######## block 1 ########
===== config.mk =====
export PLATFORM = sky130hd
export DESIGN_NAME = vga_fb_scanout
export DESIGN_NICKNAME = d
export VERILOG_FILES = /design/src/rtl/vga_fb_scanout_pkg.sv /design/src/rtl/vga_timing_counter.sv /design/src/rtl/vga_fb_scanout.sv
export SDC_FILE = /design/constraint.sdc
export NUM_CORES = 1
export LEC_CHECK = 0
export CAP_MARGIN = 20
export CORE_ASPECT_RATIO = 2
export CORE_MARGIN = 5
export CORE_UTILIZATION = 30
export CTS_BUF_LIST = sky130_fd_sc_hd__clkbuf_8
export CTS_CLUSTER_SIZE = 30
export DETAILED_ROUTE_END_ITERATION = 12
export PLACE_DENSITY = 0.5
export SLEW_MARGIN = 40
export SYNTH_ARGS = -nofsm -noshare
export SYNTH_HDL_FRONTEND = slang
export SYNTH_SLANG_ARGS = --single-unit

===== constraint.sdc =====
create_clock -name clock -period 2.3 [get_ports clock]
set_input_delay 0.46 -clock clock [delete_from_list [all_inputs] [get_ports clock]]
set_output_delay 0.46 -clock clock [all_outputs]
set_load 0.02 [all_outputs]

===== src/rtl/vga_fb_scanout_pkg.sv =====
// Shared constants, colour bus type and helpers for the frame-buffer VGA scanout.
package vga_fb_scanout_pkg;

  localparam int unsigned CLK_DIV_DEF = 2;
  localparam int unsigned H_VIS_DEF   = 640;
  localparam int unsigned H_FP_DEF    = 16;
  localparam int unsigned H_SYNC_DEF  = 96;
  localparam int unsigned H_BP_DEF    = 48;
  localparam int unsigned V_VIS_DEF   = 480;
  localparam int unsigned V_FP_DEF    = 10;
  localparam int unsigned V_SYNC_DEF  = 2;
  localparam int unsigned V_BP_DEF    = 33;

  localparam int unsigned FB_WIDTH    = 160;
  localparam int unsigned FB_HEIGHT   = 120;
  localparam int unsigned FB_ADDR_W   = 15;
  localparam int unsigned COLOR_W     = 3;
  localparam int unsigned DAC_W       = 8;
  localparam int unsigned PIX_SHIFT   = 2;
  localparam int unsigned CNT_W       = 10;
  localparam int unsigned FB_X_W      = CNT_W - PIX_SHIFT;
  localparam int unsigned FB_Y_W      = CNT_W - 1 - PIX_SHIFT;

  // 160 = 128 + 32, so y*160 is built from two shifts
  localparam int unsigned ROW_SH_HI   = 7;
  localparam int unsigned ROW_SH_LO   = 5;

  typedef struct packed {
    logic [DAC_W-1:0] r;
    logic [DAC_W-1:0] g;
    logic [DAC_W-1:0] b;
  } rgb_t;

  function automatic logic [FB_ADDR_W-1:0] fb_addr(input logic [FB_Y_W-1:0] y,
                                                   input logic [FB_X_W-1:0] x);
    logic [FB_ADDR_W-1:0] row;
    row = FB_ADDR_W'(y);
    return (row << ROW_SH_HI) + (row << ROW_SH_LO) + FB_ADDR_W'(x);
  endfunction

  function automatic rgb_t expand_color(input logic [COLOR_W-1:0] c);
    rgb_t o;
    o.r = {DAC_W{c[2]}};
    o.g = {DAC_W{c[1]}};
    o.b = {DAC_W{c[0]}};
    return o;
  endfunction

endpackage


===== src/rtl/vga_timing_counter.sv =====
// Pixel-tick divider, raster counters and the combinational sync/visible decode.
module vga_timing_counter
  import vga_fb_scanout_pkg::*;
#(
  parameter int unsigned CLK_DIV = CLK_DIV_DEF,
  parameter int unsigned H_VIS   = H_VIS_DEF,
  parameter int unsigned H_FP    = H_FP_DEF,
  parameter int unsigned H_SYNC  = H_SYNC_DEF,
  parameter int unsigned H_BP    = H_BP_DEF,
  parameter int unsigned V_VIS   = V_VIS_DEF,
  parameter int unsigned V_FP    = V_FP_DEF,
  parameter int unsigned V_SYNC  = V_SYNC_DEF,
  parameter int unsigned V_BP    = V_BP_DEF
) (
  input  logic              clk_i,
  input  logic              rst_n_i,
  output logic              tick_c_o,
  output logic [FB_X_W-1:0] fb_x_o,
  output logic [FB_Y_W-1:0] fb_y_o,
  output logic              visible_c_o,
  output logic              hsync_c_o,
  output logic              vsync_c_o,
  output logic              frame_start_o,
  output logic              vga_clk_o
);

  localparam int unsigned H_TOT = H_VIS + H_FP + H_SYNC + H_BP;
  localparam int unsigned V_TOT = V_VIS + V_FP + V_SYNC + V_BP;
  localparam int unsigned DIV_W = (CLK_DIV > 1) ? $clog2(CLK_DIV) : 1;

  logic [DIV_W-1:0] div_q, div_d;
  logic [CNT_W-1:0] hcount_q, hcount_d;
  logic [CNT_W-1:0] vcount_q, vcount_d;
  logic             frame_start_q, frame_start_d;
  logic             vga_clk_q, vga_clk_d;
  logic             tick;
  logic             h_last, v_last;

  assign tick   = (div_q == DIV_W'(CLK_DIV - 1));
  assign h_last = (hcount_q == CNT_W'(H_TOT - 1));
  assign v_last = (vcount_q == CNT_W'(V_TOT - 1));

  always_comb begin
    div_d         = tick ? '0 : div_q + DIV_W'(1);
    hcount_d      = hcount_q;
    vcount_d      = vcount_q;
    // VGA_CLK rises mid-tick, half a tick after the pins change
    vga_clk_d     = (div_d >= DIV_W'(CLK_DIV / 2));
    frame_start_d = tick && h_last && (vcount_q == CNT_W'(V_VIS - 1));
    if (tick) begin
      if (h_last) begin
        hcount_d = '0;
        vcount_d = v_last ? '0 : vcount_q + CNT_W'(1);
      end else begin
        hcount_d = hcount_q + CNT_W'(1);
      end
    end
  end

  always_ff @(posedge clk_i or negedge rst_n_i) begin
    if (!rst_n_i) begin
      div_q         <= '0;
      hcount_q      <= '0;
      vcount_q      <= '0;
      frame_start_q <= 1'b0;
      vga_clk_q     <= 1'b0;
    end else begin
      div_q         <= div_d;
      hcount_q      <= hcount_d;
      vcount_q      <= vcount_d;
      frame_start_q <= frame_start_d;
      vga_clk_q     <= vga_clk_d;
    end
  end

  assign tick_c_o      = tick;
  assign fb_x_o        = hcount_q[CNT_W-1:PIX_SHIFT];
  assign fb_y_o        = vcount_q[CNT_W-2:PIX_SHIFT];
  assign visible_c_o   = (hcount_q < CNT_W'(H_VIS)) && (vcount_q < CNT_W'(V_VIS));
  assign hsync_c_o     = (hcount_q >= CNT_W'(H_VIS + H_FP)) &&
                         (hcount_q <  CNT_W'(H_VIS + H_FP + H_SYNC));
  assign vsync_c_o     = (vcount_q >= CNT_W'(V_VIS + V_FP)) &&
                         (vcount_q <  CNT_W'(V_VIS + V_FP + V_SYNC));
  assign frame_start_o = frame_start_q;
  assign vga_clk_o     = vga_clk_q;

endmodule


===== src/rtl/vga_fb_scanout.sv =====
// Frame-buffer scanout: address generation and the two-stage colour/sync pipeline to the DAC.
module vga_fb_scanout
  import vga_fb_scanout_pkg::*;
#(
  parameter int unsigned CLK_DIV = CLK_DIV_DEF,
  parameter int unsigned H_VIS   = H_VIS_DEF,
  parameter int unsigned H_FP    = H_FP_DEF,
  parameter int unsigned H_SYNC  = H_SYNC_DEF,
  parameter int unsigned H_BP    = H_BP_DEF,
  parameter int unsigned V_VIS   = V_VIS_DEF,
  parameter int unsigned V_FP    = V_FP_DEF,
  parameter int unsigned V_SYNC  = V_SYNC_DEF,
  parameter int unsigned V_BP    = V_BP_DEF
) (
  input  logic                 clock,
  input  logic                 resetn,
  output logic [FB_ADDR_W-1:0] rd_addr,
  input  logic [COLOR_W-1:0]   rd_data,
  output logic                 VGA_CLK,
  output logic                 VGA_HS,
  output logic                 VGA_VS,
  output logic                 VGA_BLANK_N,
  output logic [DAC_W-1:0]     VGA_R,
  output logic [DAC_W-1:0]     VGA_G,
  output logic [DAC_W-1:0]     VGA_B,
  output logic                 frame_start
);

  logic              tick, visible_c, hsync_c, vsync_c;
  logic [FB_X_W-1:0] fb_x;
  logic [FB_Y_W-1:0] fb_y;

  vga_timing_counter #(
    .CLK_DIV (CLK_DIV), .H_VIS (H_VIS), .H_FP (H_FP), .H_SYNC (H_SYNC), .H_BP (H_BP),
    .V_VIS   (V_VIS),   .V_FP  (V_FP),  .V_SYNC (V_SYNC), .V_BP (V_BP)
  ) u_timing (
    .clk_i         (clock),
    .rst_n_i       (resetn),
    .tick_c_o      (tick),
    .fb_x_o        (fb_x),
    .fb_y_o        (fb_y),
    .visible_c_o   (visible_c),
    .hsync_c_o     (hsync_c),
    .vsync_c_o     (vsync_c),
    .frame_start_o (frame_start),
    .vga_clk_o     (VGA_CLK)
  );

  logic [FB_ADDR_W-1:0] rd_addr_q, rd_addr_d;
  logic                 vis_q, hs_n_q, vs_n_q;
  logic                 hs_out_q, vs_out_q, blank_n_q;
  rgb_t                 rgb_q, rgb_d;

  // Address freezes outside the visible window so the RAM sees a stable, known value
  always_comb begin
    rd_addr_d = rd_addr_q;
    rgb_d     = '0;
    if (visible_c) rd_addr_d = fb_addr(fb_y, fb_x);
    if (vis_q)     rgb_d     = expand_color(rd_data);
  end

  always_ff @(posedge clock or negedge resetn) begin
    if (!resetn) begin
      rd_addr_q <= '0;
      vis_q     <= 1'b0;
      hs_n_q    <= 1'b1;
      vs_n_q    <= 1'b1;
      hs_out_q  <= 1'b1;
      vs_out_q  <= 1'b1;
      blank_n_q <= 1'b0;
      rgb_q     <= '0;
    end else if (tick) begin
      rd_addr_q <= rd_addr_d;
      vis_q     <= visible_c;
      hs_n_q    <= ~hsync_c;
      vs_n_q    <= ~vsync_c;
      hs_out_q  <= hs_n_q;
      vs_out_q  <= vs_n_q;
      blank_n_q <= vis_q;
      rgb_q     <= rgb_d;
    end
  end

  assign rd_addr     = rd_addr_q;
  assign VGA_HS      = hs_out_q;
  assign VGA_VS      = vs_out_q;
  assign VGA_BLANK_N = blank_n_q;
  assign VGA_R       = rgb_q.r;
  assign VGA_G       = rgb_q.g;
  assign VGA_B       = rgb_q.b;

endmodule


######## block 2 ########
File: config.mk
export PLATFORM = sky130hd
export DESIGN_NAME = io_input_conditioner
export DESIGN_NICKNAME = d
export VERILOG_FILES = /design/src/rtl/io_input_conditioner.sv
export SDC_FILE = /design/constraint.sdc
export NUM_CORES = 1
export LEC_CHECK = 0
export CAP_MARGIN = 10
export CORE_AREA = 2 2 49 51
export CTS_BUF_LIST = sky130_fd_sc_hd__clkbuf_4
export DETAILED_ROUTE_END_ITERATION = 8
export DIE_AREA = 0 0 51 53
export PLACE_DENSITY = 0.79
export SYNTH_ARGS = -nofsm -noshare
export SYNTH_HDL_FRONTEND = slang
export SYNTH_SLANG_ARGS = --single-unit
File: constraint.sdc
create_clock -name clk -period 1.67 [get_ports clk]
set_input_delay 0.4175 -clock clk [delete_from_list [all_inputs] [get_ports clk]]
set_output_delay 0.4175 -clock clk [all_outputs]
set_load 0.02 [all_outputs]
File: src/rtl/io_input_conditioner.sv
// Input conditioning for the pico_mips core: synchronises switches and button,
// debounces the button and freezes the operand while the handshake is high.

module io_sync_bit (
  input  logic clk,
  input  logic reset,
  input  logic d,
  output logic q
);
  logic meta;

  always_ff @(posedge clk) begin
    if (reset) begin
      meta <= 1'b0;
      q    <= 1'b0;
    end else begin
      meta <= d;
      q    <= meta;
    end
  end
endmodule

module io_input_conditioner #(
  parameter int N              = 8,
  parameter int DebounceCycles = 3
) (
  input  logic         clk,
  input  logic         reset,
  input  logic         btn_raw,
  input  logic [N-1:0] sw_raw,
  output logic [N-1:0] in_bus,
  output logic         io_handshake,
  output logic         press_pulse,
  output logic         release_pulse
);
  localparam int CW = $clog2(DebounceCycles) + 1;
  localparam logic [CW-1:0] CNT_LAST = CW'(DebounceCycles - 1);

  typedef enum logic [1:0] {LOW, ARM_HIGH, HIGH, ARM_LOW} state_t;

  state_t        state, state_nxt;
  logic [CW-1:0] cnt, cnt_nxt;
  logic          press_nxt, release_nxt, hs_nxt;
  logic          b2;
  logic [N-1:0]  s2;

  io_sync_bit u_btn_sync (.clk(clk), .reset(reset), .d(btn_raw), .q(b2));

  genvar i;
  generate
    for (i = 0; i < N; i++) begin : g_sw
      io_sync_bit u_sw_sync (.clk(clk), .reset(reset), .d(sw_raw[i]), .q(s2[i]));
    end
  endgenerate

  always_comb begin
    state_nxt   = state;
    cnt_nxt     = cnt;
    press_nxt   = 1'b0;
    release_nxt = 1'b0;
    case (state)
      LOW: if (b2) begin
        state_nxt = ARM_HIGH;
        cnt_nxt   = CW'(1);
      end
      ARM_HIGH: begin
        if (!b2) begin
          state_nxt = LOW;
          cnt_nxt   = '0;
        end else if (cnt == CNT_LAST) begin
          state_nxt = HIGH;
          cnt_nxt   = '0;
          press_nxt = 1'b1;
        end else begin
          cnt_nxt = cnt + 1'b1;
        end
      end
      HIGH: if (!b2) begin
        state_nxt = ARM_LOW;
        cnt_nxt   = CW'(1);
      end
      ARM_LOW: begin
        if (b2) begin
          state_nxt = HIGH;
          cnt_nxt   = '0;
        end else if (cnt == CNT_LAST) begin
          state_nxt   = LOW;
          cnt_nxt     = '0;
          release_nxt = 1'b1;
        end else begin
          cnt_nxt = cnt + 1'b1;
        end
      end
      default: begin
        state_nxt = LOW;
        cnt_nxt   = '0;
      end
    endcase
    hs_nxt = (state_nxt == HIGH) || (state_nxt == ARM_LOW);
  end

  // in_bus follows s2 while the registered handshake is low, which also
  // captures s2 on the rising edge itself.
  always_ff @(posedge clk) begin
    if (reset) begin
      state         <= LOW;
      cnt           <= '0;
      io_handshake  <= 1'b0;
      press_pulse   <= 1'b0;
      release_pulse <= 1'b0;
      in_bus        <= '0;
    end else begin
      state         <= state_nxt;
      cnt           <= cnt_nxt;
      io_handshake  <= hs_nxt;
      press_pulse   <= press_nxt;
      release_pulse <= release_nxt;
      if (!io_handshake) in_bus <= s2;
    end
  end
endmodule

######## block 3 ########
===== src/rtl/mux_nx1_serializer_if.sv =====
// Lane-bus interface for the N:1 serializer: parallel frame load side plus
// the registered serial word stream and status flags.
interface mux_nx1_serializer_if #(
  parameter int NUM_LANES = 4,
  parameter int DATA_W    = 8
);
  localparam int IDX_W = (NUM_LANES > 2) ? $clog2(NUM_LANES) : 1;

  logic [NUM_LANES*DATA_W-1:0] in_data;
  logic [NUM_LANES-1:0]        in_valid;
  logic                        in_load;
  logic                        in_ready;
  logic [DATA_W-1:0]           out;
  logic                        validout;
  logic [IDX_W-1:0]            lane_idx;
  logic                        frame_end;
  logic                        overrun_err;

  modport master (
    output in_data, in_valid, in_load,
    input  in_ready, out, validout, lane_idx, frame_end, overrun_err
  );

  modport slave (
    input  in_data, in_valid, in_load,
    output in_ready, out, validout, lane_idx, frame_end, overrun_err
  );
endinterface


===== src/rtl/mux_nx1_serializer.sv =====
// N:1 lane serializer: captures a frame of NUM_LANES words and emits them one
// per cycle, optionally skipping invalid lanes, with back-to-back frame reload.
module mux_nx1_serializer #(
  parameter int NUM_LANES    = 4,
  parameter int DATA_W       = 8,
  parameter int SKIP_INVALID = 0
) (
  input  logic                  clk,
  input  logic                  reset,
  mux_nx1_serializer_if.slave   bus
);
  localparam int IDX_W = (NUM_LANES > 2) ? $clog2(NUM_LANES) : 1;

  typedef enum logic [0:0] {
    IDLE = 1'b0,
    SEND = 1'b1
  } state_t;

  state_t                      state_q, state_d;
  logic [IDX_W-1:0]            ptr_q, ptr_d;
  logic [NUM_LANES*DATA_W-1:0] buf_q, buf_d;
  logic [NUM_LANES-1:0]        vld_q, vld_d;
  logic [DATA_W-1:0]           out_q, out_d;
  logic                        validout_q, validout_d;
  logic [IDX_W-1:0]            idx_q, idx_d;
  logic                        fend_q, fend_d;
  logic                        ovr_q, ovr_d;

  logic                        last_s;
  logic                        ready_s;
  logic                        accept_s;
  logic                        nonempty_s;
  logic [IDX_W-1:0]            last_lane_s;
  logic [IDX_W-1:0]            first_lane_s;
  logic [IDX_W-1:0]            next_lane_s;

  // Lowest set bit strictly above position 'above' (pass -1 for the lowest overall).
  function automatic logic [IDX_W-1:0] lowest_set(input logic [NUM_LANES-1:0] v,
                                                  input int above);
    logic [IDX_W-1:0] r;
    r = '0;
    for (int i = NUM_LANES - 1; i >= 0; i--) begin
      if (v[i] && (i > above)) begin
        r = IDX_W'(i);
      end
    end
    return r;
  endfunction

  function automatic logic [IDX_W-1:0] highest_set(input logic [NUM_LANES-1:0] v);
    logic [IDX_W-1:0] r;
    r = '0;
    for (int i = 0; i < NUM_LANES; i++) begin
      if (v[i]) begin
        r = IDX_W'(i);
      end
    end
    return r;
  endfunction

  // Lane sequencing helpers: skip mode walks only the set valid bits.
  always_comb begin
    if (SKIP_INVALID != 0) begin
      last_lane_s  = highest_set(vld_q);
      first_lane_s = lowest_set(bus.in_valid, -1);
      next_lane_s  = lowest_set(vld_q, int'(ptr_q));
      nonempty_s   = |bus.in_valid;
    end else begin
      last_lane_s  = IDX_W'(NUM_LANES - 1);
      first_lane_s = '0;
      next_lane_s  = ptr_q + IDX_W'(1);
      nonempty_s   = 1'b1;
    end
  end

  assign last_s   = (state_q == SEND) && (ptr_q == last_lane_s);
  assign ready_s  = (state_q == IDLE) || last_s;
  assign accept_s = bus.in_load && ready_s;

  // Next-state, buffer capture and registered-output decode.
  always_comb begin
    state_d    = state_q;
    ptr_d      = ptr_q;
    buf_d      = buf_q;
    vld_d      = vld_q;
    out_d      = '0;
    validout_d = 1'b0;
    idx_d      = '0;
    fend_d     = 1'b0;
    ovr_d      = ovr_q | (bus.in_load & ~ready_s);

    case (state_q)
      IDLE: begin
        state_d = IDLE;
      end
      SEND: begin
        out_d      = buf_q[int'(ptr_q)*DATA_W +: DATA_W];
        idx_d      = ptr_q;
        validout_d = (SKIP_INVALID != 0) ? 1'b1 : vld_q[ptr_q];
        fend_d     = last_s;
        if (last_s) begin
          state_d = IDLE;
        end else begin
          ptr_d = next_lane_s;
        end
      end
      default: begin
        state_d = IDLE;
        ptr_d   = '0;
      end
    endcase

    // A reload on the last-lane cycle overrides the return to IDLE.
    if (accept_s) begin
      buf_d   = bus.in_data;
      vld_d   = bus.in_valid;
      ptr_d   = first_lane_s;
      state_d = nonempty_s ? SEND : IDLE;
    end else begin
      buf_d = buf_d;
    end
  end

  // State and output registers with synchronous reset.
  always_ff @(posedge clk) begin
    if (reset) begin
      state_q    <= IDLE;
      ptr_q      <= '0;
      buf_q      <= '0;
      vld_q      <= '0;
      out_q      <= '0;
      validout_q <= 1'b0;
      idx_q      <= '0;
      fend_q     <= 1'b0;
      ovr_q      <= 1'b0;
    end else begin
      state_q    <= state_d;
      ptr_q      <= ptr_d;
      buf_q      <= buf_d;
      vld_q      <= vld_d;
      out_q      <= out_d;
      validout_q <= validout_d;
      idx_q      <= idx_d;
      fend_q     <= fend_d;
      ovr_q      <= ovr_d;
    end
  end

  assign bus.in_ready    = ready_s;
  assign bus.out         = out_q;
  assign bus.validout    = validout_q;
  assign bus.lane_idx    = idx_q;
  assign bus.frame_end   = fend_q;
  assign bus.overrun_err = ovr_q;
endmodule

===== src/flat_wrapper.sv =====
// flat-port wrapper written by rule: the top's interface ports become plain ports
module mux_nx1_serializer_flat 
#(
  parameter int NUM_LANES    = 4,
  parameter int DATA_W       = 8,
  parameter int SKIP_INVALID = 0
)
  (clk, reset, bus_in_data, bus_in_valid, bus_in_load, bus_in_ready, bus_out, bus_validout, bus_lane_idx, bus_frame_end, bus_overrun_err);
  mux_nx1_serializer_if #(.NUM_LANES(NUM_LANES), .DATA_W(DATA_W)) bus_i ();
  input  logic clk;
  input  logic reset;
  input wire logic [$bits(bus_i.in_data)-1:0] bus_in_data;
  input wire logic [$bits(bus_i.in_valid)-1:0] bus_in_valid;
  input wire logic [$bits(bus_i.in_load)-1:0] bus_in_load;
  output wire logic [$bits(bus_i.in_ready)-1:0] bus_in_ready;
  output wire logic [$bits(bus_i.out)-1:0] bus_out;
  output wire logic [$bits(bus_i.validout)-1:0] bus_validout;
  output wire logic [$bits(bus_i.lane_idx)-1:0] bus_lane_idx;
  output wire logic [$bits(bus_i.frame_end)-1:0] bus_frame_end;
  output wire logic [$bits(bus_i.overrun_err)-1:0] bus_overrun_err;
  assign bus_i.in_data = bus_in_data;
  assign bus_i.in_valid = bus_in_valid;
  assign bus_i.in_load = bus_in_load;
  assign bus_in_ready = bus_i.in_ready;
  assign bus_out = bus_i.out;
  assign bus_validout = bus_i.validout;
  assign bus_lane_idx = bus_i.lane_idx;
  assign bus_frame_end = bus_i.frame_end;
  assign bus_overrun_err = bus_i.overrun_err;
  mux_nx1_serializer #(.NUM_LANES(NUM_LANES), .DATA_W(DATA_W), .SKIP_INVALID(SKIP_INVALID)) u_core (.clk(clk), .reset(reset), .bus(bus_i));
endmodule

===== config.mk =====
export PLATFORM = sky130hd
export DESIGN_NAME = mux_nx1_serializer_flat
export DESIGN_NICKNAME = d
export VERILOG_FILES = /design/src/rtl/mux_nx1_serializer_if.sv /design/src/rtl/mux_nx1_serializer.sv /design/src/flat_wrapper.sv
export SDC_FILE = /design/constraint.sdc
export NUM_CORES = 1
export LEC_CHECK = 0
export CAP_MARGIN = 20
export CORE_MARGIN = 5
export CORE_UTILIZATION = 25
export CTS_CLUSTER_DIAMETER = 40
export DETAILED_ROUTE_END_ITERATION = 6
export HOLD_SLACK_MARGIN = 0.15
export PLACE_DENSITY = 0.5
export SETUP_SLACK_MARGIN = 0.3
export SYNTH_ARGS = -nofsm -noshare
export SYNTH_HDL_FRONTEND = slang
export SYNTH_SLANG_ARGS = --single-unit
export TNS_END_PERCENT = 5

===== constraint.sdc =====
create_clock -name clk -period 1.5 [get_ports clk]
set_input_delay 0.3 -clock clk [delete_from_list [all_inputs] [get_ports clk]]
set_output_delay 0.3 -clock clk [all_outputs]
set_load 0.03 [all_outputs]


==> gallery <==
Routed metal, one colour a layer.
image #1
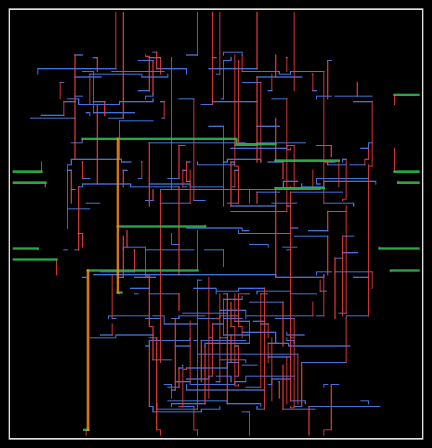
image #2
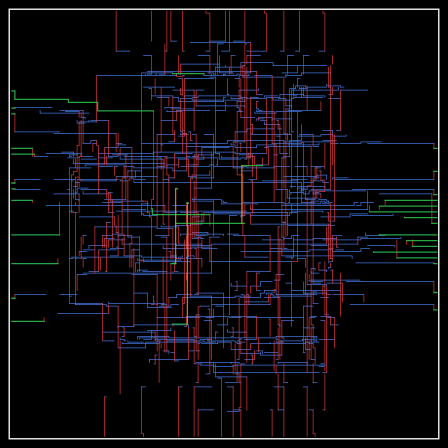
image #3
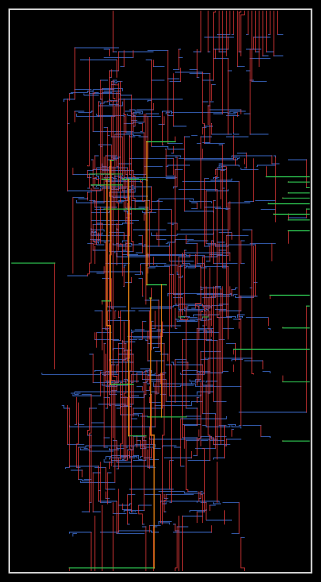
block 3: image #2
block 1: image #3
block 2: image #1

Block 1, track usage over the die:
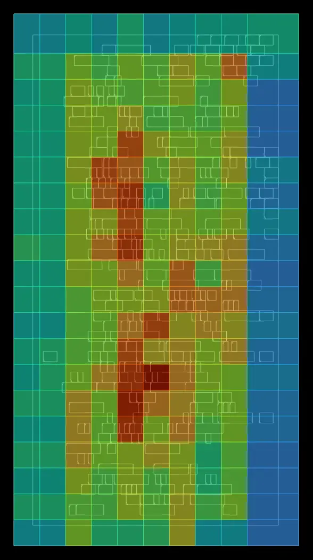
GR Util met3: 1.91%
busiest grt layer: met2
wire per inst: 15.6 µm

==> run_results.csv, block 1 <==
group,metric,value,unit
die,rows,48,
route,dr_wl_met2,3650,µm
route,firstDrtPassIters,4,
status,status,"complete, no violations",
die,coreArea,8530,µm²
flow_run,maxCapViolCount,0,
final_timing,slew_headroom,74.6,%
critical_path,path_class,"reg -> reg",
cells_and_area,layout_top_cells,"clkdlybuf4s50_1 (47), nand2_1 (44), dfrtp_1 (40)",
clocking,cts_sinks,46,
pwr,p_clk_share,36.7,%
critical_path,r2r_slack,120,ps
pwr,netSwitchingPower,0.349,mW
placement,dp_hpwl,5000,µm
clocking,cts_buffer_depth,2,
clocking,cts_setup_buffers,0,
final_timing,setup_viol_count_final,0,
critical_path,worst_path_largest_cell_delay,450,ps
cells_and_area,final_layout_top_logic_cell,"clkdlybuf4s50_1",
clocking,clkSlewWorstSetupHoldPaths,90,ps
pwr,combPwrFrac,6.9,%
route,num_vias,2000,
cells_and_area,utilization,38.2,%
synth,yosys.area_share.simple,19.3,%
synth,floorplan.nets,298,
synth,async_flop_share,100,%
synth,synth_cell_type_count,41,
synth,yosysSeqAreaShare,44.5,%
pwr,seqPwrFrac,56.4,%
critical_path,cp_common_cell,"ha_1",
clocking,cts_hold_buf,0,
synth,yosysWarnings,0,
synth,synthCells,274,
die,ios,49,
route,drc,0,
route,finalWirelength,6520,µm
critical_path,crit_path_end,"rd_addr[14]",
pwr,comb_cell_power,0.0998,mW
synth,yosysTopAreaCell,"dfrtp_1",
final_timing,clock.fmax,0.458,GHz
global_routing,grt_pass1_wl,10300,µm
clocking,root_buffer,"clkbuf_8",
## block 1: stage by stage
| step | area [µm²] | setup slack (ps) | total power [mW] | hold slack [ps] |
|---|---|---|---|---|
| floorplan | 2600 | 44.5 | 0.891 | 164 |
| global placement | 3140 | 28.2 | 0.935 | 459 |
| detailed placement | 3140 | -10.6 | 0.936 | 463 |
| CTS | 3240 | 12.5 | 1.48 | 120 |
| global route | 3260 | 14.3 | 1.52 | 112 |
| finish | 3260 | 117 | 1.45 | 106 |
## block 1: worst min path at each step
stage                  end  depth (start not counted)
5_1_grt         rd_addr[2]                          2
4_1_cts         rd_addr[2]                          2
3_5_place_dp    rd_addr[0]                          2
2_1_floorplan  VGA_BLANK_N                          0
6_report        rd_addr[2]                          2
3_3_place_gp   rd_addr[11]                          2
## block 1: layout make-up
class / instances / area (µm²)
clock buffers: 6 / 82.6
clock inverters: 2 / 12.5
fillers: 881 / 5270
inverters: 19 / 71.3
multi-input cells: 180 / 1190
flip-flops and latches: 46 / 1160
well taps: 100 / 125
repair buffers: 65 / 616
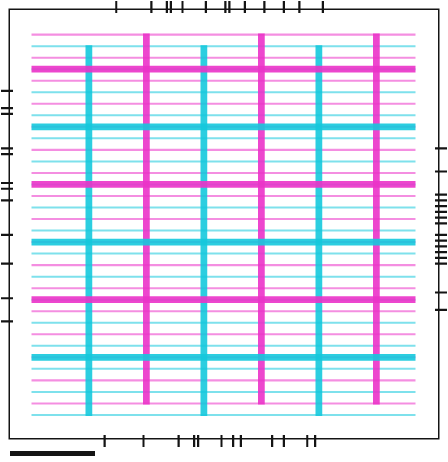
Block 3: power grid
Bar = 20 µm. Pins as bars on the die edge.
VDD: in magenta. VSS: in cyan.
53 signal pins sit on the boundary. 6 straps on met4.

==> run_results.csv, block 3 <==
group,metric,value,unit
status,status,"complete, no violations",
final_timing,setup_viol_count_final,0,
synth,numSynthFlops,52,
synth,yosysWarnings,0,
synth,yosys.area_share.simple,11.9,%
critical_path,cp_max_fo,2,
route,finalWirelength,5630,µm
synth,postSynthAreaPerCell,9.04,µm²
critical_path,cpLargestDelayFamily,"flip-flops",
critical_path,r2r_slack,180,ps
cells_and_area,largest_class,"sequential cells",
clocking,clk_latency,300,ps
die,fp_util,25.5,%
synth,synth-main-ff-cell,"dfxtp_1",
clocking,cts_hold_buf,0,
flow_run,warnings,28,
cells_and_area,final-nonclk-buf-share,22.8,%
route,wl_met1,2820,µm
cells_and_area,nFillCells,837,
cells_and_area,clock_buffers,6,
synth,ys_cells,229,
cells_and_area,num-nonclk-inverters,3,
synth,syn_area,2070,µm²
placement,port_buffers,52,
placement,dp.cells,375,
cells_and_area,final_cells,386,
critical_path,crit_path_end,"bus_in_ready",
pwr,internal_power,2.16,mW
route,top_layer,"met4",
critical_path,worstSetupStartpoint,"u_core.ptr_q[1]",
cells_and_area,sh_comb_area,31.7,%
die,die_height,101,µm
final_timing,tns,0,ps
placement,place.gp.congestion,0.726,
block 3: per-stage QoR:
step | power, mW | utilization (%) | instance area [µm²] | hold slack (ps)
after detailed placement | 1.95 | 33.3 | 2710 | 461
after global routing | 2.99 | 35.0 | 2850 | 502
after CTS | 2.90 | 34.9 | 2840 | 477
after global placement | 1.94 | 33.3 | 2710 | 449
after floorplan | 1.75 | - | 2080 | 443
final | 2.87 | 35.0 | 2850 | 473
block 3: worst reg2reg max path: stages (launching register included):
cell	delay [ps]
dfxtp_2	340
ha_4	160
nor2b_4	150
buf_4	140
buf_4	190
o21ai_0	110
a21oi_1	150
block 3: placed cells by master (no fill, tap or decap), types with 2 or more instances in the layout:
| cell | count |
|---|---|
| nand2_1 | 2 |
| buf_4 | 12 |
| o22ai_1 | 9 |
| and2_1 | 2 |
| buf_2 | 2 |
| a21oi_1 | 40 |
| o21ai_2 | 2 |
| buf_12 | 3 |
| clkdlybuf4s50_1 | 38 |
| mux2i_1 | 18 |
| dfxtp_2 | 2 |
| dfxtp_1 | 50 |
| clkbuf_8 | 5 |
| o21ai_0 | 24 |
| dlygate4sd2_1 | 11 |
| o21ai_1 | 10 |
| nand3_1 | 38 |
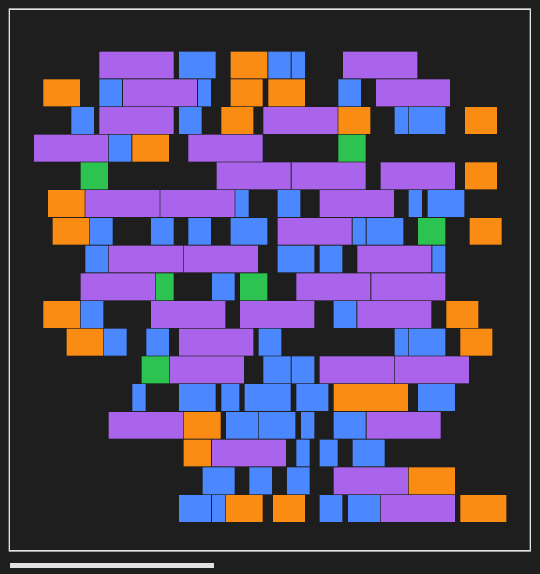
Block 2: placed cells, one colour a class
Bar = 20 µm.
remaining buffers and delay cells: in orange, cells 23, share of their area 18%. registers: in purple, cells 33, share of their area 50%. clock drivers and dummy loads: in green, cells 6, share of their area 3.3%. remaining logic cells: in blue, cells 55, share of their area 29%.

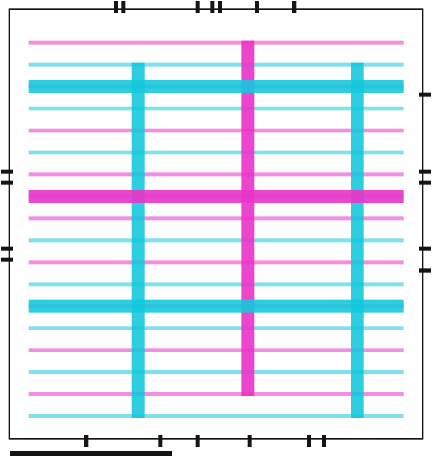
Block 2: power grid
Bar = 20 µm. Pins as bars on the die edge.
VDD: in magenta. VSS: in cyan.
The core has 17 rows. 3 straps on met5. 18 met1 rails follow the rows.

==> run_results.csv, block 2 <==
group,metric,value,unit
final_timing,period_needed,1480,ps
status,status,"complete, no violations",
cells_and_area,nFillCells,182,
die,die_height,53,µm
final_timing,fin_crit_sh,88.8,%
synth,yosysWarnings,0,
final_timing,rsz0062_at_grt,"no",
global_routing,grt_pass1_wl,2840,µm
pwr,powerDensity,948,nW/µm²
clocking,clk_latency,320,ps
cells_and_area,final_layout_top_logic_cell,"dfxtp_1",
placement,port_buffers,21,
synth,syn_area,1050,µm²
die,fp_util,48.9,%
flow_run,maxCapViolCount,0,
cells_and_area,fin_nets,129,
critical_path,cp.depth,1,
cells_and_area,clockNetworkAreaShare,3.17,%
synth,common_cells,"dfxtp_1 (33), nor2b_1 (18), nor2_1 (11)",
clocking,cts_tree,"done",
clocking,cts_hold_buf,0,
critical_path,cp_max_fo,4,
cells_and_area,num-nonclk-inverters,0,
cells_and_area,area.sequential,661,µm²
global_routing,first_global_vias,626,
synth,yosysSeqAreaShare,62.9,%
critical_path,worst_path_largest_cell_delay,410,ps
cells_and_area,syn_to_final_growth,27.9,%
hold_path,hold_depth,1,
critical_path,critical_path_required,1250,ps
synth,synth_cell_type_count,21,
synth,synthTopCellsByArea,"dfxtp_1 (63%), nor2b_1 (11%), mux2i_1 (8.6%)",
route,drc,0,
synth,async_flop_share,0,%
final_timing,setup_slack,186,ps
die,coreArea,2150,µm²
synth,ys_cells,92,
synth,yosys-stat-area,1050,µm²
block 2: power breakdown:
| part | internal (mW) | total (mW) | leakage (nW) | switching (mW) |
|---|---|---|---|---|
| Sequential | 0.814 | 0.825 | 0.271 | 0.0112 |
| Clock | 0.146 | 0.370 | 0.0269 | 0.224 |
| Combinational | 0.0470 | 0.0791 | 0.263 | 0.0321 |
block 2: state kept, by name, summed over array words and instances (netlist names):
signal and count:
cnt 3, g_sw.u_sw_sync.meta 8, g_sw.u_sw_sync.q 8, in_bus 8, io_handshake 1, press_pulse 1, release_pulse 1, state 1
u_btn_sync.meta 1, u_btn_sync.q 1
block 2: kinds of logic (layout without fill, tap and decap cells):
logic type             Yosys count  after routing  share of synthesized area [%]
AND-OR/OR-AND                    4              4                           2.86
buffers and inverters            4             29                           1.55
AND/OR/NAND/NOR                 40             40                           22.5
XOR/XNOR                         2              2                           1.67
multiplexers                     9              9                           8.57
flip-flops                      33             33                           62.9
block 2: per-layer routing:
metal | track usage [%] | part of all wire [%]
met1 | 18.0 | 42
met2 | 21.2 | 49
met3 | 7.06 | 5.9
met4 | 10.4 | 2.3
met5 | 0 | 0

######## block 4 ########
Block 4, track usage over the die:
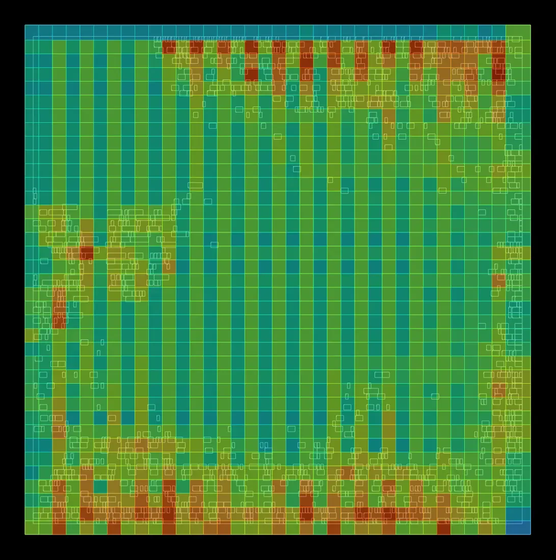

<file path="src/rtl/mpt_pkg.sv">
// Shared types for the PLB port arbiter: requester IDs, flush FSM states and
// a saturating-increment helper used by the optional counters.
package mpt_pkg;

  typedef enum logic {
    PLB_SRC_LOOKUP = 1'b0,
    PLB_SRC_REFILL = 1'b1
  } plb_arb_src_e;

  typedef enum logic [1:0] {
    IDLE  = 2'd0,
    DRAIN = 2'd1,
    FLUSH = 2'd2,
    DONE  = 2'd3
  } plb_flush_state_e;

  localparam int PLB_ARB_PERF_W = 32;

  function automatic logic [PLB_ARB_PERF_W-1:0] sat_inc(input logic [PLB_ARB_PERF_W-1:0] v);
    return (&v) ? v : v + PLB_ARB_PERF_W'(1);
  endfunction

endpackage

</file>
<file path="src/rtl/plb_arb_id_fifo.sv">
// 1-bit wide source-ID FIFO; records which requester owns each outstanding
// PLB access so responses can be routed back in order.
module plb_arb_id_fifo #(
  parameter int DEPTH = 4
) (
  input  logic                     clk_i,
  input  logic                     rst_ni,
  input  logic                     push_i,
  input  logic                     pop_i,
  input  logic                     data_i,
  output logic                     full_o,
  output logic                     empty_o,
  output logic                     head_o,
  output logic [$clog2(DEPTH):0]   count_o
);

  localparam int PTR_W = $clog2(DEPTH);

  logic [DEPTH-1:0] mem_q, mem_d;
  logic [PTR_W-1:0] wr_ptr_q, wr_ptr_d;
  logic [PTR_W-1:0] rd_ptr_q, rd_ptr_d;
  logic [PTR_W:0]   cnt_q, cnt_d;
  logic             do_push, do_pop;

  assign full_o  = (cnt_q == (PTR_W+1)'(DEPTH));
  assign empty_o = (cnt_q == '0);
  assign head_o  = mem_q[rd_ptr_q];
  assign count_o = cnt_q;

  // Guarded internally so an overrun or underrun can never corrupt the count.
  assign do_push = push_i && !full_o;
  assign do_pop  = pop_i && !empty_o;

  always_comb begin
    mem_d    = mem_q;
    wr_ptr_d = wr_ptr_q;
    rd_ptr_d = rd_ptr_q;
    if (do_push) begin
      mem_d[wr_ptr_q] = data_i;
      wr_ptr_d        = wr_ptr_q + PTR_W'(1);
    end
    if (do_pop) begin
      rd_ptr_d = rd_ptr_q + PTR_W'(1);
    end
    cnt_d = cnt_q + (PTR_W+1)'(do_push) - (PTR_W+1)'(do_pop);
  end

  always_ff @(posedge clk_i) begin
    if (!rst_ni) begin
      mem_q    <= '0;
      wr_ptr_q <= '0;
      rd_ptr_q <= '0;
      cnt_q    <= '0;
    end else begin
      mem_q    <= mem_d;
      wr_ptr_q <= wr_ptr_d;
      rd_ptr_q <= rd_ptr_d;
      cnt_q    <= cnt_d;
    end
  end

endmodule

</file>
<file path="src/rtl/plb_port_arbiter.sv">
// Shares the PLB MEM port between the lookup (read) and refill (write) masters
// and sequences PLB flushes. Optional counters: define PLB_ARB_PERF_CNT_EN.
module plb_port_arbiter
  import mpt_pkg::*;
#(
  parameter int DATA_WIDTH      = 64,
  parameter int ADDR_WIDTH      = 64,
  parameter int MAX_OUTSTANDING = 4
) (
  input  logic                      clk_i,
  input  logic                      rst_ni,
  input  logic                      lkp_slave_mem_req,
  output logic                      lkp_slave_mem_gnt,
  output logic                      lkp_slave_mem_valid,
  input  logic [ADDR_WIDTH-1:0]     lkp_slave_mem_addr,
  output logic [DATA_WIDTH-1:0]     lkp_slave_mem_rdata,
  output logic                      lkp_slave_mem_error,
  input  logic                      rfl_slave_mem_req,
  output logic                      rfl_slave_mem_gnt,
  output logic                      rfl_slave_mem_valid,
  input  logic [ADDR_WIDTH-1:0]     rfl_slave_mem_addr,
  input  logic [DATA_WIDTH-1:0]     rfl_slave_mem_wdata,
  input  logic                      rfl_slave_mem_we,
  input  logic [DATA_WIDTH/8-1:0]   rfl_slave_mem_be,
  output logic [DATA_WIDTH-1:0]     rfl_slave_mem_rdata,
  output logic                      rfl_slave_mem_error,
  output logic                      plb_master_mem_req,
  input  logic                      plb_master_mem_gnt,
  input  logic                      plb_master_mem_valid,
  output logic [ADDR_WIDTH-1:0]     plb_master_mem_addr,
  input  logic [DATA_WIDTH-1:0]     plb_master_mem_rdata,
  output logic [DATA_WIDTH-1:0]     plb_master_mem_wdata,
  output logic                      plb_master_mem_we,
  output logic [DATA_WIDTH/8-1:0]   plb_master_mem_be,
  input  logic                      plb_master_mem_error,
  input  logic                      flush_req_i,
  output logic                      flush_done_o,
  output logic                      plb_flush_o,
  input  logic                      plb_flush_ack_i,
  output logic                      protocol_error_o,
  output logic [PLB_ARB_PERF_W-1:0] perf_lkp_gnt_o,
  output logic [PLB_ARB_PERF_W-1:0] perf_rfl_gnt_o,
  output logic [PLB_ARB_PERF_W-1:0] perf_conflict_o,
  output logic [1:0]                dbg_flush_state_o
);

  localparam int CNT_W = $clog2(MAX_OUTSTANDING) + 1;

  // Handshake: a master holds req and its addr/wdata/we/be stable until it sees
  // gnt; each accepted request gets exactly one in-order valid from the PLB.

  plb_flush_state_e state_q;
  logic             plb_flush_q, flush_done_q;
  logic             lock_q, lock_d;
  plb_arb_src_e     lock_src_q, lock_src_d;
  plb_arb_src_e     rr_q, rr_d;
  logic             prot_err_q, prot_err_d;
  plb_arb_src_e     sel, head_src;
  logic             src_req, eligible, granted, push, pop, drained;
  logic             fifo_full, fifo_empty, fifo_head;
  logic [CNT_W-1:0] fifo_count, count_nxt;

  always_comb begin
    sel = PLB_SRC_LOOKUP;
    if (lock_q) begin
      sel = lock_src_q;
    end else if (lkp_slave_mem_req && rfl_slave_mem_req) begin
      sel = rr_q;
    end else if (rfl_slave_mem_req) begin
      sel = PLB_SRC_REFILL;
    end
  end

  assign src_req  = (sel == PLB_SRC_REFILL) ? rfl_slave_mem_req : lkp_slave_mem_req;
  assign eligible = (state_q == IDLE) && !fifo_full;
  // A locked request is always allowed through so DRAIN can finish it.
  assign plb_master_mem_req = src_req && (lock_q || eligible);
  assign granted            = plb_master_mem_req && plb_master_mem_gnt;
  assign lkp_slave_mem_gnt  = granted && (sel == PLB_SRC_LOOKUP);
  assign rfl_slave_mem_gnt  = granted && (sel == PLB_SRC_REFILL);

  assign plb_master_mem_addr  = (sel == PLB_SRC_REFILL) ? rfl_slave_mem_addr  : lkp_slave_mem_addr;
  assign plb_master_mem_wdata = (sel == PLB_SRC_REFILL) ? rfl_slave_mem_wdata : '0;
  assign plb_master_mem_we    = (sel == PLB_SRC_REFILL) ? rfl_slave_mem_we    : 1'b0;
  assign plb_master_mem_be    = (sel == PLB_SRC_REFILL) ? rfl_slave_mem_be    : '1;

  assign push     = granted;
  assign pop      = plb_master_mem_valid && !fifo_empty;
  assign head_src = plb_arb_src_e'(fifo_head);

  assign lkp_slave_mem_valid = pop && (head_src == PLB_SRC_LOOKUP);
  assign rfl_slave_mem_valid = pop && (head_src == PLB_SRC_REFILL);
  assign lkp_slave_mem_rdata = lkp_slave_mem_valid ? plb_master_mem_rdata : '0;
  assign rfl_slave_mem_rdata = rfl_slave_mem_valid ? plb_master_mem_rdata : '0;
  assign lkp_slave_mem_error = lkp_slave_mem_valid && plb_master_mem_error;
  assign rfl_slave_mem_error = rfl_slave_mem_valid && plb_master_mem_error;

  plb_arb_id_fifo #(
    .DEPTH (MAX_OUTSTANDING)
  ) u_id_fifo (
    .clk_i   (clk_i),
    .rst_ni  (rst_ni),
    .push_i  (push),
    .pop_i   (pop),
    .data_i  (sel),
    .full_o  (fifo_full),
    .empty_o (fifo_empty),
    .head_o  (fifo_head),
    .count_o (fifo_count)
  );

  always_comb begin
    lock_d     = lock_q;
    lock_src_d = lock_src_q;
    rr_d       = rr_q;
    if (granted) begin
      lock_d = 1'b0;
      rr_d   = (sel == PLB_SRC_LOOKUP) ? PLB_SRC_REFILL : PLB_SRC_LOOKUP;
    end else if (plb_master_mem_req) begin
      lock_d     = 1'b1;
      lock_src_d = sel;
    end
    prot_err_d = prot_err_q | (plb_master_mem_valid && fifo_empty);
  end

  // Drained means nothing locked and nothing outstanding after this edge.
  assign count_nxt = fifo_count + CNT_W'(push) - CNT_W'(pop);
  assign drained   = !lock_d && (count_nxt == '0);

  always_ff @(posedge clk_i) begin
    if (!rst_ni) begin
      lock_q     <= 1'b0;
      lock_src_q <= PLB_SRC_LOOKUP;
      rr_q       <= PLB_SRC_LOOKUP;
      prot_err_q <= 1'b0;
    end else begin
      lock_q     <= lock_d;
      lock_src_q <= lock_src_d;
      rr_q       <= rr_d;
      prot_err_q <= prot_err_d;
    end
  end

  always_ff @(posedge clk_i) begin
    if (!rst_ni) begin
      state_q      <= IDLE;
      plb_flush_q  <= 1'b0;
      flush_done_q <= 1'b0;
    end else begin
      case (state_q)
        IDLE: begin
          if (flush_req_i) state_q <= DRAIN;
        end
        DRAIN: begin
          if (drained) begin
            state_q     <= FLUSH;
            plb_flush_q <= 1'b1;
          end
        end
        FLUSH: begin
          if (plb_flush_ack_i) begin
            state_q      <= DONE;
            plb_flush_q  <= 1'b0;
            flush_done_q <= 1'b1;
          end
        end
        DONE: begin
          state_q      <= IDLE;
          flush_done_q <= 1'b0;
        end
        default: state_q <= IDLE;
      endcase
    end
  end

  assign plb_flush_o       = plb_flush_q;
  assign flush_done_o      = flush_done_q;
  assign protocol_error_o  = prot_err_q;
  assign dbg_flush_state_o = state_q;

`ifdef PLB_ARB_PERF_CNT_EN
  logic [PLB_ARB_PERF_W-1:0] perf_lkp_q, perf_lkp_d;
  logic [PLB_ARB_PERF_W-1:0] perf_rfl_q, perf_rfl_d;
  logic [PLB_ARB_PERF_W-1:0] perf_cfl_q, perf_cfl_d;

  always_comb begin
    perf_lkp_d = perf_lkp_q;
    perf_rfl_d = perf_rfl_q;
    perf_cfl_d = perf_cfl_q;
    if (lkp_slave_mem_gnt) perf_lkp_d = sat_inc(perf_lkp_q);
    if (rfl_slave_mem_gnt) perf_rfl_d = sat_inc(perf_rfl_q);
    // With both pending, at most one can be granted, so the other is denied.
    if (lkp_slave_mem_req && rfl_slave_mem_req) perf_cfl_d = sat_inc(perf_cfl_q);
  end

  always_ff @(posedge clk_i) begin
    if (!rst_ni) begin
      perf_lkp_q <= '0;
      perf_rfl_q <= '0;
      perf_cfl_q <= '0;
    end else begin
      perf_lkp_q <= perf_lkp_d;
      perf_rfl_q <= perf_rfl_d;
      perf_cfl_q <= perf_cfl_d;
    end
  end

  assign perf_lkp_gnt_o  = perf_lkp_q;
  assign perf_rfl_gnt_o  = perf_rfl_q;
  assign perf_conflict_o = perf_cfl_q;
`else
  assign perf_lkp_gnt_o  = '0;
  assign perf_rfl_gnt_o  = '0;
  assign perf_conflict_o = '0;
`endif

endmodule

</file>
<file path="config.mk">
export PLATFORM = sky130hd
export DESIGN_NAME = plb_port_arbiter
export DESIGN_NICKNAME = d
export VERILOG_FILES = /design/src/rtl/mpt_pkg.sv /design/src/rtl/plb_arb_id_fifo.sv /design/src/rtl/plb_port_arbiter.sv
export SDC_FILE = /design/constraint.sdc
export NUM_CORES = 1
export LEC_CHECK = 0
export ABC_AREA = 1
export CAP_MARGIN = 20
export CORE_AREA = 4 4 250 252
export CTS_CLUSTER_SIZE = 14
export DETAILED_ROUTE_END_ITERATION = 10
export DIE_AREA = 0 0 254 256
export GPL_ROUTABILITY_DRIVEN = 0
export MAX_ROUTING_LAYER = met4
export PLACE_DENSITY = 0.38
export REMOVE_ABC_BUFFERS = 1
export SLEW_MARGIN = 10
export SYNTH_ARGS = -nofsm -noshare
export SYNTH_HDL_FRONTEND = slang
export SYNTH_SLANG_ARGS = --single-unit
</file>
<file path="constraint.sdc">
create_clock -name clk_i -period 5.2 [get_ports clk_i]
set_input_delay 1.04 -clock clk_i [delete_from_list [all_inputs] [get_ports clk_i]]
set_output_delay 1.04 -clock clk_i [all_outputs]
set_load 0.005 [all_outputs]
</file>
######## block 5 ########
==> src/rtl/conv_feed_if.sv <==
// Bundle between the sample producer, the burst feeder and the convolution stage.
// Carries the input handshake, the burst output pair with its framing flags, and status.
// The producer side (master) drives in_valid/in_data; the feeder side (slave) drives the rest.
interface conv_feed_if;
    logic              in_valid;
    logic              in_ready;
    logic signed [7:0] in_data0;
    logic signed [7:0] in_data1;
    logic signed [7:0] out_data0;
    logic signed [7:0] out_data1;
    logic              out_valid;
    logic              out_first;
    logic              out_last;
    logic              busy;
    logic [7:0]        frame_cnt;

    modport master (
        output in_valid, in_data0, in_data1,
        input  in_ready, out_data0, out_data1, out_valid, out_first, out_last, busy, frame_cnt
    );

    modport slave (
        input  in_valid, in_data0, in_data1,
        output in_ready, out_data0, out_data1, out_valid, out_first, out_last, busy, frame_cnt
    );
endinterface

==> src/rtl/conv_feed.sv <==
// Buffers signed sample pairs and releases them as FRAME_LEN-sample bursts separated by GAP_LEN idle cycles.
// Latency: first burst sample appears one cycle after the edge that sees FRAME_LEN stored pairs.
// Backpressure: in_ready drops only while the pair FIFO is full; pushes are accepted in every state.
module conv_feed #(
    parameter int FRAME_LEN  = 8,
    parameter int GAP_LEN    = 40,
    parameter int FIFO_DEPTH = 16
) (
    input  logic       clk,
    input  logic       reset,
    conv_feed_if.slave bus
);
    localparam int AW = (FIFO_DEPTH > 1) ? $clog2(FIFO_DEPTH) : 1;
    localparam int CW = $clog2(FIFO_DEPTH + 1);
    localparam int IW = $clog2(FRAME_LEN + 1);
    localparam int GW = (GAP_LEN > 1) ? $clog2(GAP_LEN) : 1;

    localparam logic [AW-1:0] PTR_LAST  = AW'(FIFO_DEPTH - 1);
    localparam logic [CW-1:0] OCC_FULL  = CW'(FIFO_DEPTH);
    localparam logic [CW-1:0] OCC_FRAME = CW'(FRAME_LEN);
    localparam logic [IW-1:0] IDX_END   = IW'(FRAME_LEN);
    localparam logic [IW-1:0] IDX_LAST  = IW'(FRAME_LEN - 1);
    localparam logic [GW-1:0] GAP_END   = GW'(GAP_LEN - 1);

    typedef enum logic [1:0] {IDLE, BURST, GAP} state_t;

    typedef struct packed {
        logic [7:0] d0;
        logic [7:0] d1;
    } pair_t;

    pair_t          mem [FIFO_DEPTH];
    logic [AW-1:0]  wr_ptr;
    logic [AW-1:0]  rd_ptr;
    logic [CW-1:0]  occ;
    logic           push;
    logic           pop;
    logic           start;
    logic           more;

    state_t         state;
    logic [IW-1:0]  idx;
    logic [GW-1:0]  gap_cnt;
    pair_t          out_pair;
    logic           out_valid;
    logic           out_first;
    logic           out_last;
    logic [7:0]     frame_cnt;

    // idx counts pairs already popped in the current burst; when it reaches
    // FRAME_LEN the last sample is on the outputs and nothing more is popped.
    assign bus.in_ready = (occ < OCC_FULL);
    assign push         = bus.in_valid & bus.in_ready;
    assign start        = (state == IDLE) && (occ >= OCC_FRAME);
    assign more         = (state == BURST) && (idx != IDX_END);
    assign pop          = start | more;

    // Pair storage; no reset needed because the pointers alone define valid contents.
    always_ff @(posedge clk) begin
        if (reset && push) begin
            mem[wr_ptr] <= {bus.in_data0, bus.in_data1};
        end
    end

    // Pointer and occupancy bookkeeping; reset discards everything stored.
    always_ff @(posedge clk) begin
        if (!reset) begin
            wr_ptr <= '0;
            rd_ptr <= '0;
            occ    <= '0;
        end else begin
            if (push) begin
                wr_ptr <= (wr_ptr == PTR_LAST) ? '0 : wr_ptr + 1'b1;
            end
            if (pop) begin
                rd_ptr <= (rd_ptr == PTR_LAST) ? '0 : rd_ptr + 1'b1;
            end
            case ({push, pop})
                2'b10:   occ <= occ + 1'b1;
                2'b01:   occ <= occ - 1'b1;
                default: occ <= occ;
            endcase
        end
    end

    // Burst sequencer: IDLE waits for a full frame, BURST streams it with registered
    // outputs, GAP holds off the next frame while the convolution stage works.
    always_ff @(posedge clk) begin
        if (!reset) begin
            state     <= IDLE;
            idx       <= '0;
            gap_cnt   <= '0;
            out_pair  <= '0;
            out_valid <= 1'b0;
            out_first <= 1'b0;
            out_last  <= 1'b0;
            frame_cnt <= '0;
        end else begin
            out_pair  <= '0;
            out_valid <= 1'b0;
            out_first <= 1'b0;
            out_last  <= 1'b0;
            case (state)
                IDLE: begin
                    if (start) begin
                        state     <= BURST;
                        out_pair  <= mem[rd_ptr];
                        out_valid <= 1'b1;
                        out_first <= 1'b1;
                        out_last  <= (FRAME_LEN == 1);
                        idx       <= IW'(1);
                    end
                end
                BURST: begin
                    if (more) begin
                        out_pair  <= mem[rd_ptr];
                        out_valid <= 1'b1;
                        out_last  <= (idx == IDX_LAST);
                        idx       <= idx + 1'b1;
                    end else begin
                        // Last sample is being presented this cycle.
                        state     <= (GAP_LEN == 0) ? IDLE : GAP;
                        idx       <= '0;
                        gap_cnt   <= '0;
                        frame_cnt <= frame_cnt + 1'b1;
                    end
                end
                GAP: begin
                    if (gap_cnt == GAP_END) begin
                        state   <= IDLE;
                        gap_cnt <= '0;
                    end else begin
                        gap_cnt <= gap_cnt + 1'b1;
                    end
                end
                default: state <= IDLE;
            endcase
        end
    end

    assign bus.out_data0 = out_pair.d0;
    assign bus.out_data1 = out_pair.d1;
    assign bus.out_valid = out_valid;
    assign bus.out_first = out_first;
    assign bus.out_last  = out_last;
    assign bus.busy      = (state != IDLE);
    assign bus.frame_cnt = frame_cnt;
endmodule

==> src/flat_wrapper.sv <==
// flat-port wrapper written by rule: the top's interface ports become plain ports
module conv_feed_flat 
#(
    parameter int FRAME_LEN  = 8,
    parameter int GAP_LEN    = 40,
    parameter int FIFO_DEPTH = 16
)
  (clk, reset, bus_in_valid, bus_in_data0, bus_in_data1, bus_in_ready, bus_out_data0, bus_out_data1, bus_out_valid, bus_out_first, bus_out_last, bus_busy, bus_frame_cnt);
  conv_feed_if bus_i ();
  input  logic clk;
  input  logic reset;
  input wire logic [$bits(bus_i.in_valid)-1:0] bus_in_valid;
  input wire logic [$bits(bus_i.in_data0)-1:0] bus_in_data0;
  input wire logic [$bits(bus_i.in_data1)-1:0] bus_in_data1;
  output wire logic [$bits(bus_i.in_ready)-1:0] bus_in_ready;
  output wire logic [$bits(bus_i.out_data0)-1:0] bus_out_data0;
  output wire logic [$bits(bus_i.out_data1)-1:0] bus_out_data1;
  output wire logic [$bits(bus_i.out_valid)-1:0] bus_out_valid;
  output wire logic [$bits(bus_i.out_first)-1:0] bus_out_first;
  output wire logic [$bits(bus_i.out_last)-1:0] bus_out_last;
  output wire logic [$bits(bus_i.busy)-1:0] bus_busy;
  output wire logic [$bits(bus_i.frame_cnt)-1:0] bus_frame_cnt;
  assign bus_i.in_valid = bus_in_valid;
  assign bus_i.in_data0 = bus_in_data0;
  assign bus_i.in_data1 = bus_in_data1;
  assign bus_in_ready = bus_i.in_ready;
  assign bus_out_data0 = bus_i.out_data0;
  assign bus_out_data1 = bus_i.out_data1;
  assign bus_out_valid = bus_i.out_valid;
  assign bus_out_first = bus_i.out_first;
  assign bus_out_last = bus_i.out_last;
  assign bus_busy = bus_i.busy;
  assign bus_frame_cnt = bus_i.frame_cnt;
  conv_feed #(.FRAME_LEN(FRAME_LEN), .GAP_LEN(GAP_LEN), .FIFO_DEPTH(FIFO_DEPTH)) u_core (.clk(clk), .reset(reset), .bus(bus_i));
endmodule
==> config.mk <==
export PLATFORM = sky130hd
export DESIGN_NAME = conv_feed_flat
export DESIGN_NICKNAME = d
export VERILOG_FILES = /design/src/rtl/conv_feed_if.sv /design/src/rtl/conv_feed.sv /design/src/flat_wrapper.sv
export SDC_FILE = /design/constraint.sdc
export NUM_CORES = 1
export LEC_CHECK = 0
export CAP_MARGIN = 0
export CORE_MARGIN = 1
export CORE_UTILIZATION = 25
export CTS_BUF_LIST = sky130_fd_sc_hd__clkbuf_8 sky130_fd_sc_hd__clkbuf_16
export DETAILED_ROUTE_END_ITERATION = 10
export PLACE_DENSITY = 0.4
export SLEW_MARGIN = 10
export SYNTH_ARGS = -nofsm -noshare
export SYNTH_HDL_FRONTEND = slang
export SYNTH_SLANG_ARGS = --single-unit
==> constraint.sdc <==
create_clock -name clk -period 6.1 [get_ports clk]
set_clock_uncertainty 0.15 [all_clocks]
set_input_delay 1.22 -clock clk [delete_from_list [all_inputs] [get_ports clk]]
set_output_delay 1.22 -clock clk [all_outputs]
set_load 0.02 [all_outputs]
######## block 6 ########
$ cat config.mk
export PLATFORM = sky130hd
export DESIGN_NAME = cu_line_buffer_flat
export DESIGN_NICKNAME = d
export VERILOG_FILES = /design/src/rtl/cu_line_buffer_if.sv /design/src/rtl/cu_line_buffer.sv /design/src/flat_wrapper.sv
export SDC_FILE = /design/constraint.sdc
export NUM_CORES = 1
export LEC_CHECK = 0
export CAP_MARGIN = 20
export CORE_ASPECT_RATIO = 0.75
export CORE_UTILIZATION = 55
export DETAILED_ROUTE_END_ITERATION = 6
export GPL_TIMING_DRIVEN = 0
export PLACE_DENSITY = 0.75
export SLEW_MARGIN = 10
export SYNTH_ARGS = -nofsm -noshare
export SYNTH_HDL_FRONTEND = slang
export SYNTH_SLANG_ARGS = --single-unit
$ cat constraint.sdc
create_clock -name clk -period 9.1 [get_ports clk]
set_clock_uncertainty 0.05 [all_clocks]
set_input_delay 2.275 -clock clk [delete_from_list [all_inputs] [get_ports clk]]
set_output_delay 2.275 -clock clk [all_outputs]
set_load 0.02 [all_outputs]
$ cat src/rtl/cu_line_buffer_if.sv
// Pixel-in / column-out bundle between the raster source, the line buffer
// and the downstream convolution engine.
interface cu_line_buffer_if #(
    parameter int DATA_W = 8
);
    logic                  sof;
    logic                  pix_valid;
    logic [DATA_W-1:0]     pix_in;
    logic [3*DATA_W-1:0]   col_out;
    logic [8:0]            pe_en_ctrl;
    logic                  col_valid;
    logic                  win_valid;
    logic                  busy;
    logic                  frame_done;

    // Pixel source side: drives the stream, observes the column outputs.
    modport master (
        output sof,
        output pix_valid,
        output pix_in,
        input  col_out,
        input  pe_en_ctrl,
        input  col_valid,
        input  win_valid,
        input  busy,
        input  frame_done
    );

    // Line buffer side: consumes the stream, produces the column outputs.
    modport slave (
        input  sof,
        input  pix_valid,
        input  pix_in,
        output col_out,
        output pe_en_ctrl,
        output col_valid,
        output win_valid,
        output busy,
        output frame_done
    );
endinterface

$ cat src/rtl/cu_line_buffer.sv
// Two-line raster buffer feeding cu_engine. Every accepted pixel yields a
// registered vertical 3-pixel column {row r, row r-1, row r-2} plus the PE
// enable ramp, one cycle after the accepting edge.
module cu_line_buffer #(
    parameter int DATA_W = 8,
    parameter int IMG_W  = 8,
    parameter int IMG_H  = 8
) (
    input  logic             clk,
    input  logic             rst,
    cu_line_buffer_if.slave  lb
);
    localparam int CW = (IMG_W > 2) ? $clog2(IMG_W) : 2;
    localparam int RW = (IMG_H > 2) ? $clog2(IMG_H) : 2;
    localparam logic [CW-1:0] COL_LAST = CW'(IMG_W - 1);
    localparam logic [RW-1:0] ROW_LAST = RW'(IMG_H - 1);
    localparam logic [RW-1:0] ROW_ONE  = RW'(1);
    localparam logic [RW-1:0] ROW_TWO  = RW'(2);

    typedef enum logic [1:0] {
        IDLE = 2'd0,
        FILL = 2'd1,
        RUN  = 2'd2
    } state_t;

    state_t          state_q, state_d;
    logic [CW-1:0]   col_q, col_d;
    logic [RW-1:0]   row_q, row_d;

    // Position of the pixel being accepted this cycle (a start pixel is (0,0)).
    logic            start;
    logic            accept;
    logic [CW-1:0]   acc_col;
    logic [RW-1:0]   acc_row;
    logic            col_last;

    // Registered output state.
    logic [8:0]      pe_en_q, pe_en_d;
    logic            col_valid_q, col_valid_d;
    logic            win_valid_q, win_valid_d;
    logic            frame_done_q, frame_done_d;
    logic            col_clr_q;
    logic [DATA_W-1:0] pix_q;

    // Line memories: lb1 holds row r-1, lb2 holds row r-2. Never cleared;
    // FILL rewrites both before any column is flagged valid.
    logic [DATA_W-1:0] lb1_mem [IMG_W];
    logic [DATA_W-1:0] lb2_mem [IMG_W];
    logic [DATA_W-1:0] lb1_rd_q;
    logic [DATA_W-1:0] lb2_rd_q;

    // Enable ramp: lane gi (3 PEs each) is live once the column index has
    // reached gi, so the engine fills its window from the left edge.
    logic [2:0] lane_en;

    generate
        for (genvar gi = 0; gi < 3; gi++) begin : g_lane
            assign lane_en[gi] = (acc_col >= CW'(gi));
        end
    endgenerate

    // Next-state, counter and output decode.
    always_comb begin
        state_d      = state_q;
        row_d        = row_q;
        col_d        = col_q;
        pe_en_d      = '0;
        col_valid_d  = 1'b0;
        win_valid_d  = 1'b0;
        frame_done_d = 1'b0;

        start    = lb.sof & lb.pix_valid;
        accept   = lb.pix_valid & (start | (state_q != IDLE));
        acc_col  = start ? '0 : col_q;
        acc_row  = start ? '0 : row_q;
        col_last = (acc_col == COL_LAST);

        if (accept) begin
            if (col_last) begin
                col_d = '0;
                row_d = acc_row + ROW_ONE;
            end else begin
                col_d = acc_col + CW'(1);
                row_d = acc_row;
            end

            if (acc_row >= ROW_TWO) begin
                col_valid_d = 1'b1;
                win_valid_d = lane_en[2];
                pe_en_d     = {{3{lane_en[2]}}, {3{lane_en[1]}}, {3{lane_en[0]}}};
            end

            if (start) begin
                state_d = FILL;
            end else begin
                unique case (state_q)
                    FILL: begin
                        if (col_last && (acc_row == ROW_ONE)) begin
                            state_d = RUN;
                        end
                    end
                    RUN: begin
                        if (col_last && (acc_row == ROW_LAST)) begin
                            state_d      = IDLE;
                            row_d        = '0;
                            frame_done_d = 1'b1;
                        end
                    end
                    default: state_d = state_q;
                endcase
            end
        end
    end

    // State, counters and registered control outputs.
    always_ff @(posedge clk) begin
        if (rst) begin
            state_q      <= IDLE;
            row_q        <= '0;
            col_q        <= '0;
            pe_en_q      <= '0;
            col_valid_q  <= 1'b0;
            win_valid_q  <= 1'b0;
            frame_done_q <= 1'b0;
            col_clr_q    <= 1'b1;
            pix_q        <= '0;
        end else begin
            state_q      <= state_d;
            row_q        <= row_d;
            col_q        <= col_d;
            pe_en_q      <= pe_en_d;
            col_valid_q  <= col_valid_d;
            win_valid_q  <= win_valid_d;
            frame_done_q <= frame_done_d;
            if (accept) begin
                col_clr_q <= 1'b0;
                pix_q     <= lb.pix_in;
            end
        end
    end

    // Read-before-write line memory shift; read data is registered so the
    // column lines up with the registered pixel.
    always_ff @(posedge clk) begin
        if (accept && !rst) begin
            lb1_rd_q         <= lb1_mem[acc_col];
            lb2_rd_q         <= lb2_mem[acc_col];
            lb2_mem[acc_col] <= lb1_mem[acc_col];
            lb1_mem[acc_col] <= lb.pix_in;
        end
    end

    // The read registers carry no reset; the clear flag masks them to zero
    // until the first pixel after reset lands.
    assign lb.col_out    = col_clr_q ? '0 : {pix_q, lb1_rd_q, lb2_rd_q};
    assign lb.pe_en_ctrl = pe_en_q;
    assign lb.col_valid  = col_valid_q;
    assign lb.win_valid  = win_valid_q;
    assign lb.busy       = (state_q != IDLE);
    assign lb.frame_done = frame_done_q;

endmodule

$ cat src/flat_wrapper.sv
// flat-port wrapper written by rule: the top's interface ports become plain ports
module cu_line_buffer_flat 
#(
    parameter int DATA_W = 8,
    parameter int IMG_W  = 8,
    parameter int IMG_H  = 8
)
  (clk, rst, lb_sof, lb_pix_valid, lb_pix_in, lb_col_out, lb_pe_en_ctrl, lb_col_valid, lb_win_valid, lb_busy, lb_frame_done);
  cu_line_buffer_if #(.DATA_W(DATA_W)) lb_i ();
  input  logic clk;
  input  logic rst;
  input wire logic [$bits(lb_i.sof)-1:0] lb_sof;
  input wire logic [$bits(lb_i.pix_valid)-1:0] lb_pix_valid;
  input wire logic [$bits(lb_i.pix_in)-1:0] lb_pix_in;
  output wire logic [$bits(lb_i.col_out)-1:0] lb_col_out;
  output wire logic [$bits(lb_i.pe_en_ctrl)-1:0] lb_pe_en_ctrl;
  output wire logic [$bits(lb_i.col_valid)-1:0] lb_col_valid;
  output wire logic [$bits(lb_i.win_valid)-1:0] lb_win_valid;
  output wire logic [$bits(lb_i.busy)-1:0] lb_busy;
  output wire logic [$bits(lb_i.frame_done)-1:0] lb_frame_done;
  assign lb_i.sof = lb_sof;
  assign lb_i.pix_valid = lb_pix_valid;
  assign lb_i.pix_in = lb_pix_in;
  assign lb_col_out = lb_i.col_out;
  assign lb_pe_en_ctrl = lb_i.pe_en_ctrl;
  assign lb_col_valid = lb_i.col_valid;
  assign lb_win_valid = lb_i.win_valid;
  assign lb_busy = lb_i.busy;
  assign lb_frame_done = lb_i.frame_done;
  cu_line_buffer #(.DATA_W(DATA_W), .IMG_W(IMG_W), .IMG_H(IMG_H)) u_core (.clk(clk), .rst(rst), .lb(lb_i));
endmodule
######## block 7 ########
[src/rtl/pwm_multi.sv]
// Multi-channel PWM: one shared period counter (edge- or center-aligned) with
// per-channel duty compare; period, mode and duties are double-buffered.
module pwm_multi #(
  parameter int WIDTH    = 8,
  parameter int CHANNELS = 4
) (
  input  logic                      clk,
  input  logic                      rst_n,
  input  logic                      ena,
  input  logic                      load,
  input  logic                      mode_in,
  input  logic [WIDTH-1:0]          period_in,
  input  logic [CHANNELS*WIDTH-1:0] duty_in,
  output logic [CHANNELS-1:0]       pwm_out,
  output logic                      period_end,
  output logic [WIDTH-1:0]          cnt_out
);

  localparam logic [0:0]       DIR_UP   = 1'b0;
  localparam logic [0:0]       DIR_DOWN = 1'b1;
  localparam logic [WIDTH-1:0] CNT_ONE  = WIDTH'(1);

  logic [WIDTH-1:0] cnt_q, cnt_d, cnt_step;
  logic [0:0]       dir_q, dir_d, dir_step;
  logic [WIDTH-1:0] period_sh_q, period_sh_d, period_act_q, period_act_d;
  logic             mode_sh_q, mode_sh_d, mode_act_q, mode_act_d;
  logic             period_end_q, period_end_d;
  logic             boundary;

  always_comb begin
    cnt_step = cnt_q;
    dir_step = dir_q;
    if (!mode_act_q) begin
      cnt_step = (cnt_q >= period_act_q) ? '0 : cnt_q + CNT_ONE;
      dir_step = DIR_UP;
    end else if (dir_q == DIR_UP) begin
      if (cnt_q < period_act_q) begin
        cnt_step = cnt_q + CNT_ONE;
      end else begin
        cnt_step = cnt_q - CNT_ONE;
        dir_step = DIR_DOWN;
      end
    end else begin
      cnt_step = cnt_q - CNT_ONE;
      if (cnt_q <= CNT_ONE) begin
        cnt_step = '0;
        dir_step = DIR_UP;
      end
    end

    // P = 0 makes every enabled cycle a boundary; the stepper result is ignored then.
    boundary = ena && ((period_act_q == '0) || ((cnt_q != '0) && (cnt_step == '0)));

    cnt_d = cnt_q;
    dir_d = dir_q;
    if (ena) begin
      cnt_d = cnt_step;
      dir_d = dir_step;
    end
    if (boundary) begin
      cnt_d = '0;
      dir_d = DIR_UP;
    end

    period_end_d = boundary;

    period_sh_d = load ? period_in : period_sh_q;
    mode_sh_d   = load ? mode_in : mode_sh_q;
    // Active side takes the pre-load shadow, so a coincident load waits one more period.
    period_act_d = boundary ? period_sh_q : period_act_q;
    mode_act_d   = boundary ? mode_sh_q : mode_act_q;
  end

  always_ff @(posedge clk or negedge rst_n) begin
    if (!rst_n) begin
      cnt_q        <= '0;
      dir_q        <= DIR_UP;
      period_sh_q  <= '1;
      period_act_q <= '1;
      mode_sh_q    <= 1'b0;
      mode_act_q   <= 1'b0;
      period_end_q <= 1'b0;
    end else begin
      cnt_q        <= cnt_d;
      dir_q        <= dir_d;
      period_sh_q  <= period_sh_d;
      period_act_q <= period_act_d;
      mode_sh_q    <= mode_sh_d;
      mode_act_q   <= mode_act_d;
      period_end_q <= period_end_d;
    end
  end

  genvar gi;
  generate
    for (gi = 0; gi < CHANNELS; gi++) begin : g_ch
      logic [WIDTH-1:0] duty_sh_q, duty_sh_d, duty_act_q, duty_act_d;
      logic             pwm_q, pwm_d;

      always_comb begin
        duty_sh_d  = load ? duty_in[gi*WIDTH +: WIDTH] : duty_sh_q;
        duty_act_d = boundary ? duty_sh_q : duty_act_q;
        pwm_d      = ena && (cnt_q < duty_act_q);
      end

      always_ff @(posedge clk or negedge rst_n) begin
        if (!rst_n) begin
          duty_sh_q  <= '0;
          duty_act_q <= '0;
          pwm_q      <= 1'b0;
        end else begin
          duty_sh_q  <= duty_sh_d;
          duty_act_q <= duty_act_d;
          pwm_q      <= pwm_d;
        end
      end

      assign pwm_out[gi] = pwm_q;
    end
  endgenerate

  assign period_end = period_end_q;
  assign cnt_out    = cnt_q;

endmodule

[config.mk]
export PLATFORM = sky130hd
export DESIGN_NAME = pwm_multi
export DESIGN_NICKNAME = d
export VERILOG_FILES = /design/src/rtl/pwm_multi.sv
export SDC_FILE = /design/constraint.sdc
export NUM_CORES = 1
export LEC_CHECK = 0
export CORE_ASPECT_RATIO = 0.75
export CORE_UTILIZATION = 50
export DETAILED_ROUTE_END_ITERATION = 16
export PLACE_DENSITY_LB_ADDON = 0.12
export SLEW_MARGIN = 20
export SYNTH_ARGS = -nofsm -noshare
export SYNTH_HDL_FRONTEND = slang
export SYNTH_SLANG_ARGS = --single-unit
[constraint.sdc]
create_clock -name clk -period 8 [get_ports clk]
set_input_delay 0.8 -clock clk [delete_from_list [all_inputs] [get_ports clk]]
set_output_delay 0.8 -clock clk [all_outputs]
set_load 0.05 [all_outputs]
Block 7, placed cells, one colour a class:
Bar = 20 µm.
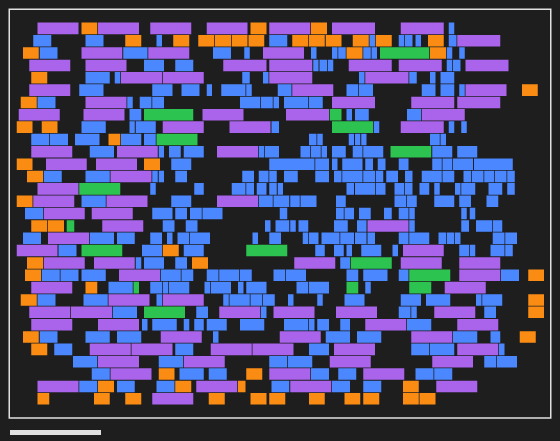
remaining buffers and delay cells: in orange, cells 59, share of their area 9.8%. clock drivers and dummy loads: in green, cells 16, share of their area 5.5%. registers: in purple, cells 96, share of their area 41%. remaining logic cells: in blue, cells 312, share of their area 44%.

==> run_results.csv, block 7 <==
group,metric,value,unit
route,avgRoutedWirePerCell,16.5,µm
global_routing,grt_max_degree,63,
critical_path,cpMaxStageDelayCell,"dfrtp_1",
cells_and_area,layout_top_cells,"dfrtp_1 (80), clkdlybuf4s50_1 (55), inv_1 (52)",
placement,port_buffers,57,
critical_path,cpLargestDelayFamily,"AND-OR/OR-AND gates",
critical_path,reg2reg_depth,11,
global_routing,overflow,0,
global_routing,grt_pass1_wl,17100,µm
synth,logic_family,"multiplexers",
placement,dp_hpwl,7350,µm
synth,adder_share,9.51,%
placement,place.gp.congestion,0.876,
synth,yosys-stat-area,5130,µm²
pwr,ir_worst_vdd,0.195,mV
critical_path,worstSetupStartpoint,"cnt_out[0]",
clocking,post_cts_resized,0,
critical_path,start_kind,"flop",
critical_path,cp_max_fo,26,
cells_and_area,final_cells,615,
flow_run,warnings,28,
clocking,clk_latency,340,ps
final_timing,rsz0062_at_grt,"no",
synth,yosysWarnings,0,
global_routing,antenna_found_initial,0,
hold_path,holdCritPathClass,"in -> async",
global_routing,grtUsageTotal,20.5,%
synth,postSynthAreaPerCell,12.0,µm²
critical_path,end_kind,"flop",
clocking,cts_tree,"done",
flow_run,maxCapViolCount,0,
cells_and_area,fin_nets,562,
status,status,"complete, no violations",
synth,yosysSeqAreaShare,47.2,%
critical_path,cp.depth,11,
die,fp_util,52.3,%
synth,yosys.area.top_type_share,39.0,%
final_timing,fin_worst_skew,5.89,ps
pwr,powerDensity,402,nW/µm²
final_timing,fin_crit_sh,56.5,%
critical_path,r2r_slack,3480,ps
synth,synth_cell_type_count,52,
synth,common_cells,"dfrtp_1 (80), inv_1 (52), ha_1 (39)",
cells_and_area,nFillCells,796,
==> block 7: routing by layer <==
metal	wire length [µm]	vias to the layer above	GRT usage, %
met5	0	-	0
met3	401	18	4.38
li1	-	1620	-
met2	4450	76	30.4
met4	169	0	6.43
met1	5120	1683	29.9
==> block 7: power by group <==
group	total, mW	switching [mW]	internal [mW]
logic	1.18	0.579	0.597
clock network	0.457	0.175	0.282
registers	0.811	0.153	0.658
total	2.44	0.907	1.54
==> block 7: stage by stage <==
| stage | area, µm² | worst slack, ps |
|---|---|---|
| floorplan | 5130 | 4360 |
| global placement | 5750 | 3630 |
| detailed placement | 5750 | 3550 |
| CTS | 6080 | 3520 |
| global route | 6080 | 3250 |
| finish | 6080 | 3480 |
==> block 7: final cells by class <==
type                    instances  area [µm²]  share of cell area (%)
flip-flops and latches         96        2420                    39.9
inverters                      53         199                    3.27
clock inverters                 5        80.1                    1.32
multi-input cells             259        2390                    39.3
clock buffers                  11         243                    4.00
repair buffers                 59         578                    9.51
well taps                     132         165                    2.72
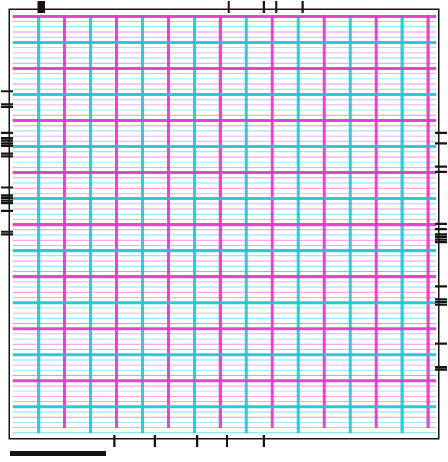
Block 5: power grid
Bar = 50 µm. Pins as bars on the die edge.
VSS: in cyan. VDD: in magenta.
16 straps on met4. The core has 80 rows. 48 signal pins sit on the boundary. 81 met1 rails follow the rows. 16 straps on met5.
core area: 48,100 µm²
die width: 224 µm

==> run_results.csv, block 5 <==
group,metric,value,unit
status,status,"complete, no violations",
synth,yosysWarnings,0,
pwr,powerDensity,373,nW/µm²
synth,synth_cell_type_count,54,
critical_path,end_kind,"flop",
flow_run,maxCapViolCount,0,
critical_path,crit_path_end,"u_core.bus.out_data0[7]",
critical_path,path_class,"in -> reg",
critical_path,cpLargestDelayFamily,"buffers and inverters",
final_timing,setup_viol_count_final,0,
route,firstDrtPassIters,4,
cells_and_area,area.sequential,8810,µm²
cells_and_area,sh_seq_area,60.6,%
die,nWellTaps,656,
synth,yosys.area_share.simple,6.23,%
critical_path,cp_max_fo,30,
critical_path,reg2reg_depth,9,
final_timing,final-hold-violation-count,0,
final_timing,slew_headroom,27.7,%
pwr,p_total,5.43,mW
route,wl_met3,1200,µm
critical_path,crit_chain,"clkdlybuf4s50_1, inv_1, nor4_4, nand2b_1, o21ai_1",
critical_path,worst_path_largest_cell_delay,810,ps
pwr,internal_power,3.99,mW
critical_path,start_kind,"input pin",
pwr,ir_worst_vdd,0.184,mV
pwr,seq_power,2.53,mW
cells_and_area,num_antenna_cells,0,
==> block 5: metrics by stage <==
| stage | instances | hold slack, ps | setup slack, ps | area, µm² | utilization (%) |
|---|---|---|---|---|---|
| 5_1_grt | 1411 | 362 | 2130 | 14500 | 30.2 |
| 4_1_cts | 1411 | 348 | 2420 | 14500 | 30.2 |
| 3_3_place_gp | 1349 | 337 | 2040 | 13400 | 27.9 |
| 6_report | 1411 | 349 | 2350 | 14500 | 30.2 |
| 3_5_place_dp | 1349 | 338 | 1860 | 13400 | 27.9 |
| 2_1_floorplan | 674 | 316 | 2760 | 12300 | - |
==> block 5: flip-flops by register name, summed over array words and instances, names as in the netlist, named ones only <==
| register | cells |
|---|---|
| u_core.wr_ptr | 4 |
| u_core.occ | 5 |
| u_core.state | 2 |
| u_core.mem | 256 |
| u_core.bus.out_data1 | 8 |
| u_core.bus.out_data0 | 8 |
| u_core.bus.out_last | 1 |
| u_core.rd_ptr | 4 |
| u_core.bus.out_valid | 1 |
| u_core.bus.out_first | 1 |
| u_core.bus.frame_cnt | 8 |
| u_core.gap_cnt | 6 |
| u_core.idx | 4 |
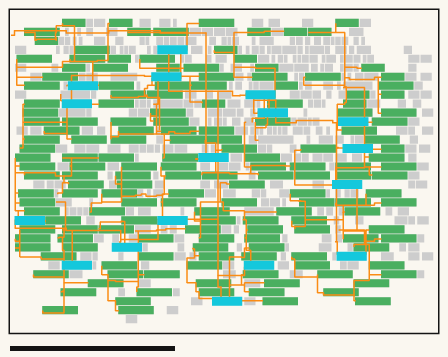
Block 6: clock wires, drivers and flops
Bar = 50 µm.
flip-flops: in green, count 166. clock-net drivers: in cyan, count 17. clock wires: in orange, length 1,820 µm.
Position of the flops: all over the die.
P_clk: 0.747 mW
clk latency late pin: 420 ps
clock network fraction of total power: 43.2%

==> run_results.csv, block 6 <==
group,metric,value,unit
synth,yosysWarnings,0,
global_routing,first_global_vias,4092,
critical_path,cp_common_cell,"nand2b_1",
pwr,internal_power,1.36,mW
final_timing,setup_slack,3730,ps
synth,yosys.area_share.simple,10.6,%
clocking,cts_hold_buf,0,
hold_path,holdCritPathClass,"reg -> reg",
synth,adder_share,2.05,%
pwr,power-top-group,"registers",
status,status,"complete, no violations",
cells_and_area,drive_gt1_share,14.2,%
synth,synth.most_common_cell,"edfxtp_1",
clocking,post_cts_resized,0,
critical_path,start_kind,"input pin",
cells_and_area,final_cells,703,
route,avgRoutedWirePerCell,22.7,µm
placement,postPlaceCellArea,7450,µm²
final_timing,worst_hold_slack,400,ps
pwr,seqPwrFrac,49.4,%
pwr,combPwrFrac,7.3,%
-- block 6: cell usage in the layout, fill, tap and decap left out, types with 12 or more instances in the layout --
cell	instances
nor2b_1	28
edfxtp_1	144
clkbuf_1	15
clkdlybuf4s50_1	47
clkbuf_16	21
nand2_1	35
nand3_1	14
a21oi_1	16
mux2_2	13
dfxtp_1	22
mux2i_1	13
nor2_1	12
-- block 6: critical path, delay by kind of cell --
family | cells | cell delay [ps]
buffers and inverters | 2 | 1440
and+or+nand+nor | 4 | 1640
-- block 6: routing by layer --
metal | vias up | wire [µm] | GRT usage (%) | part of all wire, %
met4 | 0 | 384 | 10.5 | 2.4
met1 | 2097 | 6850 | 37.7 | 43
met2 | 229 | 7290 | 41.3 | 46
li1 | 1886 | - | - | -
met5 | - | 0 | 0 | 0
met3 | 32 | 1450 | 8.11 | 9.1
-- block 6: layout make-up --
| type | instances | area (µm²) |
|---|---|---|
| clock inverter | 5 | 53.8 |
| fill | 833 | 3660 |
| buffer | 30 | 150 |
| multi-input combinational | 250 | 1770 |
| tap | 162 | 203 |
| inverter | 12 | 47.5 |
| timing repair buffer | 51 | 512 |
| clock buffer | 27 | 578 |
| sequential | 166 | 4760 |
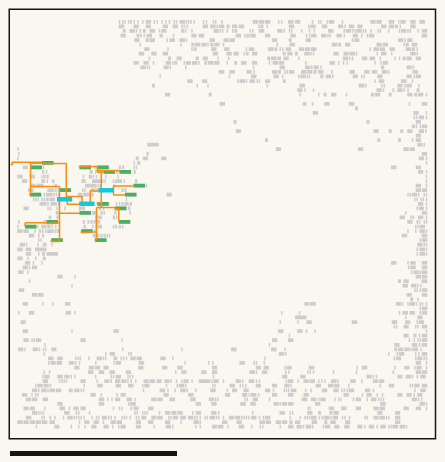
Block 4: clock wires, drivers and flops
Bar = 100 µm.
flip-flops: in green, count 19. clock-net drivers: in cyan, count 3. clock wires: in orange, length 366 µm.
There are 4 routed clock nets.
clock network fraction of total power: 8.3%
P_clk: 0.164 mW
clock skew: 1.72 ps
clk latency late pin: 250 ps

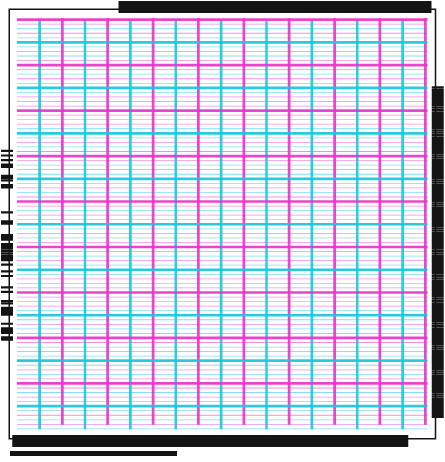
Block 4: power grid
Bar = 100 µm. Pins as bars on the die edge.
VDD: in magenta. VSS: in cyan.
91 met1 rails follow the rows. The core has 90 rows. 18 straps on met4.
core area: 60,100 µm²
Max VDD drop: 0.179 mV

Notes on 'track usage over the die' of block 4 above:
Util after Layout: 17.2%
GRT Util Overall: 9.42%
grt met2 use: 16.3%

==> run_results.csv, block 4 <==
group,metric,value,unit
synth,yosysSeqAreaShare,8.99,%
die,nWellTaps,782,
clocking,cts_setup_buffers,0,
cells_and_area,sh_seq_area,3.68,%
synth,adder_share,4.50,%
critical_path,cp_common_cell,"nand2_1",
final_timing,worst_slew_pin_slew,520,ps
route,wl_met1,13700,µm
synth,postSynthAreaPerCell,5.18,µm²
status,status,"complete, no violations",
route,finalWirelength,33000,µm
placement,port_buffers,550,
die,die_x,254,µm
critical_path,cp_max_fo,34,
die,chipArea,65000,µm²
final_timing,worst_hold_slack,451,ps
critical_path,worst_path_largest_cell_delay,530,ps
cells_and_area,largest_class,"buffers",
cells_and_area,final_layout_top_logic_cell,"clkdlybuf4s50_1",
final_timing,final-hold-violation-count,0,
synth,synthCells,816,
critical_path,start_kind,"input pin",
placement,dp_hpwl,29300,µm
critical_path,r2r_end,"dbg_flush_state_o[1]",
cells_and_area,comb_area,2650,µm²
cells_and_area,layout_top_cells,"clkdlybuf4s50_1 (550), nand2_1 (222), inv_1 (159)",
clocking,root_buffer,"clkbuf_16",
route,vias_per_cell,2.89,
synth,async_flop_share,0,%
block 4: worst min-delay path, delay by kind of cell (launching register included):
kind	cells	cell delay, ps
compound gates	1	50
buf+inv	1	50
flops	1	310
block 4: stage by stage:
step / std cells / utilization, % / setup WS [ps] / area [µm²]
3_5_place_dp: 2118 / 17.0 / 938 / 10200
2_1_floorplan: 778 / - / 831 / 3650
6_report: 2129 / 17.2 / 966 / 10300
5_1_grt: 2128 / 17.2 / 793 / 10300
3_3_place_gp: 2118 / 17.0 / 906 / 10200
4_1_cts: 2122 / 17.2 / 938 / 10300
block 4: synth_stat cells, types with 5 or more instances:
cell / number / share of area, %
buf_4: 98 / 17
ha_1: 12 / 3.5
buf_2: 22 / 2.6
nand2_2: 5 / 0.74
inv_1: 159 / 14
a21oi_1: 14 / 1.7
buf_6: 6 / 1.6
nor2_2: 52 / 7.7
clkbuf_1: 6 / 0.53
nand2_1: 223 / 20
nor2_1: 154 / 14
dfxtp_1: 19 / 9.0
or2_2: 9 / 1.3
nand3_1: 9 / 1.1
o21ai_0: 5 / 0.59


==> layout pictures side by side <==
Placed cells, one colour a class.
picture 1
Bar = 20 µm.
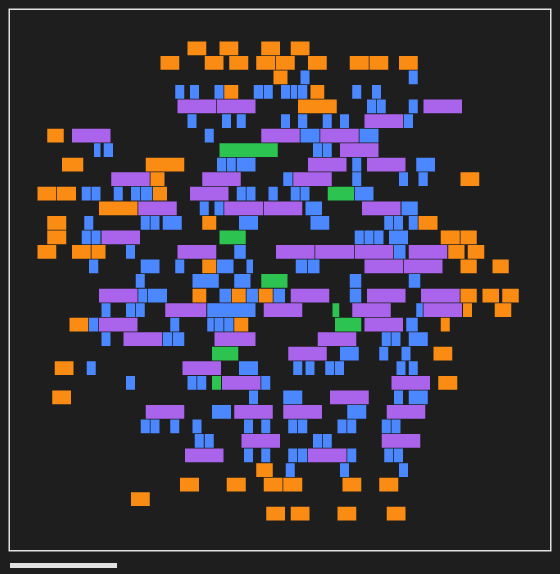
picture 2
Bar = 50 µm.
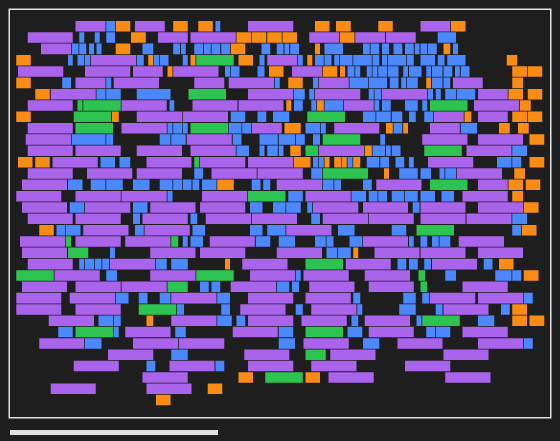
picture 3
Bar = 50 µm.
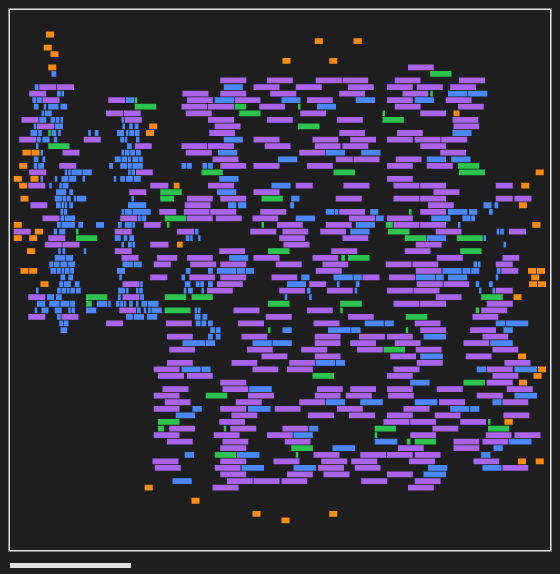
picture 4
Bar = 20 µm.
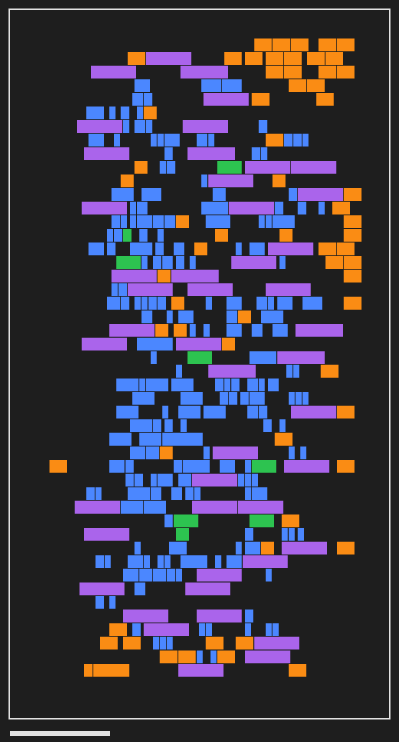
picture 5
Bar = 100 µm.
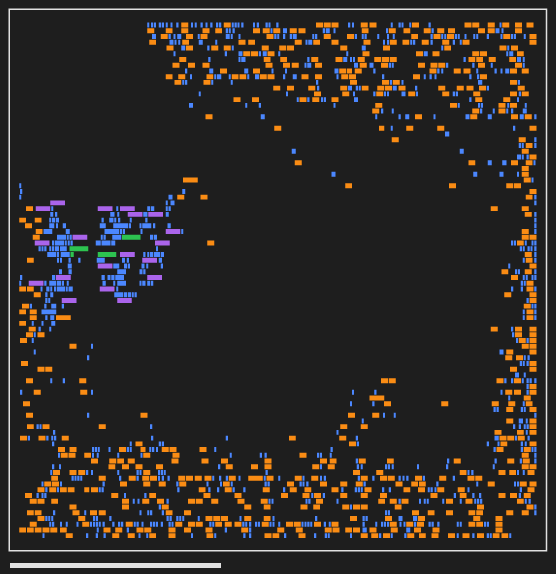
Of these, fewest sequential cells: picture 5
Of these, highest utilization: picture 2
- block 4 = picture 5
- block 6 = picture 2
- block 1 = picture 4
- block 5 = picture 3
- block 3 = picture 1

Key to picture 5:
remaining buffers and delay cells: in orange, cells 558, share of their area 60%. registers: in purple, cells 19, share of their area 4.1%. remaining logic cells: in blue, cells 759, share of their area 35%. clock drivers and dummy loads: in green, cells 4, share of their area 0.86%.


==> gallery <==
Track usage over the die.
Plate I
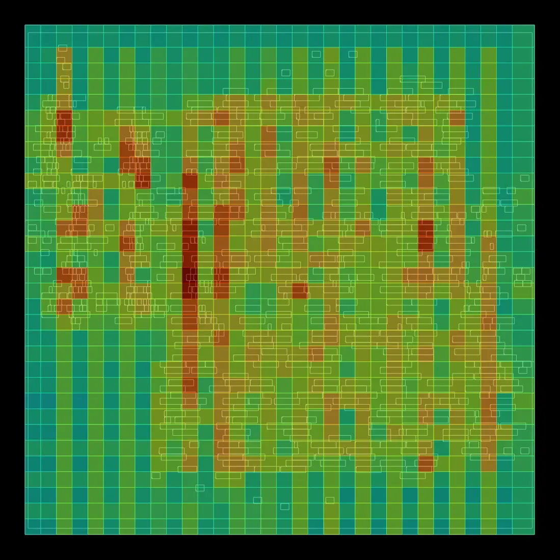
Plate II
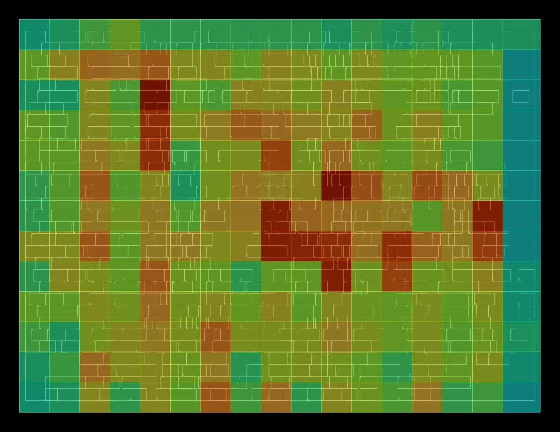
Plate III
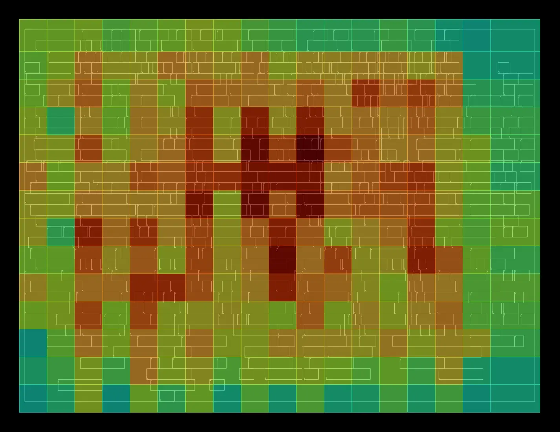
Plate IV
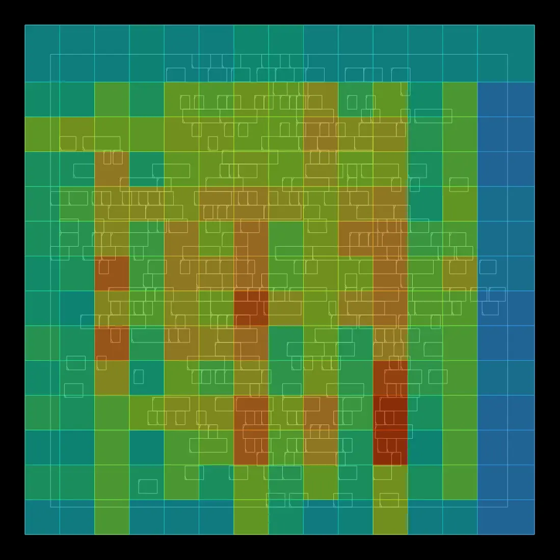
Plate V
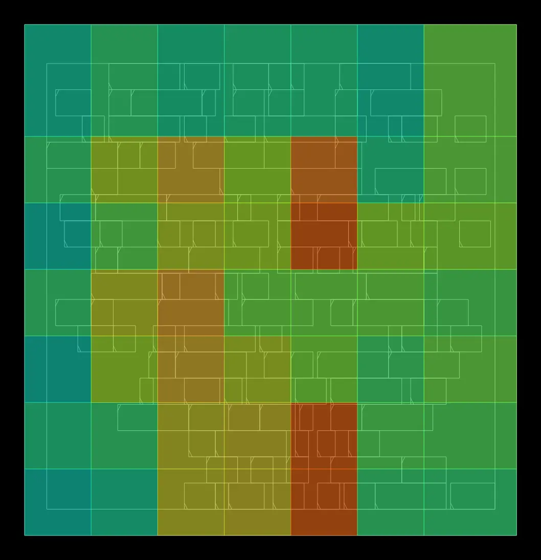
Plate III comes from block 6.
Plate IV comes from block 3.
Plate I comes from block 5.
Plate II comes from block 7.
Plate V comes from block 2.
The one with the highest track usage is Plate III.

Power is estimated from default activity; no workload was simulated.
